=== line_collision_ctrl ===
===== config.mk =====
export PLATFORM = sky130hd
export DESIGN_NAME = line_collision_ctrl
export DESIGN_NICKNAME = d
export VERILOG_FILES = /design/src/rtl/line_collision_ctrl_pkg.sv /design/src/rtl/line_collision_ctrl_edge_sync.sv /design/src/rtl/line_collision_ctrl.sv
export SDC_FILE = /design/constraint.sdc
export NUM_CORES = 1
export LEC_CHECK = 0
export CORE_MARGIN = 5
export CORE_UTILIZATION = 30
export DETAILED_ROUTE_END_ITERATION = 10
export PLACE_DENSITY = 0.49
export SYNTH_ARGS = -nofsm -noshare
export SYNTH_HDL_FRONTEND = slang
export SYNTH_HIERARCHICAL = 1
export SYNTH_SLANG_ARGS = --single-unit

===== constraint.sdc =====
create_clock -name clk -period 1.95 [get_ports clk]
set_input_delay 0.4875 -clock clk [delete_from_list [all_inputs] [get_ports clk]]
set_output_delay 0.4875 -clock clk [all_outputs]
set_load 0.1 [all_outputs]

===== src/rtl/line_collision_ctrl_pkg.sv =====
// Shared types and helpers for the line collision / game control stage.
// Holds the FSM encoding, the debug state code mapping and the score width.
package line_collision_ctrl_pkg;

  localparam int SCORE_W = 8;
  localparam int CNT_W   = 8;

  typedef enum logic [2:0] {
    ST_IDLE,
    ST_LOAD,
    ST_PLAY,
    ST_HIT,
    ST_OVER
  } state_e;

  // Two-bit debug code; PLAY and HIT share a code and are told apart by hit.
  localparam logic [1:0] DBG_IDLE = 2'd0;
  localparam logic [1:0] DBG_LOAD = 2'd1;
  localparam logic [1:0] DBG_RUN  = 2'd2;
  localparam logic [1:0] DBG_OVER = 2'd3;

  function automatic logic [1:0] state_code(input state_e s);
    logic [1:0] code;
    code = DBG_IDLE;
    case (s)
      ST_IDLE: code = DBG_IDLE;
      ST_LOAD: code = DBG_LOAD;
      ST_PLAY: code = DBG_RUN;
      ST_HIT:  code = DBG_RUN;
      ST_OVER: code = DBG_OVER;
      default: code = DBG_IDLE;
    endcase
    return code;
  endfunction

  function automatic logic [SCORE_W-1:0] sat_inc(input logic [SCORE_W-1:0] v);
    return (v == {SCORE_W{1'b1}}) ? v : v + 1'b1;
  endfunction

endpackage


===== src/rtl/line_collision_ctrl_edge_sync.sv =====
// Optional 2-flop synchronizer followed by a rising-edge detector.
// With SYNC=0 only the edge stage is kept, for inputs already on clk.
module line_collision_ctrl_edge_sync #(
  parameter bit SYNC = 1'b1
) (
  input  logic i_clk,
  input  logic i_rst_n,
  input  logic i_d,
  output logic o_rise
);

  logic w_level;
  logic r_q;

  generate
    if (SYNC) begin : g_sync
      logic r_s1;
      logic r_s2;
      always_ff @(posedge i_clk or negedge i_rst_n) begin
        if (!i_rst_n) begin
          r_s1 <= 1'b0;
          r_s2 <= 1'b0;
        end else begin
          r_s1 <= i_d;
          r_s2 <= r_s1;
        end
      end
      assign w_level = r_s2;
    end else begin : g_raw
      assign w_level = i_d;
    end
  endgenerate

  always_ff @(posedge i_clk or negedge i_rst_n) begin
    if (!i_rst_n) begin
      r_q <= 1'b0;
    end else begin
      r_q <= w_level;
    end
  end

  assign o_rise = w_level & ~r_q;

endmodule


===== src/rtl/line_collision_ctrl.sv =====
// Game control downstream of the line renderers: per-frame cube/line collision,
// survival score and the IDLE/LOAD/PLAY/HIT/OVER machine driving the renderers.
module line_collision_ctrl
  import line_collision_ctrl_pkg::*;
#(
  parameter int NUM_LINES    = 2,
  parameter int SCORE_FRAMES = 60,
  parameter int FLASH_FRAMES = 15,
  parameter int HIT_FRAMES   = 120
) (
  input  logic                 clk,
  input  logic                 reset_n,
  input  logic                 frame,
  input  logic                 btn_start,
  input  logic [NUM_LINES-1:0] line_pix,
  input  logic                 cube_pix,
  output logic                 start_machine,
  output logic                 load_counter,
  output logic                 stop,
  output logic                 flash,
  output logic                 hit,
  output logic [SCORE_W-1:0]   score,
  output logic [1:0]           state
);

  localparam logic [CNT_W-1:0] SCORE_LAST = CNT_W'(SCORE_FRAMES - 1);
  localparam logic [CNT_W-1:0] FLASH_LAST = CNT_W'(FLASH_FRAMES - 1);
  localparam logic [CNT_W-1:0] HIT_LAST   = CNT_W'(HIT_FRAMES - 1);

  logic w_start_p;
  logic w_frame_p;
  logic w_overlap;

  state_e r_state;
  state_e w_state_nxt;

  logic [CNT_W-1:0]   r_cnt;
  logic [CNT_W-1:0]   w_cnt_nxt;
  logic [CNT_W-1:0]   r_fl_cnt;
  logic [CNT_W-1:0]   w_fl_cnt_nxt;
  logic               r_flash;
  logic               w_flash_nxt;
  logic [SCORE_W-1:0] r_score;
  logic [SCORE_W-1:0] w_score_nxt;
  logic               r_coll;

  logic       r_load_counter;
  logic       r_start_machine;
  logic       r_stop;
  logic       r_hit;
  logic [1:0] r_state_dbg;

  line_collision_ctrl_edge_sync #(.SYNC(1'b1)) u_btn_sync (
    .i_clk   (clk),
    .i_rst_n (reset_n),
    .i_d     (btn_start),
    .o_rise  (w_start_p)
  );

  line_collision_ctrl_edge_sync #(.SYNC(1'b0)) u_frame_edge (
    .i_clk   (clk),
    .i_rst_n (reset_n),
    .i_d     (frame),
    .o_rise  (w_frame_p)
  );

  assign w_overlap = cube_pix & (|line_pix);

  // A hit on the frame_p cycle itself is kept for the next frame's decision.
  always_ff @(posedge clk or negedge reset_n) begin
    if (!reset_n) begin
      r_coll <= 1'b0;
    end else begin
      r_coll <= w_overlap | (r_coll & ~w_frame_p);
    end
  end

  always_ff @(posedge clk or negedge reset_n) begin
    if (!reset_n) begin
      r_state <= ST_IDLE;
    end else begin
      r_state <= w_state_nxt;
    end
  end

  always_comb begin
    w_state_nxt  = r_state;
    w_cnt_nxt    = r_cnt;
    w_fl_cnt_nxt = r_fl_cnt;
    w_flash_nxt  = r_flash;
    w_score_nxt  = r_score;

    case (r_state)
      ST_IDLE: begin
        if (w_start_p) begin
          w_state_nxt = ST_LOAD;
          w_score_nxt = '0;
        end else if (w_frame_p) begin
          if (r_fl_cnt == FLASH_LAST) begin
            w_fl_cnt_nxt = '0;
            w_flash_nxt  = ~r_flash;
          end else begin
            w_fl_cnt_nxt = r_fl_cnt + 1'b1;
          end
        end
      end
      ST_LOAD: begin
        if (w_frame_p) begin
          w_state_nxt = ST_PLAY;
        end
      end
      ST_PLAY: begin
        if (w_frame_p) begin
          if (r_coll) begin
            w_state_nxt = ST_HIT;
          end else if (r_cnt == SCORE_LAST) begin
            w_cnt_nxt   = '0;
            w_score_nxt = sat_inc(r_score);
          end else begin
            w_cnt_nxt = r_cnt + 1'b1;
          end
        end
      end
      ST_HIT: begin
        if (w_frame_p) begin
          if (r_cnt == HIT_LAST) begin
            w_state_nxt = ST_OVER;
          end else begin
            w_cnt_nxt = r_cnt + 1'b1;
          end
          if (r_fl_cnt == FLASH_LAST) begin
            w_fl_cnt_nxt = '0;
            w_flash_nxt  = ~r_flash;
          end else begin
            w_fl_cnt_nxt = r_fl_cnt + 1'b1;
          end
        end
      end
      ST_OVER: begin
        if (w_start_p) begin
          w_state_nxt = ST_LOAD;
          w_score_nxt = '0;
        end
      end
      default: begin
        w_state_nxt = ST_IDLE;
      end
    endcase

    // Every state starts with fresh counters; HIT blinks starting dark,
    // the other entered states show the lines solid.
    if (w_state_nxt != r_state) begin
      w_cnt_nxt    = '0;
      w_fl_cnt_nxt = '0;
      w_flash_nxt  = (w_state_nxt != ST_HIT);
    end
  end

  always_ff @(posedge clk or negedge reset_n) begin
    if (!reset_n) begin
      r_cnt           <= '0;
      r_fl_cnt        <= '0;
      r_flash         <= 1'b0;
      r_score         <= '0;
      r_load_counter  <= 1'b1;
      r_start_machine <= 1'b0;
      r_stop          <= 1'b0;
      r_hit           <= 1'b0;
      r_state_dbg     <= DBG_IDLE;
    end else begin
      r_cnt           <= w_cnt_nxt;
      r_fl_cnt        <= w_fl_cnt_nxt;
      r_flash         <= w_flash_nxt;
      r_score         <= w_score_nxt;
      r_load_counter  <= (w_state_nxt == ST_IDLE) || (w_state_nxt == ST_LOAD);
      r_start_machine <= (w_state_nxt == ST_PLAY);
      r_stop          <= (w_state_nxt == ST_PLAY);
      r_hit           <= (w_state_nxt == ST_HIT) || (w_state_nxt == ST_OVER);
      r_state_dbg     <= state_code(w_state_nxt);
    end
  end

  assign start_machine = r_start_machine;
  assign load_counter  = r_load_counter;
  assign stop          = r_stop;
  assign flash         = r_flash;
  assign hit           = r_hit;
  assign score         = r_score;
  assign state         = r_state_dbg;

endmodule


=== pmt_pulse_gen ===
**src/rtl/pmt_pulse_gen.sv**
```systemverilog
// -----------------------------------------------------------------------------
// pmt_pulse_gen
//
// Programmable pulse-train transmitter for the time-bin photon counter
// self-test path. A start request arms one train: a single-cycle bin-clear
// strobe, then exactly N pulses with programmable high and low widths, then a
// one-cycle done pulse. It stands in for the PMT discriminator so the counter's
// bin counts can be checked against a known source.
//
// The counter acts on falling edges of both lines, so every pulse needs at
// least one high and one low sample. Zero widths are therefore promoted to one
// cycle.
//
// Ports
//   clk          system clock, all logic on posedge
//   reset        asynchronous reset, active low
//   start        one-cycle request, only honoured in IDLE
//   abort        terminate the running train (CLR/HIGH/LOW only)
//   n_pulses     number of pulses, latched on an accepted start
//   high_cycles  pulse high time in clk cycles, latched on start
//   low_cycles   pulse low time in clk cycles, latched on start
//   pulse_out    count pulse line to the counter
//   bin_clr      bin-clear strobe to the counter
//   busy         high in every state except IDLE
//   done         one-cycle completion pulse (never after an abort)
//   sent_count   falling edges emitted on pulse_out since the last start
// -----------------------------------------------------------------------------
module pmt_pulse_gen #(
  parameter int CNT_W = 8,
  parameter int HI_W  = 8,
  parameter int LO_W  = 16
) (
  input  logic             clk,
  input  logic             reset,
  input  logic             start,
  input  logic             abort,
  input  logic [CNT_W-1:0] n_pulses,
  input  logic [HI_W-1:0]  high_cycles,
  input  logic [LO_W-1:0]  low_cycles,
  output logic             pulse_out,
  output logic             bin_clr,
  output logic             busy,
  output logic             done,
  output logic [CNT_W-1:0] sent_count
);

  typedef enum logic [2:0] {
    S_IDLE,
    S_CLR,
    S_HIGH,
    S_LOW,
    S_DONE
  } state_t;

  state_t state, state_next;

  // Latched train parameters. Widths are stored as reload values (effective
  // width minus one) so the down-counters simply run to zero.
  logic [CNT_W-1:0] n_lat;
  logic [HI_W-1:0]  hi_reload;
  logic [LO_W-1:0]  lo_reload;

  // Per-phase down-counters; zero means "last cycle of this phase".
  logic [HI_W-1:0]  hi_cnt;
  logic [LO_W-1:0]  lo_cnt;

  logic enter_high;
  logic enter_low;
  logic leave_high;
  logic accept_start;

  // ---------------------------------------------------------------------------
  // State register
  // ---------------------------------------------------------------------------
  // NOTE: sequential state uses non-blocking assignments so every flop samples
  // the pre-edge value of every other flop, independent of block order.
  always_ff @(posedge clk or negedge reset) begin
    if (!reset) state <= S_IDLE;
    else        state <= state_next;
  end

  // ---------------------------------------------------------------------------
  // Next-state logic
  // ---------------------------------------------------------------------------
  // NOTE: state_next gets its default before the case so every path assigns it
  // and no latch is inferred.
  always_comb begin
    state_next = state;
    unique case (state)
      S_IDLE: begin
        if (start) state_next = S_CLR;
      end
      S_CLR: begin
        if (abort)            state_next = S_IDLE;
        else if (n_lat != '0) state_next = S_HIGH;
        else                  state_next = S_DONE;
      end
      S_HIGH: begin
        if (abort)             state_next = S_IDLE;
        else if (hi_cnt == '0) state_next = S_LOW;
      end
      S_LOW: begin
        // sent_count was bumped on the HIGH->LOW transition, so it already
        // includes the pulse that has just finished.
        if (abort)                  state_next = S_IDLE;
        else if (lo_cnt == '0)      state_next = (sent_count < n_lat) ? S_HIGH : S_DONE;
      end
      S_DONE: begin
        state_next = S_IDLE;
      end
      default: state_next = S_IDLE;
    endcase
  end

  assign accept_start = (state == S_IDLE) && start;
  assign enter_high   = (state_next == S_HIGH) && (state != S_HIGH);
  assign enter_low    = (state_next == S_LOW)  && (state != S_LOW);
  // Leaving HIGH for any reason (normal end or abort) drops pulse_out and so
  // produces a falling edge the counter will register.
  assign leave_high   = (state == S_HIGH) && (state_next != S_HIGH);

  // ---------------------------------------------------------------------------
  // Parameter latches
  // ---------------------------------------------------------------------------
  always_ff @(posedge clk or negedge reset) begin
    if (!reset) begin
      n_lat     <= '0;
      hi_reload <= '0;
      lo_reload <= '0;
    end else if (accept_start) begin
      n_lat     <= n_pulses;
      hi_reload <= (high_cycles == '0) ? '0 : high_cycles - HI_W'(1);
      lo_reload <= (low_cycles  == '0) ? '0 : low_cycles  - LO_W'(1);
    end
  end

  // ---------------------------------------------------------------------------
  // Phase width counters
  // ---------------------------------------------------------------------------
  always_ff @(posedge clk or negedge reset) begin
    if (!reset) begin
      hi_cnt <= '0;
    end else if (enter_high) begin
      hi_cnt <= hi_reload;
    end else if ((state == S_HIGH) && (hi_cnt != '0)) begin
      hi_cnt <= hi_cnt - HI_W'(1);
    end
  end

  always_ff @(posedge clk or negedge reset) begin
    if (!reset) begin
      lo_cnt <= '0;
    end else if (enter_low) begin
      lo_cnt <= lo_reload;
    end else if ((state == S_LOW) && (lo_cnt != '0)) begin
      lo_cnt <= lo_cnt - LO_W'(1);
    end
  end

  // ---------------------------------------------------------------------------
  // Falling-edge count. Never exceeds the latched N, so it cannot wrap.
  // ---------------------------------------------------------------------------
  always_ff @(posedge clk or negedge reset) begin
    if (!reset) begin
      sent_count <= '0;
    end else if (accept_start) begin
      sent_count <= '0;
    end else if (leave_high) begin
      sent_count <= sent_count + CNT_W'(1);
    end
  end

  // ---------------------------------------------------------------------------
  // Registered Moore outputs, decoded from the upcoming state so each output
  // flop holds exactly what the state register will hold after the edge.
  // ---------------------------------------------------------------------------
  always_ff @(posedge clk or negedge reset) begin
    if (!reset) begin
      pulse_out <= 1'b0;
      bin_clr   <= 1'b0;
      busy      <= 1'b0;
      done      <= 1'b0;
    end else begin
      pulse_out <= (state_next == S_HIGH);
      bin_clr   <= (state_next == S_CLR);
      busy      <= (state_next != S_IDLE);
      done      <= (state_next == S_DONE);
    end
  end

endmodule

```
**config.mk**
```make
export PLATFORM = sky130hd
export DESIGN_NAME = pmt_pulse_gen
export DESIGN_NICKNAME = d
export VERILOG_FILES = /design/src/rtl/pmt_pulse_gen.sv
export SDC_FILE = /design/constraint.sdc
export NUM_CORES = 1
export LEC_CHECK = 0
export CAP_MARGIN = 10
export CORE_ASPECT_RATIO = 2
export CORE_UTILIZATION = 35
export DETAILED_ROUTE_END_ITERATION = 8
export GPL_ROUTABILITY_DRIVEN = 1
export PLACE_DENSITY = 0.65
export RECOVER_POWER = 50
export SLEW_MARGIN = 10
export SYNTH_ARGS = -nofsm -noshare
export SYNTH_HDL_FRONTEND = slang
export SYNTH_SLANG_ARGS = --single-unit
```
**constraint.sdc**
```tcl
create_clock -name clk -period 8.32 [get_ports clk]
set_input_delay 1.248 -clock clk [delete_from_list [all_inputs] [get_ports clk]]
set_output_delay 1.248 -clock clk [all_outputs]
set_load 0.03 [all_outputs]
```
=== reg_access_seq ===
===== config.mk =====
export PLATFORM = sky130hd
export DESIGN_NAME = reg_access_seq
export DESIGN_NICKNAME = d
export VERILOG_FILES = /design/src/rtl/reg_access_seq.sv
export SDC_FILE = /design/constraint.sdc
export NUM_CORES = 1
export LEC_CHECK = 0
export ABC_AREA = 1
export CAP_MARGIN = 25
export CORE_UTILIZATION = 28
export CTS_BUF_LIST = sky130_fd_sc_hd__clkbuf_16
export DETAILED_ROUTE_END_ITERATION = 16
export HOLD_SLACK_MARGIN = 0.03
export SLEW_MARGIN = 10
export SYNTH_ARGS = -nofsm -noshare
export SYNTH_HDL_FRONTEND = slang
export SYNTH_SLANG_ARGS = --single-unit

===== constraint.sdc =====
create_clock -name clk -period 3.38 [get_ports clk]
set_clock_uncertainty 0.15 [all_clocks]
set_input_delay 0.845 -clock clk [delete_from_list [all_inputs] [get_ports clk]]
set_output_delay 0.845 -clock clk [all_outputs]
set_load 0.1 [all_outputs]

===== src/rtl/reg_access_seq.sv =====
// reg_access_seq: host command sequencer for a 16x32 register file with burst reads and a 2-entry response FIFO
module reg_access_seq #(
  parameter int DATA_W = 32,
  parameter int ADDR_W = 4,
  parameter int LEN_W  = 4
) (
  input  logic              clk,
  input  logic              rst,
  input  logic              cmd_valid,
  output logic              cmd_ready,
  input  logic              cmd_write,
  input  logic [ADDR_W-1:0] cmd_addr,
  input  logic [LEN_W-1:0]  cmd_len,
  input  logic [DATA_W-1:0] cmd_wdata,
  output logic              rsp_valid,
  input  logic              rsp_ready,
  output logic [DATA_W-1:0] rsp_data,
  output logic              rsp_last,
  output logic              rf_read_en,
  output logic              rf_write_en,
  output logic [ADDR_W-1:0] rf_addr,
  output logic [DATA_W-1:0] rf_write_data,
  input  logic [DATA_W-1:0] rf_read_data,
  output logic              busy
);
  typedef enum logic [1:0] {IDLE, WRITE, READ} state_t;
  state_t            state_q, state_d;
  logic [ADDR_W-1:0] addr_q, addr_d;
  logic [DATA_W-1:0] wdata_q, wdata_d;
  logic [LEN_W-1:0]  beats_q, beats_d;
  logic              inflight_q, inflight_d;
  logic              inflight_last_q, inflight_last_d;
  logic [DATA_W:0]   mem_q [2];
  logic [DATA_W:0]   mem_d [2];
  logic              rd_ptr_q, rd_ptr_d;
  logic              wr_ptr_q, wr_ptr_d;
  logic [1:0]        count_q, count_d;
  logic              accept, pop, issue_ok;
  always_ff @(posedge clk) begin
    if (rst) begin
      state_q         <= IDLE;
      addr_q          <= '0;
      wdata_q         <= '0;
      beats_q         <= '0;
      inflight_q      <= 1'b0;
      inflight_last_q <= 1'b0;
      mem_q[0]        <= '0;
      mem_q[1]        <= '0;
      rd_ptr_q        <= 1'b0;
      wr_ptr_q        <= 1'b0;
      count_q         <= '0;
    end else begin
      state_q         <= state_d;
      addr_q          <= addr_d;
      wdata_q         <= wdata_d;
      beats_q         <= beats_d;
      inflight_q      <= inflight_d;
      inflight_last_q <= inflight_last_d;
      mem_q[0]        <= mem_d[0];
      mem_q[1]        <= mem_d[1];
      rd_ptr_q        <= rd_ptr_d;
      wr_ptr_q        <= wr_ptr_d;
      count_q         <= count_d;
    end
  end
  always_comb begin
    state_d = (state_q == IDLE)  ? (accept ? (cmd_write ? WRITE : READ) : IDLE) :
              (state_q == WRITE) ? IDLE :
              (rf_read_en && beats_q == '0) ? IDLE : READ;
  end
  always_comb begin
    cmd_ready     = state_q == IDLE && !rst;
    rf_write_en   = state_q == WRITE;
    rf_read_en    = state_q == READ && issue_ok;
    rf_addr       = addr_q;
    rf_write_data = wdata_q;
    rsp_valid     = count_q != '0;
    {rsp_data, rsp_last} = mem_q[rd_ptr_q];
    busy          = state_q != IDLE || inflight_q || rsp_valid;
  end
  always_comb begin
    accept          = cmd_valid && cmd_ready;
    pop             = rsp_valid && rsp_ready;
    issue_ok        = ({1'b0, count_q} + {2'b0, inflight_q}) < ({2'b0, pop} + 3'd2);
    addr_d          = accept ? cmd_addr : rf_read_en ? addr_q + ADDR_W'(1) : addr_q;
    wdata_d         = (accept && cmd_write) ? cmd_wdata : wdata_q;
    beats_d         = (accept && !cmd_write) ? cmd_len : rf_read_en ? beats_q - LEN_W'(1) : beats_q;
    inflight_d      = rf_read_en;
    inflight_last_d = rf_read_en && beats_q == '0;
    mem_d[0]        = (inflight_q && !wr_ptr_q) ? {rf_read_data, inflight_last_q} : mem_q[0];
    mem_d[1]        = (inflight_q && wr_ptr_q) ? {rf_read_data, inflight_last_q} : mem_q[1];
    wr_ptr_d        = wr_ptr_q ^ inflight_q;
    rd_ptr_d        = rd_ptr_q ^ pop;
    count_d         = count_q + {1'b0, inflight_q} - {1'b0, pop};
  end
endmodule


line_collision_ctrl, register map, names as in the netlist:
Other sequential cells in the stronger grey, the rest of the logic in the fainter grey.
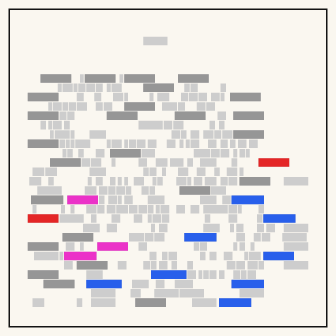
score -> blue  # placed flops 8
r_state -> magenta  # placed flops 3
state -> red  # placed flops 2
Seq area share: 0.332
Core Util, Final: 0.451

==> deck_impl_summary.md, line_collision_ctrl <==
Synthesis and Place & Route Summary

Pwr
  • Leakage power: roughly 0.0013 uW
  • Combinational share of power: 0.407
  • Clock power share: 0.234
  • P_sw: 1030 uW

Synthesis
  • Simple-Gate Fraction of Synth Area: 0.258
  • Synth cell count leaders: 37 x dfrtp_1, 20 x nor2_1, 19 x nand2_1, 16 x a21oi_1, 15 x o21ai_0
  • Mux frac, synth: 0.00496
  • Syn nets: 224

STA
  • Slew @ Worst Pin: approximately 0.52 ns

Worst setup path
  • CP Capture Type: flip-flop
  • Worst endpoint data arrival time: roughly 2.1 ns
  • Crit path required time: 2.17 ns

Run status
  • Run status: completed

CTS
  • TritonCTS clock tree: done
  • Setup bufs post-CTS: 0

Floorplanning
  • IO Count: 22
  • Initial Util: 0.312

Hold path
  • Class of the worst hold path: primary input to asynchronous set/reset pin

Place
  • Total placed instance area: around 2800 sq um

Flow run
  • Stage-log warning count: 27

Cells and area
  • Final #Nets: roughly 290
## line_collision_ctrl: metrics by stage
stage	total power, uW	utilization	hold slack (ns)	setup TNS [ns]	cells
2_1_floorplan	1610	-	0.192	0	213
3_3_place_gp	2090	0.429	0.336	-7.68	344
3_5_place_dp	2100	0.429	0.340	-8.11	344
4_1_cts	2760	0.447	0.150	0	352
5_1_grt	2910	0.451	0.176	0	353
6_report	2740	0.451	0.145	0	353
## line_collision_ctrl: per-layer routing
metal | GRT usage | vias up | share of wire
met5 | 0 | - | 0
met2 | 0.189 | 21 | 0.44
met3 | 0.0237 | 5 | 0.024
li1 | - | 900 | -
met1 | 0.165 | 829 | 0.52
met4 | 0.0446 | 0 | 0.014
## line_collision_ctrl: worst max-delay path, cell delays in order (launching register included)
cell     delay, ns
dfrtp_4       0.48
ha_2          0.19
and3_1        0.16
nand3_1       0.10
a21oi_1       0.10
buf_12        0.16
or4_1         0.49
a21oi_1       0.13
## line_collision_ctrl: final cells by class
type	instances	area (sq um)
clock buffers	8	110
fillers	600	3550
inverters	6	22.5
multi-input cells	160	1010
flip-flops and latches	38	967
well taps	77	96.3
repair buffers	64	702
reg_access_seq, the metal 3 layer:
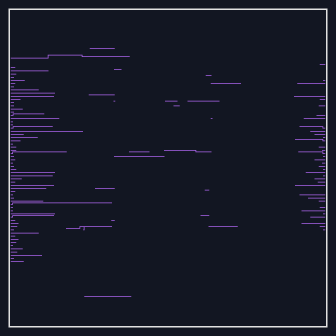
longest straight run = 42.3 um
main direction = horizontal
nets with wire on the layer = 104

==> deck_impl_summary.md, reg_access_seq <==
Synthesis and Place & Route Summary

STA
  • Final setup slack of the worst path: 0.513 ns
  • Final worst path period share: 0.848

Cells and area
  • Synth-to-Final Area Change: 50.5%
  • # diodes: 0

Pwr
  • Switch share: 0.359
  • P_sw: 1780 uW
  • VDD IR max: just under 0.0003 V
  • Final Power: around 5000 uW
  • Clock power share: 0.346

Synthesis
  • Syn nets: 615
  • Synthesized registers: 114
  • Distinct lib cells: 30
  • Seq share, synth: 0.592
  • Synthesized area: 4970 sq um

GRT
  • GR Util met2: 0.226
  • GR Overflow Total: 0
  • Antenna violations before repair: 0
  • Met3 GRT Util: 0.0513

Place
  • Place WS: 0.493 ns
  • Dpl hpwl: between 8 and 9 mm
  • Total placed instance area: about 6900 sq um

CTS
  • Setup bufs post-CTS: 0
  • CTS sink cnt: ~110
  • Htree depth: 4

Route
  • First-pass DRT Iterations: 4
  • Drt drc: 0

Floorplanning
  • Core ar.: between 15000 and 20000 sq um

Worst setup path
  • Worst path slowest cell: clkdlybuf4s50_1

Run status
  • Run status: completed
==> reg_access_seq: final timing paths <==
path	startpoint	endpoint	depth (start not counted)
max reg2reg	state_q[1]	rf_write_data[13]	7
min reg2reg	rf_write_data[14]	rf_write_data[14]	2
min	rf_write_data[14]	rf_write_data[14]	2
max	rsp_ready	rf_read_en	6
==> reg_access_seq: cells in the mapped netlist (all sizes together) <==
library cell  count
or2               3
edfxtp           66
o21ai             3
ha                9
a21oi            38
nand4             3
clkbuf           14
inv              54
dfxtp            48
buf              10
nand3            11
clkinv            2
nor3b             1
xor2              1
nor2             54
nand2           207
xnor2             1
nor3              2
nand3b            2
==> reg_access_seq: cell families (layout without fill, tap and decap cells) <==
kind of cell,count (synthesis),after routing,share of synthesized area
fa+ha+maj,9,9,0.0227
flops,114,114,0.592
simple gates,283,283,0.245
compound gates,41,41,0.0632
xor+xnor,2,2,0.00353
buf+inv,80,245,0.0735
==> reg_access_seq: cell type report <==
class | count | area, sq um
Timing Repair Buffer | 157 | 1800
Clock buffer | 17 | 425
Fill cell | 1625 | 9820
Tap cell | 225 | 282
Clock inverter | 15 | 148
Inverter | 56 | 215
Sequential cell | 114 | 2940
Multi-Input combinational cell | 335 | 1670
pmt_pulse_gen, placement view:
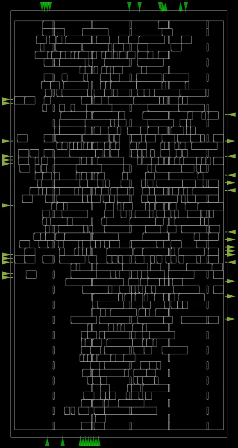
Core Util, Final: 0.447
fill count: 1053

pmt_pulse_gen, the metal 3 layer:
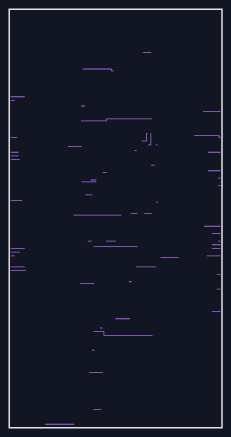
longest straight run = 17.7 um
nets with wire on the layer = 43

==> deck_impl_summary.md, pmt_pulse_gen <==
Synthesis and Place & Route Summary

Run status
  • Run status: finished with violations
  • Failing checks: max-capacitance violations, max-slew violations

Synthesis
  • Commonest flop: dfrtp_1
  • Synth Warn #: 0
  • Chip Area, Yosys: ~4000 sq um
  • FA/HA/MAJ Cells, Area Fraction: 0.0375
  • Syn Inst Count: 430
  • Most frequent cell after synthesis: dfrtp_1

Cells and area
  • Seq area share: 0.361
  • Nonclk buf count: around 50
  • Synth-to-Final Area Change: 22.9%
  • Final #Nets: 526
  • Comb/total area: 0.412

Floorplanning
  • Core ar.: roughly 11000 sq um
  • IO Count: approximately 48
  • Die width: 77.6 um

Pwr
  • VDD IR max: ~0.00013 V
  • Clock power share: 0.276
  • Seq power: about 600 uW
  • P_sw: 593 uW
  • Switch share: 0.369

STA
  • Final worst path period share: 0.534
  • Fin. max-slew vios: ~70
  • Hold Vio Cnt, Final: 0
  • Final min period: between 4 and 5 ns
  • Worst-case clock skew: roughly 0.006 ns

GRT
  • Total GRT Usage: 0.169
  • GR Overflow Total: 0
  • Busiest layer in global routing: met2

Flow run
  • Stage-log warning count: 26
  • Max-cap violations: 1

CTS
  • TritonCTS clock tree: done
  • CTS sink cnt: 71
  • Setup bufs post-CTS: 0
  • CTS resizes: 0

Worst setup path
  • Crit path cell chain: buf_2, clkbuf_1
  • CP Capture Type: asynchronous set/reset pin
  • Worst Setup Start Kind: primary input

Route
  • Post-Route WL: a little over 9 mm
  • Drt drc: 0
  • DR iter-0 viols: ~200
  • First-pass DRT Iterations: 4

Place
  • # port buffers: 47
  • RePlAce Congestion: around 0.86
==> pmt_pulse_gen: tightest hold or removal path: cells and delay by family, from the launching register on <==
| kind | cells | cell delay, ns |
|---|---|---|
| flops | 1 | 0.34 |
| compound gates | 1 | 0.06 |
| simple gates | 1 | 0.05 |
==> pmt_pulse_gen: metrics by stage <==
| stage | utilization | setup slack (ns) | total power, uW | cell area, sq um |
|---|---|---|---|---|
| 2_1_floorplan | - | 5.04 | 1000 | 4000 |
| 3_3_place_gp | 0.417 | 4.16 | 1150 | 4600 |
| 3_5_place_dp | 0.417 | 4.06 | 1180 | 4600 |
| 4_1_cts | 0.449 | 4.42 | 1630 | 4940 |
| 5_1_grt | 0.447 | 3.16 | 1720 | 4920 |
| 6_report | 0.447 | 3.88 | 1610 | 4920 |
==> pmt_pulse_gen: worst paths after layout <==
check,from,end,slack (ns),depth (start not counted)
max,reset,n_lat[6],3.88,2
min,lo_reload[12],lo_reload[12],0.48,2
max reg2reg,lo_cnt[0],hi_cnt[2],4.61,8
min reg2reg,lo_reload[12],lo_reload[12],0.48,2
max in group clk,low_cycles[0],lo_reload[10],4.46,8
min in group asynchronous,reset,hi_cnt[0],2.30,2

=== mips_run_ctrl ===
mips_run_ctrl, nets reached from selected ports:
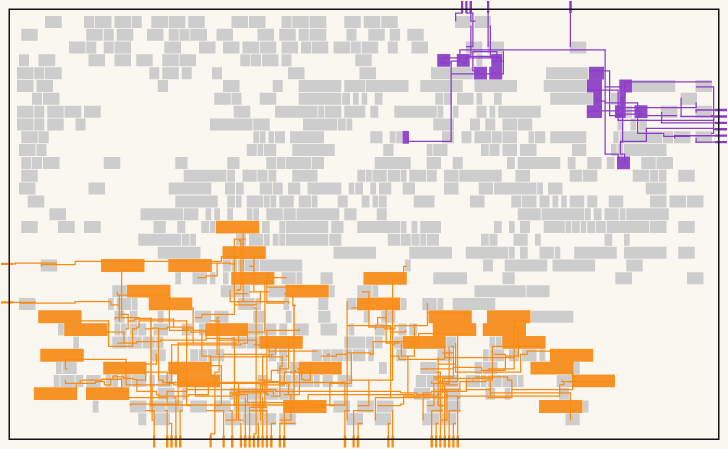

**config.mk**
```make
export PLATFORM = sky130hd
export DESIGN_NAME = mips_run_ctrl
export DESIGN_NICKNAME = d
export VERILOG_FILES = /design/src/rtl/mips_run_pkg.sv /design/src/rtl/mips_cycle_counter.sv /design/src/rtl/mips_run_ctrl.sv
export SDC_FILE = /design/constraint.sdc
export NUM_CORES = 1
export LEC_CHECK = 0
export CAP_MARGIN = 20
export CORE_ASPECT_RATIO = 0.6
export CORE_UTILIZATION = 30
export DETAILED_ROUTE_END_ITERATION = 16
export PLACE_DENSITY = 0.56
export SKIP_LAST_GASP = 1
export SLEW_MARGIN = 20
export SYNTH_ARGS = -nofsm -noshare
export SYNTH_HDL_FRONTEND = slang
export SYNTH_SLANG_ARGS = --single-unit
```
**constraint.sdc**
```tcl
create_clock -name clk -period 2.87 [get_ports clk]
set_clock_uncertainty 0.2 [all_clocks]
set_input_delay 0.7175 -clock clk [delete_from_list [all_inputs] [get_ports clk]]
set_output_delay 0.7175 -clock clk [all_outputs]
set_load 0.01 [all_outputs]
```
**src/rtl/mips_run_pkg.sv**
```systemverilog
// Shared state encoding and default widths for the MIPS run controller.
package mips_run_pkg;

    typedef enum logic [2:0] {
        S_IDLE     = 3'd0,
        S_RST_HOLD = 3'd1,
        S_LOAD     = 3'd2,
        S_RUN      = 3'd3,
        S_DONE     = 3'd4
    } state_t;

    localparam int DEF_ADDR_W       = 10;
    localparam int DEF_DATA_W       = 32;
    localparam int DEF_CNT_W        = 32;
    localparam int DEF_RESET_CYCLES = 4;
    localparam int DEF_MAX_CYCLES   = 100000;

endpackage

```
**src/rtl/mips_cycle_counter.sv**
```systemverilog
// Up/down counter with clear, load, enable and a terminal-count compare.
module mips_cycle_counter #(
    parameter int W    = 32,
    parameter bit DOWN = 1'b0
) (
    input  logic         clk,
    input  logic         rst_n,
    input  logic         clear,
    input  logic         load,
    input  logic [W-1:0] load_val,
    input  logic         en,
    input  logic [W-1:0] tc_val,
    output logic [W-1:0] count,
    output logic         tc
);

    // NOTE: registered state uses non-blocking assignments so every flop samples pre-edge values.
    always_ff @(posedge clk or negedge rst_n) begin
        if (!rst_n) begin
            count <= '0;
        end else if (clear) begin
            count <= '0;
        end else if (load) begin
            count <= load_val;
        end else if (en) begin
            count <= DOWN ? count - 1'b1 : count + 1'b1;
        end
    end

    assign tc = (count == tc_val);

endmodule

```
**src/rtl/mips_run_ctrl.sv**
```systemverilog
// Run controller: holds the MIPS core in reset, streams a program into imem,
// then runs the core until it halts or the cycle budget is exhausted.
module mips_run_ctrl
    import mips_run_pkg::*;
#(
    parameter int ADDR_W       = DEF_ADDR_W,
    parameter int DATA_W       = DEF_DATA_W,
    parameter int CNT_W        = DEF_CNT_W,
    parameter int RESET_CYCLES = DEF_RESET_CYCLES,
    parameter int MAX_CYCLES   = DEF_MAX_CYCLES
) (
    input  logic              clk,
    input  logic              rst_n,
    input  logic              start,
    input  logic              abort,
    input  logic [ADDR_W:0]   load_len,
    input  logic              prog_valid,
    input  logic [DATA_W-1:0] prog_data,
    output logic              prog_ready,
    output logic              imem_we,
    output logic [ADDR_W-1:0] imem_addr,
    output logic [DATA_W-1:0] imem_wdata,
    output logic              core_rst_n,
    output logic              core_en,
    input  logic              core_halt,
    output logic              busy,
    output logic              done,
    output logic              timeout,
    output logic [CNT_W-1:0]  cycle_cnt
);

    localparam int              RC_W    = $clog2(RESET_CYCLES) + 1;
    localparam logic [ADDR_W:0] MAX_LEN = {1'b1, {ADDR_W{1'b0}}};

    state_t          state;
    logic [ADDR_W:0] len_q;
    logic [ADDR_W:0] wcnt_q;
    logic [ADDR_W:0] len_clamped;
    logic [RC_W-1:0] hold_cnt;
    logic            hold_tc;
    logic            run_tc;
    logic            start_acc;
    logic            hs;
    logic            last_word;

    assign start_acc   = start && !abort && (state == S_IDLE || state == S_DONE);
    assign hs          = prog_valid && prog_ready;
    assign last_word   = hs && (wcnt_q == len_q - 1'b1);
    // The word counter is one bit wider than the address so a full-size load never wraps.
    assign len_clamped = (load_len > MAX_LEN) ? MAX_LEN : load_len;

    assign imem_we    = hs;
    assign imem_addr  = wcnt_q[ADDR_W-1:0];
    assign imem_wdata = prog_ready ? prog_data : '0;

    mips_cycle_counter #(.W(RC_W), .DOWN(1'b1)) u_hold_cnt (
        .clk      (clk),
        .rst_n    (rst_n),
        .clear    (1'b0),
        .load     (start_acc),
        .load_val (RC_W'(RESET_CYCLES - 1)),
        .en       ((state == S_RST_HOLD) && (hold_cnt != '0)),
        .tc_val   ('0),
        .count    (hold_cnt),
        .tc       (hold_tc)
    );

    // Terminal count one below the budget: the increment on that cycle lands on MAX_CYCLES.
    mips_cycle_counter #(.W(CNT_W), .DOWN(1'b0)) u_run_cnt (
        .clk      (clk),
        .rst_n    (rst_n),
        .clear    (start_acc),
        .load     (1'b0),
        .load_val ('0),
        .en       (state == S_RUN),
        .tc_val   (CNT_W'(MAX_CYCLES - 1)),
        .count    (cycle_cnt),
        .tc       (run_tc)
    );

    always_ff @(posedge clk or negedge rst_n) begin
        if (!rst_n) begin
            state      <= S_IDLE;
            len_q      <= '0;
            wcnt_q     <= '0;
            prog_ready <= 1'b0;
            core_rst_n <= 1'b0;
            core_en    <= 1'b0;
            busy       <= 1'b0;
            done       <= 1'b0;
            timeout    <= 1'b0;
        end else if (abort) begin
            state      <= S_IDLE;
            prog_ready <= 1'b0;
            core_rst_n <= 1'b0;
            core_en    <= 1'b0;
            busy       <= 1'b0;
            done       <= 1'b0;
            timeout    <= 1'b0;
        end else begin
            case (state)
                S_IDLE, S_DONE: begin
                    if (start_acc) begin
                        state      <= S_RST_HOLD;
                        len_q      <= len_clamped;
                        wcnt_q     <= '0;
                        core_rst_n <= 1'b0;
                        core_en    <= 1'b0;
                        busy       <= 1'b1;
                        done       <= 1'b0;
                        timeout    <= 1'b0;
                    end
                end
                S_RST_HOLD: begin
                    if (hold_tc) begin
                        if (len_q == '0) begin
                            state      <= S_RUN;
                            core_rst_n <= 1'b1;
                            core_en    <= 1'b1;
                        end else begin
                            state      <= S_LOAD;
                            prog_ready <= 1'b1;
                        end
                    end
                end
                S_LOAD: begin
                    if (hs) begin
                        wcnt_q <= wcnt_q + 1'b1;
                        if (last_word) begin
                            state      <= S_RUN;
                            prog_ready <= 1'b0;
                            core_rst_n <= 1'b1;
                            core_en    <= 1'b1;
                        end
                    end
                end
                S_RUN: begin
                    // A halt retiring on the budget cycle still counts as a clean halt.
                    if (core_halt || run_tc) begin
                        state   <= S_DONE;
                        core_en <= 1'b0;
                        busy    <= 1'b0;
                        done    <= 1'b1;
                        timeout <= !core_halt;
                    end
                end
                default: begin
                    state      <= S_IDLE;
                    prog_ready <= 1'b0;
                    core_rst_n <= 1'b0;
                    core_en    <= 1'b0;
                    busy       <= 1'b0;
                end
            endcase
        end
    end

endmodule

```
=== const_value_reader ===
## config.mk

```make
export PLATFORM = sky130hd
export DESIGN_NAME = const_value_reader
export DESIGN_NICKNAME = d
export VERILOG_FILES = /design/src/rtl/const_reg_pkg.sv /design/src/rtl/axilite_slave_fsm.sv /design/src/rtl/const_value_reader.sv
export SDC_FILE = /design/constraint.sdc
export NUM_CORES = 1
export LEC_CHECK = 0
export CORE_ASPECT_RATIO = 0.75
export CORE_MARGIN = 5
export CORE_UTILIZATION = 37
export DETAILED_ROUTE_END_ITERATION = 7
export PLACE_DENSITY = 0.8
export RECOVER_POWER = 100
export SYNTH_ARGS = -nofsm -noshare
export SYNTH_HDL_FRONTEND = slang
export SYNTH_SLANG_ARGS = --single-unit
```

## constraint.sdc

```tcl
create_clock -name ap_clk -period 2.3 [get_ports ap_clk]
set_clock_uncertainty 0.2 [all_clocks]
set_input_delay 0.575 -clock ap_clk [delete_from_list [all_inputs] [get_ports ap_clk]]
set_output_delay 0.575 -clock ap_clk [all_outputs]
set_load 0.05 [all_outputs]
```

## src/rtl/const_reg_pkg.sv

```systemverilog
// Shared register-map constants, response codes and FSM state types for the
// constant-value read-back block and its AXI-Lite slave.
package const_reg_pkg;

    localparam int ADDR_CTRL   = 'h00;
    localparam int ADDR_STATUS = 'h04;
    localparam int ADDR_DATA0  = 'h08;

    localparam logic [1:0] RESP_OKAY   = 2'b00;
    localparam logic [1:0] RESP_SLVERR = 2'b10;

    localparam int CTRL_SNAP_BIT = 0;
    localparam int CTRL_AUTO_BIT = 1;

    typedef enum logic {R_IDLE, R_RESP} rd_state_t;
    typedef enum logic {W_IDLE, W_RESP} wr_state_t;

    function automatic int nwords_of(input int val_width);
        return (val_width + 31) / 32;
    endfunction

endpackage

```

## src/rtl/axilite_slave_fsm.sv

```systemverilog
// AXI-Lite slave handshake engine: independent read and write FSMs that turn
// bus transactions into single-cycle reg_wr / reg_rd strobes for the owner.
module axilite_slave_fsm
    import const_reg_pkg::*;
#(
    parameter int ADDR_WIDTH = 9
) (
    input  logic                  ap_clk,
    input  logic                  ap_rst_n,
    input  logic                  s_axilite_AWVALID,
    output logic                  s_axilite_AWREADY,
    input  logic [ADDR_WIDTH-1:0] s_axilite_AWADDR,
    input  logic                  s_axilite_WVALID,
    output logic                  s_axilite_WREADY,
    input  logic [31:0]           s_axilite_WDATA,
    input  logic [3:0]            s_axilite_WSTRB,
    output logic                  s_axilite_BVALID,
    input  logic                  s_axilite_BREADY,
    output logic [1:0]            s_axilite_BRESP,
    input  logic                  s_axilite_ARVALID,
    output logic                  s_axilite_ARREADY,
    input  logic [ADDR_WIDTH-1:0] s_axilite_ARADDR,
    output logic                  s_axilite_RVALID,
    input  logic                  s_axilite_RREADY,
    output logic [31:0]           s_axilite_RDATA,
    output logic [1:0]            s_axilite_RRESP,
    output logic                  reg_wr,
    output logic [ADDR_WIDTH-1:0] reg_wr_addr,
    output logic [31:0]           reg_wr_data,
    output logic [3:0]            reg_wr_strb,
    input  logic [1:0]            wr_resp,
    output logic                  reg_rd,
    output logic [ADDR_WIDTH-1:0] reg_rd_addr,
    input  logic [31:0]           rd_data,
    input  logic [1:0]            rd_resp
);

    wr_state_t w_state, w_next;
    rd_state_t r_state, r_next;

    logic                  aw_held, w_held;
    logic [ADDR_WIDTH-1:0] aw_addr_q;
    logic [31:0]           w_data_q;
    logic [3:0]            w_strb_q;
    logic [1:0]            bresp_q;
    logic [31:0]           rdata_q;
    logic [1:0]            rresp_q;
    logic                  aw_hs, w_hs;

    assign s_axilite_AWREADY = (w_state == W_IDLE) && !aw_held;
    assign s_axilite_WREADY  = (w_state == W_IDLE) && !w_held;
    assign s_axilite_BVALID  = (w_state == W_RESP);
    assign s_axilite_BRESP   = bresp_q;

    assign aw_hs = s_axilite_AWVALID && s_axilite_AWREADY;
    assign w_hs  = s_axilite_WVALID && s_axilite_WREADY;

    // A half arriving this cycle is forwarded directly so a same-cycle AW+W
    // commits without waiting for the held copies.
    assign reg_wr      = (aw_held || aw_hs) && (w_held || w_hs);
    assign reg_wr_addr = aw_held ? aw_addr_q : s_axilite_AWADDR;
    assign reg_wr_data = w_held ? w_data_q : s_axilite_WDATA;
    assign reg_wr_strb = w_held ? w_strb_q : s_axilite_WSTRB;

    always_ff @(posedge ap_clk or negedge ap_rst_n) begin
        if (!ap_rst_n) begin
            w_state <= W_IDLE;
        end else begin
            w_state <= w_next;
        end
    end

    always_comb begin
        w_next = w_state;
        case (w_state)
            W_IDLE:  if (reg_wr) w_next = W_RESP;
            W_RESP:  if (s_axilite_BREADY) w_next = W_IDLE;
            default: w_next = W_IDLE;
        endcase
    end

    always_ff @(posedge ap_clk or negedge ap_rst_n) begin
        if (!ap_rst_n) begin
            aw_held   <= 1'b0;
            w_held    <= 1'b0;
            aw_addr_q <= '0;
            w_data_q  <= '0;
            w_strb_q  <= '0;
            bresp_q   <= RESP_OKAY;
        end else if (reg_wr) begin
            aw_held <= 1'b0;
            w_held  <= 1'b0;
            bresp_q <= wr_resp;
        end else begin
            if (aw_hs) begin
                aw_held   <= 1'b1;
                aw_addr_q <= s_axilite_AWADDR;
            end
            if (w_hs) begin
                w_held   <= 1'b1;
                w_data_q <= s_axilite_WDATA;
                w_strb_q <= s_axilite_WSTRB;
            end
        end
    end

    assign s_axilite_ARREADY = (r_state == R_IDLE);
    assign s_axilite_RVALID  = (r_state == R_RESP);
    assign s_axilite_RDATA   = rdata_q;
    assign s_axilite_RRESP   = rresp_q;
    assign reg_rd            = s_axilite_ARVALID && s_axilite_ARREADY;
    assign reg_rd_addr       = s_axilite_ARADDR;

    always_ff @(posedge ap_clk or negedge ap_rst_n) begin
        if (!ap_rst_n) begin
            r_state <= R_IDLE;
        end else begin
            r_state <= r_next;
        end
    end

    always_comb begin
        r_next = r_state;
        case (r_state)
            R_IDLE:  if (reg_rd) r_next = R_RESP;
            R_RESP:  if (s_axilite_RREADY) r_next = R_IDLE;
            default: r_next = R_IDLE;
        endcase
    end

    always_ff @(posedge ap_clk or negedge ap_rst_n) begin
        if (!ap_rst_n) begin
            rdata_q <= '0;
            rresp_q <= RESP_OKAY;
        end else if (reg_rd) begin
            rdata_q <= rd_data;
            rresp_q <= rd_resp;
        end
    end

endmodule

```

## src/rtl/const_value_reader.sv

```systemverilog
// Samples a constant/config value bus into a shadow register and exposes it
// over AXI-Lite, with a word-0 latch so multi-word values read coherently.
module const_value_reader
    import const_reg_pkg::*;
#(
    parameter int   VAL_WIDTH    = 10,
    parameter int   ADDR_WIDTH   = 9,
    parameter logic AUTO_DEFAULT = 1'b1
) (
    input  logic                  ap_clk,
    input  logic                  ap_rst_n,
    input  logic [VAL_WIDTH-1:0]  din,
    input  logic                  s_axilite_AWVALID,
    output logic                  s_axilite_AWREADY,
    input  logic [ADDR_WIDTH-1:0] s_axilite_AWADDR,
    input  logic                  s_axilite_WVALID,
    output logic                  s_axilite_WREADY,
    input  logic [31:0]           s_axilite_WDATA,
    input  logic [3:0]            s_axilite_WSTRB,
    output logic                  s_axilite_BVALID,
    input  logic                  s_axilite_BREADY,
    output logic [1:0]            s_axilite_BRESP,
    input  logic                  s_axilite_ARVALID,
    output logic                  s_axilite_ARREADY,
    input  logic [ADDR_WIDTH-1:0] s_axilite_ARADDR,
    output logic                  s_axilite_RVALID,
    input  logic                  s_axilite_RREADY,
    output logic [31:0]           s_axilite_RDATA,
    output logic [1:0]            s_axilite_RRESP
);

    localparam int NWORDS      = nwords_of(VAL_WIDTH);
    localparam int IDXW        = (NWORDS > 1) ? $clog2(NWORDS) : 1;
    localparam int LOW_BITS    = (VAL_WIDTH < 32) ? VAL_WIDTH : 32;
    localparam int CTRL_WORD   = ADDR_CTRL / 4;
    localparam int STATUS_WORD = ADDR_STATUS / 4;
    localparam int DATA0_WORD  = ADDR_DATA0 / 4;

    logic                  reg_wr, reg_rd;
    logic [ADDR_WIDTH-1:0] reg_wr_addr, reg_rd_addr;
    logic [31:0]           reg_wr_data, rd_data;
    logic [3:0]            reg_wr_strb;
    logic [1:0]            wr_resp, rd_resp;

    logic                  ctrl_auto, snap_pulse, data_valid;
    logic                  wr_is_ctrl, ctrl_wr, capture;
    logic [VAL_WIDTH-1:0]  shadow, hold;
    logic [NWORDS*32-1:0]  hold_ext;
    logic [31:0]           shadow_lo;
    logic [31:0]           data_words [NWORDS];
    int                    rd_word;
    logic [IDXW-1:0]       rd_idx;
    logic                  unused_bits;

    axilite_slave_fsm #(.ADDR_WIDTH(ADDR_WIDTH)) u_fsm (
        .ap_clk            (ap_clk),
        .ap_rst_n          (ap_rst_n),
        .s_axilite_AWVALID (s_axilite_AWVALID),
        .s_axilite_AWREADY (s_axilite_AWREADY),
        .s_axilite_AWADDR  (s_axilite_AWADDR),
        .s_axilite_WVALID  (s_axilite_WVALID),
        .s_axilite_WREADY  (s_axilite_WREADY),
        .s_axilite_WDATA   (s_axilite_WDATA),
        .s_axilite_WSTRB   (s_axilite_WSTRB),
        .s_axilite_BVALID  (s_axilite_BVALID),
        .s_axilite_BREADY  (s_axilite_BREADY),
        .s_axilite_BRESP   (s_axilite_BRESP),
        .s_axilite_ARVALID (s_axilite_ARVALID),
        .s_axilite_ARREADY (s_axilite_ARREADY),
        .s_axilite_ARADDR  (s_axilite_ARADDR),
        .s_axilite_RVALID  (s_axilite_RVALID),
        .s_axilite_RREADY  (s_axilite_RREADY),
        .s_axilite_RDATA   (s_axilite_RDATA),
        .s_axilite_RRESP   (s_axilite_RRESP),
        .reg_wr            (reg_wr),
        .reg_wr_addr       (reg_wr_addr),
        .reg_wr_data       (reg_wr_data),
        .reg_wr_strb       (reg_wr_strb),
        .wr_resp           (wr_resp),
        .reg_rd            (reg_rd),
        .reg_rd_addr       (reg_rd_addr),
        .rd_data           (rd_data),
        .rd_resp           (rd_resp)
    );

    assign wr_is_ctrl = (int'(reg_wr_addr >> 2) == CTRL_WORD);
    assign wr_resp    = wr_is_ctrl ? RESP_OKAY : RESP_SLVERR;
    assign ctrl_wr    = reg_wr && wr_is_ctrl && reg_wr_strb[0];
    assign capture    = ctrl_auto || snap_pulse;

    // Snap is delayed one cycle so the capture lands in the cycle after the
    // CTRL write commits; an auto capture in that cycle is the same sample.
    always_ff @(posedge ap_clk or negedge ap_rst_n) begin
        if (!ap_rst_n) begin
            ctrl_auto  <= AUTO_DEFAULT;
            snap_pulse <= 1'b0;
        end else begin
            snap_pulse <= ctrl_wr && reg_wr_data[CTRL_SNAP_BIT];
            if (ctrl_wr) ctrl_auto <= reg_wr_data[CTRL_AUTO_BIT];
        end
    end

    // hold copies the pre-capture shadow, so a DATA0 read racing a capture
    // still returns a matching word set.
    always_ff @(posedge ap_clk or negedge ap_rst_n) begin
        if (!ap_rst_n) begin
            shadow     <= '0;
            hold       <= '0;
            data_valid <= 1'b0;
        end else begin
            if (capture) begin
                shadow     <= din;
                data_valid <= 1'b1;
            end
            if (reg_rd && int'(reg_rd_addr >> 2) == DATA0_WORD) hold <= shadow;
        end
    end

    always_comb begin
        shadow_lo = '0;
        shadow_lo[LOW_BITS-1:0] = shadow[LOW_BITS-1:0];
        hold_ext = '0;
        hold_ext[VAL_WIDTH-1:0] = hold;
    end

    genvar g;
    generate
        for (g = 0; g < NWORDS; g++) begin : g_words
            if (g == 0) begin : g_lo
                assign data_words[g] = shadow_lo;
            end else begin : g_hi
                assign data_words[g] = hold_ext[g*32 +: 32];
            end
        end
    endgenerate

    always_comb begin
        rd_data = '0;
        rd_resp = RESP_OKAY;
        rd_idx  = '0;
        rd_word = int'(reg_rd_addr >> 2);
        if (rd_word == CTRL_WORD) begin
            rd_data[CTRL_AUTO_BIT] = ctrl_auto;
        end else if (rd_word == STATUS_WORD) begin
            rd_data = {16'(VAL_WIDTH), 15'd0, data_valid};
        end else if (rd_word >= DATA0_WORD && rd_word < DATA0_WORD + NWORDS) begin
            rd_idx  = IDXW'(rd_word - DATA0_WORD);
            rd_data = data_words[rd_idx];
        end else begin
            rd_resp = RESP_SLVERR;
        end
    end

    assign unused_bits = ^{hold_ext[31:0], reg_wr_data[31:2], reg_wr_strb[3:1]};

endmodule

```

=== dlfloat_mul_norm_round ===
<file path="src/rtl/dlfloat_pkg.sv">
// Shared types and constants for the DLFloat16 (1/6/9, bias 31) multiplier datapath.
package dlfloat_pkg;

    localparam int BIAS   = 31;
    localparam int EXP_W  = 6;
    localparam int FRAC_W = 9;
    localparam int PROD_W = 2 * (FRAC_W + 1);

    localparam logic [15:0] DLF_ZERO           = 16'h0000;
    localparam logic [14:0] DLF_MAX_FINITE_MAG = 15'h7FFE;

    typedef enum logic [1:0] {
        IDLE  = 2'd0,
        NORM  = 2'd1,
        ROUND = 2'd2,
        DONE  = 2'd3
    } dlf_state_e;

    typedef struct packed {
        logic              sign;
        logic [EXP_W-1:0]  exp;
        logic [FRAC_W-1:0] frac;
    } dlf_t;

    // Round-to-nearest-even increment decision from guard, sticky and kept LSB.
    function automatic logic rne_round_up(input logic guard, input logic sticky, input logic lsb);
        return guard & (sticky | lsb);
    endfunction

endpackage

</file>
<file path="src/rtl/dlfloat_round_pack.sv">
// Combinational RNE rounding, exponent range classification and packing of a
// normalized significand (bit 18 is the hidden one).
module dlfloat_round_pack
    import dlfloat_pkg::*;
(
    input  logic               sign,
    input  logic signed [8:0]  e,
    input  logic [PROD_W-1:0]  p,
    input  logic               s,
    output logic [15:0]        result,
    output logic               ovf,
    output logic               unf,
    output logic               inexact
);

    logic [9:0]        mant_s;
    logic              guard_s;
    logic              sticky_s;
    logic [10:0]       sum_s;
    logic [9:0]        mant_rnd_s;
    logic signed [8:0] e_rnd_s;
    dlf_t              packed_s;

    assign mant_s   = p[18:9];
    assign guard_s  = p[8];
    assign sticky_s = (|p[7:0]) | s;
    assign sum_s    = {1'b0, mant_s} + {10'd0, rne_round_up(guard_s, sticky_s, mant_s[0])};

    // Rounding, carry-out renormalization and final classification.
    always_comb begin
        mant_rnd_s = sum_s[9:0];
        e_rnd_s    = e;
        packed_s   = '{sign: sign, exp: 6'd0, frac: 9'd0};
        result     = DLF_ZERO;
        ovf        = 1'b0;
        unf        = 1'b0;
        inexact    = guard_s | sticky_s;

        if (sum_s[10]) begin
            mant_rnd_s = 10'h200;
            e_rnd_s    = e + 9'sd1;
        end else begin
            mant_rnd_s = sum_s[9:0];
            e_rnd_s    = e;
        end

        if (e_rnd_s < 9'sd1) begin
            result = DLF_ZERO;
            unf    = 1'b1;
        end else if ((e_rnd_s > 9'sd63) ||
                     ((e_rnd_s == 9'sd63) && (mant_rnd_s[8:0] == 9'h1FF))) begin
            // The all-ones fraction at the top exponent is reserved for NaN/Inf.
            result = {sign, DLF_MAX_FINITE_MAG};
            ovf    = 1'b1;
        end else begin
            packed_s.exp  = e_rnd_s[5:0];
            packed_s.frac = mant_rnd_s[8:0];
            result        = packed_s;
        end
    end

endmodule

</file>
<file path="src/rtl/dlfloat_mul_norm_round.sv">
// Normalize/round/pack stage of the DLFloat16 multiplier: one normalization
// bit per cycle, then RNE rounding, with valid/ready on both sides.
module dlfloat_mul_norm_round
    import dlfloat_pkg::*;
(
    input  logic              clk,
    input  logic              rst,
    input  logic              in_valid,
    output logic              in_ready,
    input  logic              in_sign,
    input  logic [7:0]        in_exp,
    input  logic              in_zero,
    input  logic [PROD_W-1:0] in_prod,
    output logic              out_valid,
    input  logic              out_ready,
    output logic [15:0]       out_result,
    output logic              out_ovf,
    output logic              out_unf,
    output logic              out_inexact,
    output logic              busy
);

    dlf_state_e        state_r;
    logic              sign_r;
    logic signed [8:0] e_r;
    logic [PROD_W-1:0] p_r;
    logic              s_r;
    logic              in_ready_r;
    logic              busy_r;
    logic              out_valid_r;
    logic [15:0]       out_result_r;
    logic              out_ovf_r;
    logic              out_unf_r;
    logic              out_inexact_r;

    logic [15:0]       rp_result_s;
    logic              rp_ovf_s;
    logic              rp_unf_s;
    logic              rp_inexact_s;

    dlfloat_round_pack u_round_pack (
        .sign    (sign_r),
        .e       (e_r),
        .p       (p_r),
        .s       (s_r),
        .result  (rp_result_s),
        .ovf     (rp_ovf_s),
        .unf     (rp_unf_s),
        .inexact (rp_inexact_s)
    );

    // Control FSM, normalization shifter and registered result/flags.
    always_ff @(posedge clk) begin
        if (rst) begin
            state_r       <= IDLE;
            sign_r        <= 1'b0;
            e_r           <= 9'sd0;
            p_r           <= 20'd0;
            s_r           <= 1'b0;
            in_ready_r    <= 1'b1;
            busy_r        <= 1'b0;
            out_valid_r   <= 1'b0;
            out_result_r  <= DLF_ZERO;
            out_ovf_r     <= 1'b0;
            out_unf_r     <= 1'b0;
            out_inexact_r <= 1'b0;
        end else begin
            case (state_r)
                IDLE: begin
                    if (in_valid) begin
                        sign_r        <= in_sign;
                        e_r           <= {in_exp[7], in_exp};
                        p_r           <= in_prod;
                        s_r           <= 1'b0;
                        out_ovf_r     <= 1'b0;
                        out_unf_r     <= 1'b0;
                        out_inexact_r <= 1'b0;
                        in_ready_r    <= 1'b0;
                        busy_r        <= 1'b1;
                        if (in_zero || (in_prod == 20'd0)) begin
                            out_result_r <= DLF_ZERO;
                            out_valid_r  <= 1'b1;
                            state_r      <= DONE;
                        end else begin
                            state_r <= NORM;
                        end
                    end else begin
                        state_r <= IDLE;
                    end
                end
                NORM: begin
                    if (p_r[19]) begin
                        p_r <= {1'b0, p_r[19:1]};
                        s_r <= s_r | p_r[0];
                        e_r <= e_r + 9'sd1;
                    end else if (!p_r[18]) begin
                        p_r <= {p_r[18:0], 1'b0};
                        e_r <= e_r - 9'sd1;
                    end else begin
                        state_r <= ROUND;
                    end
                end
                ROUND: begin
                    out_result_r  <= rp_result_s;
                    out_ovf_r     <= rp_ovf_s;
                    out_unf_r     <= rp_unf_s;
                    out_inexact_r <= rp_inexact_s;
                    out_valid_r   <= 1'b1;
                    state_r       <= DONE;
                end
                DONE: begin
                    if (out_ready) begin
                        out_valid_r <= 1'b0;
                        in_ready_r  <= 1'b1;
                        busy_r      <= 1'b0;
                        state_r     <= IDLE;
                    end else begin
                        state_r <= DONE;
                    end
                end
                default: begin
                    out_valid_r <= 1'b0;
                    in_ready_r  <= 1'b1;
                    busy_r      <= 1'b0;
                    state_r     <= IDLE;
                end
            endcase
        end
    end

    assign in_ready    = in_ready_r;
    assign busy        = busy_r;
    assign out_valid   = out_valid_r;
    assign out_result  = out_result_r;
    assign out_ovf     = out_ovf_r;
    assign out_unf     = out_unf_r;
    assign out_inexact = out_inexact_r;

endmodule
</file>
<file path="config.mk">
export PLATFORM = sky130hd
export DESIGN_NAME = dlfloat_mul_norm_round
export DESIGN_NICKNAME = d
export VERILOG_FILES = /design/src/rtl/dlfloat_pkg.sv /design/src/rtl/dlfloat_round_pack.sv /design/src/rtl/dlfloat_mul_norm_round.sv
export SDC_FILE = /design/constraint.sdc
export NUM_CORES = 1
export LEC_CHECK = 0
export CAP_MARGIN = 40
export CORE_UTILIZATION = 55
export CTS_BUF_LIST = sky130_fd_sc_hd__clkbuf_16
export CTS_CLUSTER_SIZE = 20
export DETAILED_ROUTE_END_ITERATION = 16
export GPL_TIMING_DRIVEN = 0
export PLACE_DENSITY = 0.85
export SLEW_MARGIN = 10
export SYNTH_ARGS = -nofsm -noshare
export SYNTH_HDL_FRONTEND = slang
export SYNTH_HIERARCHICAL = 1
export SYNTH_SLANG_ARGS = --single-unit
</file>
<file path="constraint.sdc">
create_clock -name clk -period 3.04 [get_ports clk]
set_input_delay 0.304 -clock clk [delete_from_list [all_inputs] [get_ports clk]]
set_output_delay 0.304 -clock clk [all_outputs]
set_load 0.01 [all_outputs]
</file>
=== instr_loader ===
**src/rtl/instr_loader.sv**
```systemverilog
// rtl/instr_loader.sv - streams program bytes into instruction memory words
//
// Purpose: receives a byte stream, packs every four bytes little-endian into a
// 32-bit word and writes it to the instruction memory at consecutive word
// addresses starting at BASE_ADDR. The CPU core is held in reset until the
// complete image has been loaded.
//
// Ports:
//   clk, rst          clock, synchronous active-high reset
//   start, len        begin a load of len words (sampled only while idle)
//   s_valid, s_data   byte stream input; s_ready accepts a byte on clk rise
//   mem_we, mem_addr, mem_wdata   instruction memory write port
//   busy              a load is in progress
//   done              one-cycle pulse when the load has finished
//   cpu_rst           core reset, released the cycle after done

module instr_loader #(
  parameter logic [31:0] BASE_ADDR = 32'h0000_0000
) (
  input  logic        clk,
  input  logic        rst,
  input  logic        start,
  input  logic [15:0] len,
  input  logic        s_valid,
  input  logic [7:0]  s_data,
  output logic        s_ready,
  output logic        mem_we,
  output logic [31:0] mem_addr,
  output logic [31:0] mem_wdata,
  output logic        busy,
  output logic        done,
  output logic        cpu_rst
);

  typedef enum logic [1:0] {
    IDLE  = 2'd0,
    RECV  = 2'd1,
    WRITE = 2'd2,
    DONE  = 2'd3
  } state_t;

  state_t      r_state;
  logic [15:0] r_len;
  logic [1:0]  r_byte_cnt;
  logic [15:0] r_word_cnt;
  logic [31:0] r_addr;
  logic [31:0] r_wdata;
  logic        r_s_ready;
  logic        r_mem_we;
  logic        r_busy;
  logic        r_done;
  logic        r_loaded;

  logic [15:0] w_word_cnt_inc;

  assign w_word_cnt_inc = r_word_cnt + 16'd1;

  // r_addr doubles as the registered write address: it holds the current
  // word's address throughout RECV/WRITE and advances as WRITE retires.
  assign s_ready   = r_s_ready;
  assign mem_we    = r_mem_we;
  assign mem_addr  = r_addr;
  assign mem_wdata = r_wdata;
  assign busy      = r_busy;
  assign done      = r_done;
  assign cpu_rst   = ~r_loaded;

  always_ff @(posedge clk) begin
    if (rst) begin
      r_state    <= IDLE;
      r_len      <= 16'd0;
      r_byte_cnt <= 2'd0;
      r_word_cnt <= 16'd0;
      r_addr     <= BASE_ADDR;
      r_wdata    <= 32'd0;
      r_s_ready  <= 1'b0;
      r_mem_we   <= 1'b0;
      r_busy     <= 1'b0;
      r_done     <= 1'b0;
      r_loaded   <= 1'b0;
    end else begin
      case (r_state)
        IDLE: begin
          if (start) begin
            r_loaded   <= 1'b0;
            r_busy     <= 1'b1;
            r_len      <= len;
            r_addr     <= BASE_ADDR;
            r_byte_cnt <= 2'd0;
            r_word_cnt <= 16'd0;
            if (len != 16'd0) begin
              r_state   <= RECV;
              r_s_ready <= 1'b1;
            end else begin
              r_state <= DONE;
              r_done  <= 1'b1;
            end
          end
        end

        RECV: begin
          // Stalls here for as long as the source withholds s_valid.
          if (s_valid) begin
            case (r_byte_cnt)
              2'd0:    r_wdata[7:0]   <= s_data;
              2'd1:    r_wdata[15:8]  <= s_data;
              2'd2:    r_wdata[23:16] <= s_data;
              default: r_wdata[31:24] <= s_data;
            endcase
            r_byte_cnt <= r_byte_cnt + 2'd1;
            if (r_byte_cnt == 2'd3) begin
              r_state   <= WRITE;
              r_s_ready <= 1'b0;
              r_mem_we  <= 1'b1;
            end
          end
        end

        WRITE: begin
          r_mem_we   <= 1'b0;
          r_addr     <= r_addr + 32'd4;
          r_word_cnt <= w_word_cnt_inc;
          if (w_word_cnt_inc == r_len) begin
            r_state <= DONE;
            r_done  <= 1'b1;
          end else begin
            r_state   <= RECV;
            r_s_ready <= 1'b1;
          end
        end

        default: begin
          r_state  <= IDLE;
          r_done   <= 1'b0;
          r_busy   <= 1'b0;
          r_loaded <= 1'b1;
        end
      endcase
    end
  end

endmodule

```
**config.mk**
```make
export PLATFORM = sky130hd
export DESIGN_NAME = instr_loader
export DESIGN_NICKNAME = d
export VERILOG_FILES = /design/src/rtl/instr_loader.sv
export SDC_FILE = /design/constraint.sdc
export NUM_CORES = 1
export LEC_CHECK = 0
export CAP_MARGIN = 20
export CORE_MARGIN = 1
export CORE_UTILIZATION = 50
export CTS_BUF_LIST = sky130_fd_sc_hd__clkbuf_4 sky130_fd_sc_hd__clkbuf_8 sky130_fd_sc_hd__clkbuf_16
export DETAILED_ROUTE_END_ITERATION = 16
export GPL_ROUTABILITY_DRIVEN = 0
export MAX_ROUTING_LAYER = met4
export PLACE_DENSITY_LB_ADDON = 0.08
export SLEW_MARGIN = 40
export SYNTH_ARGS = -nofsm -noshare
export SYNTH_HDL_FRONTEND = slang
export SYNTH_SLANG_ARGS = --single-unit
```
**constraint.sdc**
```tcl
create_clock -name clk -period 5.95 [get_ports clk]
set_clock_uncertainty 0.15 [all_clocks]
set_input_delay 1.785 -clock clk [delete_from_list [all_inputs] [get_ports clk]]
set_output_delay 1.785 -clock clk [all_outputs]
set_load 0.01 [all_outputs]
```
dlfloat_mul_norm_round, register map, names as in the netlist:
Other sequential cells in the stronger grey, the rest of the logic in the fainter grey.
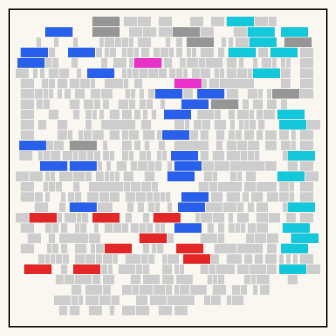
state_r -> magenta  # placed flops 2
e_r -> red  # placed flops 9
p_r -> blue  # placed flops 20
out_result -> cyan  # placed flops 16
not coloured = 8

dlfloat_mul_norm_round, nets reached from selected ports:
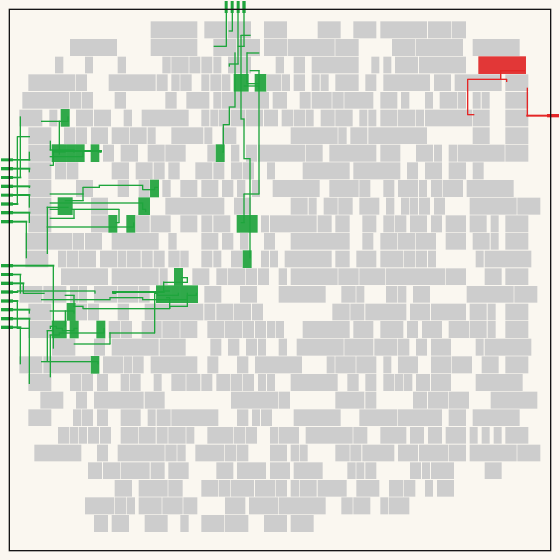
out_unf -> red  # direction output, end cells 1, wire 25.1 um
in_prod -> green  # direction input, end cells 25, wire 488 um
IO Count: 56
# port buffers: 55

==> deck_impl_summary.md, dlfloat_mul_norm_round <==
Synthesis and Place & Route Summary

Worst setup path
  • Critical Path Start: p_r[8]

Pwr
  • Final Power: roughly 2600 uW
  • Power per standard cell area: 575 nW/um^2

Cells and area
  • Share of cells above drive strength 1: 0.109

CTS
  • Hold-fix buffers at CTS: 0
  • Worst-path clk slew: ~0.070 ns
  • Late-Pin Clk Latency: approximately 0.29 ns
  • TritonCTS clock tree: done
  • Htree depth: 2

Flow run
  • Stage-log warning count: 26

STA
  • Final setup slack of the worst path: roughly 0.20 ns
  • Final worst path period share: 0.934
  • Worst-case clock skew: 0.00526 ns
  • Fmax: ~0.35 GHz

Synthesis
  • Synthesized registers: 55
  • Yosys cell count: approximately 470
  • Seq share, synth: 0.303

Run status
  • Run status: completed

Floorplanning
  • Chip area: between 6000 and 7000 sq um

GRT
  • GR Overflow Total: 0
  • Vias in the first global route: around 3500
[dlfloat_mul_norm_round: cell type report]
type | count | area [sq um]
inverters | 6 | 22.5
plain buffers | 37 | 193
flip-flops and latches | 55 | 1100
repair buffers | 56 | 558
multi-input cells | 369 | 2320
well taps | 77 | 96.3
fillers | 541 | 1910
clock inverters | 3 | 21.3
clock buffers | 5 | 125
[dlfloat_mul_norm_round: per-stage QoR]
stage | instance area [sq um] | cells | utilization
floorplan | 3630 | 467 | -
global placement | 4280 | 599 | 0.674
detailed placement | 4280 | 599 | 0.674
CTS | 4430 | 607 | 0.698
global route | 4440 | 608 | 0.699
finish | 4440 | 608 | 0.699
[dlfloat_mul_norm_round: power breakdown]
| part | switching [uW] | internal (uW) |
|---|---|---|
| Sequential | 119 | 805 |
| Combinational | 589 | 469 |
| Clock | 264 | 306 |
[dlfloat_mul_norm_round: routing by layer]
layer  GRT usage  share of wire
met5           0              0
met4       0.100          0.024
met3      0.0358          0.067
met2       0.501           0.48
met1       0.383           0.43
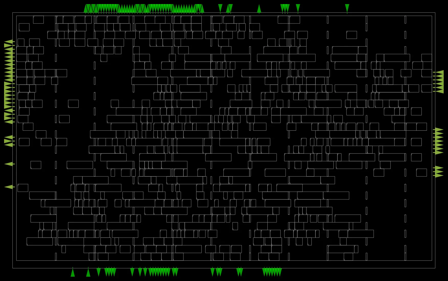
mips_run_ctrl: placement view
fin cells: 753
number of placement rows: 32

Notes on 'nets reached from selected ports' of mips_run_ctrl above:
load_len -> purple  # direction input, end cells 15, wire 437 um
cycle_cnt -> orange  # direction output, end cells 32, wire 2040 um

==> deck_impl_summary.md, mips_run_ctrl <==
Synthesis and Place & Route Summary

Route
  • Top sig layer: met4
  • Met3 wire len: 622 um
  • Met1 wire length: 5.97 mm
  • Final ANT Viol Nets: 0
  • First-pass DRT Iterations: 4

Cells and area
  • Flop area: 1650 sq um
  • MI comb area: about 2100 sq um
  • Final #Nets: approximately 630
  • Non-CTS inverters: 10
  • Most numerous logic cells after layout: 128 x clkdlybuf4s50_1, 66 x dfrtp_1, 52 x nor2_1
  • Non-clk buf share: 0.253
  • Flops: roughly 66
  • # diodes: 0

CTS
  • Clk buf depth: 2
  • Htree depth: 3
  • TritonCTS buffer count: 9

Pwr
  • Logic power comb: 1730 uW
  • VDD IR max: ~0.00033 V

STA
  • Final worst path period share: 0.976
  • Setup violators final: 0
  • Worst rel slew slack: 0.629
  • Hold Slack: 0.174 ns

Place
  • Placed insts: approximately 740
  • # port buffers: about 130

Flow run
  • Max-cap violations: 0

Synthesis
  • Syn_area_per_cell: between 8 and 9 sq um
  • Syn nets: a little under 500
  • Simple-Gate Fraction of Synth Area: 0.326
  • Number of flops mapped to enable cells by yosys: 0
  • Synthesized area: between 3000 and 4000 sq um
  • Commonest flop: dfrtp_1

Run status
  • Run status: completed

Worst setup path
  • Crit path kind: primary input to output port
  • Crit path max fanout: 3
  • Worst endpoint data arrival time: between 1.5 and 2 ns

GRT
  • GR Util met2: 0.241
## mips_run_ctrl: synthesized netlist by cell type, drive strengths merged, types with 13 or more instances
cell     n  share of area
dfrtp   66           0.42
and2    36          0.057
nand3   17          0.023
a21oi   16          0.020
o21ai   16          0.021
nor2    52          0.049
clkbuf  13          0.012
nand2   45          0.043
xor2    22          0.049
xnor2   26          0.058
nor3    16          0.022
## mips_run_ctrl: worst paths after layout
kind,cells past startpoint,endpoint,start
min in group clk,1,u_hold_cnt.count[0],u_hold_cnt.count[0]
setup / recovery,3,imem_we,prog_valid
hold reg to reg,1,u_hold_cnt.count[0],u_hold_cnt.count[0]
setup reg to reg,8,wcnt_q[10],u_run_cnt.count[0]
max in group asynchronous,2,u_run_cnt.count[12],rst_n
hold / removal,1,u_run_cnt.count[23],rst_n
## mips_run_ctrl: flip-flops by register name, summed over array words and instances (netlist names)
signal            count
timeout               1
len_q                11
core_en               1
u_hold_cnt.count      3
prog_ready            1
done                  1
u_run_cnt.count      32
state                 3
core_rst_n            1
busy                  1
wcnt_q               11
const_value_reader, the metal 3 layer:
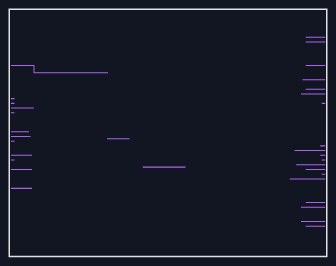
longest straight run = 21.2 um
nets with wire on the layer = 32
main direction = horizontal

const_value_reader, signal metal coverage by tile:
The die is cut into 18 by 14 equal tiles; black is low, pale yellow is high, scaled to the fullest tile. Values are wire area over tile area, all layers added.
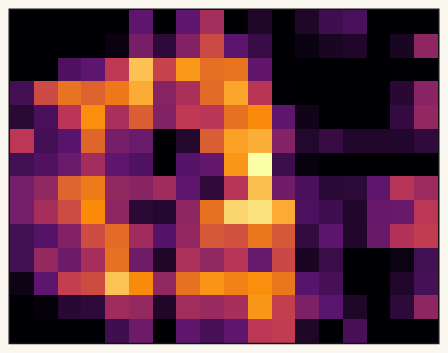
nearly empty tiles = 23%
tiles over half the peak = 22%
emptiest ninth of the die = upper right
fullest tile = 0.30
mean over tiles = 0.087

==> deck_impl_summary.md, const_value_reader <==
Synthesis and Place & Route Summary

Run status
  • Run status: completed

Synthesis
  • Synth Area in Compound Gates: 0.0845
  • Chip Area, Yosys: roughly 1800 sq um

Pwr
  • Final Power: between 2000 and 2500 uW
  • P_int: between 1500 and 2000 uW
  • Power per standard cell area: around 1000 nW/um^2

Cells and area
  • Nonclk buf count: slightly below 60
  • Comb/total area: 0.291
  • Non-clk buf share: 0.208
  • Non-CTS inverters: 2

Route
  • Routed len/inst: around 14 um
  • Drt drc: 0

STA
  • Final worst path period share: 0.979

Place
  • Dpl hpwl: approximately 2.8 mm

Worst setup path
  • Critical Path Max Stage Delay: 0.82 ns
  • WP depth: 1

CTS
  • Worst-path clk slew: roughly 0.070 ns
-- const_value_reader: synthesized netlist by cell type --
cell type / number / area [sq um]
a211oi_2: 1 / 12.5
o21ai_0: 3 / 15.0
mux2i_1: 4 / 40.0
buf_2: 1 / 5.00
dfrtp_1: 39 / 976
nor4b_4: 1 / 23.8
conb_1: 1 / 3.75
nor4b_2: 1 / 15.0
inv_1: 2 / 7.51
nor2_2: 1 / 6.26
nor2b_1: 3 / 18.8
mux2_1: 1 / 11.3
o22ai_2: 1 / 12.5
nor3_2: 1 / 10.0
a31oi_1: 1 / 6.26
buf_4: 23 / 173
or3_1: 1 / 6.26
nand2_1: 11 / 41.3
nand3b_1: 2 / 15.0
o31ai_1: 1 / 7.51
o41ai_1: 2 / 17.5
dfstp_2: 1 / 26.3
nor3_1: 2 / 10.0
clkbuf_1: 1 / 3.75
a22o_1: 8 / 70.1
o21a_1: 1 / 7.51
a21oi_1: 1 / 5.00
nor2_1: 5 / 18.8
nor4_1: 3 / 18.8
mux2_2: 21 / 236
-- const_value_reader: state kept, by name, summed over array words and instances (netlist names), 2 cells and up --
register,flops
shadow,10
u_fsm.aw_addr_q,7
u_fsm.s_axilite_RDATA,11
u_fsm.w_data_q,2
instr_loader, nets reached from selected ports:
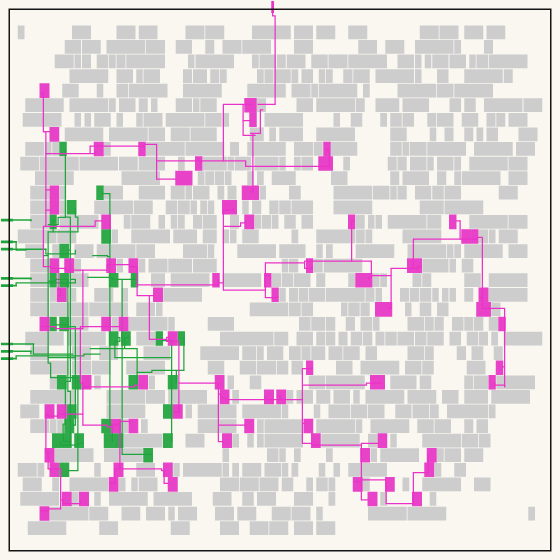
s_data -> green  # direction input, end cells 32, wire 443 um
rst -> magenta  # direction input, end cells 77, wire 674 um

==> deck_impl_summary.md, instr_loader <==
Synthesis and Place & Route Summary

Worst setup path
  • Crit path max fanout: 15
  • Worst R2R Path Depth: 9
  • Reg-to-Reg End: mem_addr[29]

Floorplanning
  • Core ar.: approximately 9300 sq um

Synthesis
  • Syn Inst Count: 613
  • Synthesized registers: between 100 and 150

CTS
  • TritonCTS buffer count: 9
  • TritonCTS clock tree: done

Cells and area
  • Comb/total area: 0.431
  • Final #Nets: just over 700

STA
  • Worst rel slew slack: 0.474
  • Setup TNS: 0 ns

Pwr
  • Final Power: 1650 uW

Route
  • Vias/cell: around 5.4

Hold path
  • Worst Hold End: mem_wdata[12]

Run status
  • Run status: completed
## instr_loader: layout by cell type, fill, tap and decap left out, types with 7 or more instances in the layout
cell type        netlist  layout
nor3_1                 7       7
nand3_1               47      47
nor4_1                12      12
a21oi_1               75      75
nand2_1              111     111
dfxtp_1              103     103
inv_1                 13      13
ha_1                  10      10
nor2_1                54      54
nand4_1               10      10
clkdlybuf4s50_1        0      93
and3_1                 8       8
o21ai_0               15      15
xor2_1                26      26
clkbuf_8               0      11
xnor2_1               19      19
## instr_loader: layer usage
| metal | up-vias | share of wire | GRT usage |
|---|---|---|---|
| met1 | 2091 | 0.45 | 0.300 |
| li1 | 2228 | - | - |
| met2 | 116 | 0.48 | 0.393 |
| met4 | 0 | 0.013 | 0.0669 |
| met3 | 12 | 0.058 | 0.0714 |
| met5 | - | 0 | - |
## instr_loader: worst reg2reg max path, delay by kind of cell (launching register included)
family,cells,cell delay [ns]
simple gates,5,1.51
xor+xnor,1,0.17
buf+inv,1,0.09
flops,1,0.41
mux,1,0.45
fa+ha+maj,1,0.33


==> layout pictures side by side <==
Register map, names as in the netlist.
Other sequential cells in the stronger grey, the rest of the logic in the fainter grey.
picture 1
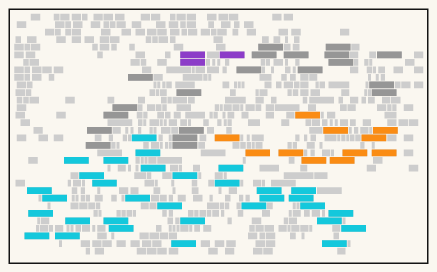
picture 2
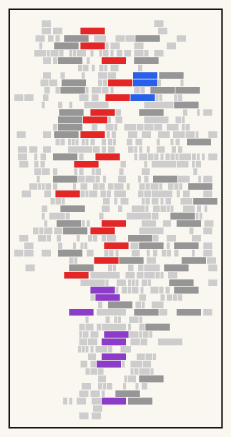
picture 3
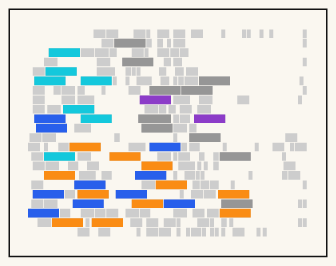
picture 4
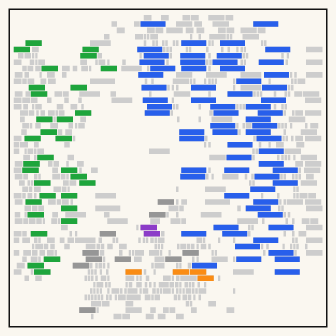
picture 5
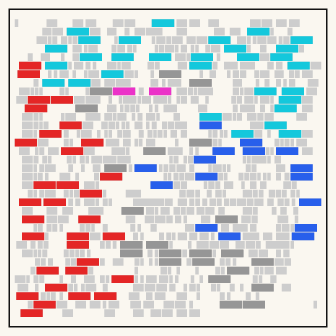
For const_value_reader, see picture 3.
For mips_run_ctrl, see picture 1.
For instr_loader, see picture 5.
For pmt_pulse_gen, see picture 2.
For reg_access_seq, see picture 4.
Of these, fewest sequential cells: picture 3
Of these, fewest cells: picture 3

Key to picture 3:
shadow -> blue  # placed flops 10
u_fsm.aw_addr_q -> cyan  # placed flops 7
u_fsm.w_data_q -> purple  # placed flops 2
u_fsm.s_axilite_RDATA -> orange  # placed flops 11


==> gallery <==
The metal 3 layer.
panel A
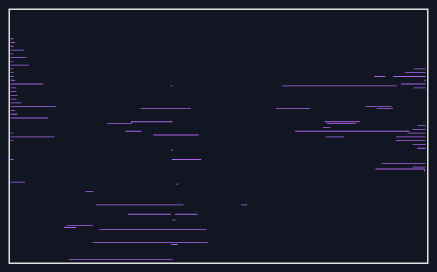
panel B
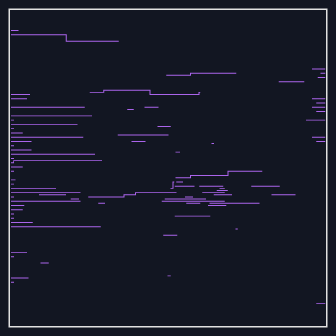
panel C
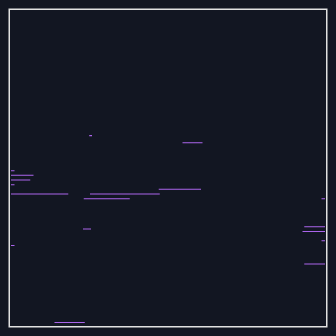
panel D
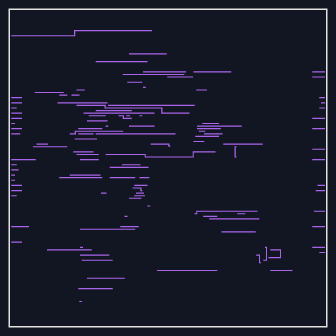
instr_loader: panel B
mips_run_ctrl: panel A
dlfloat_mul_norm_round: panel D
line_collision_ctrl: panel C

Key to panel A:
wire length on this layer = 622 um
share of all routed wire = 5.4%
main direction = horizontal
longest straight run = 41.2 um

Power is estimated from default activity; no workload was simulated.
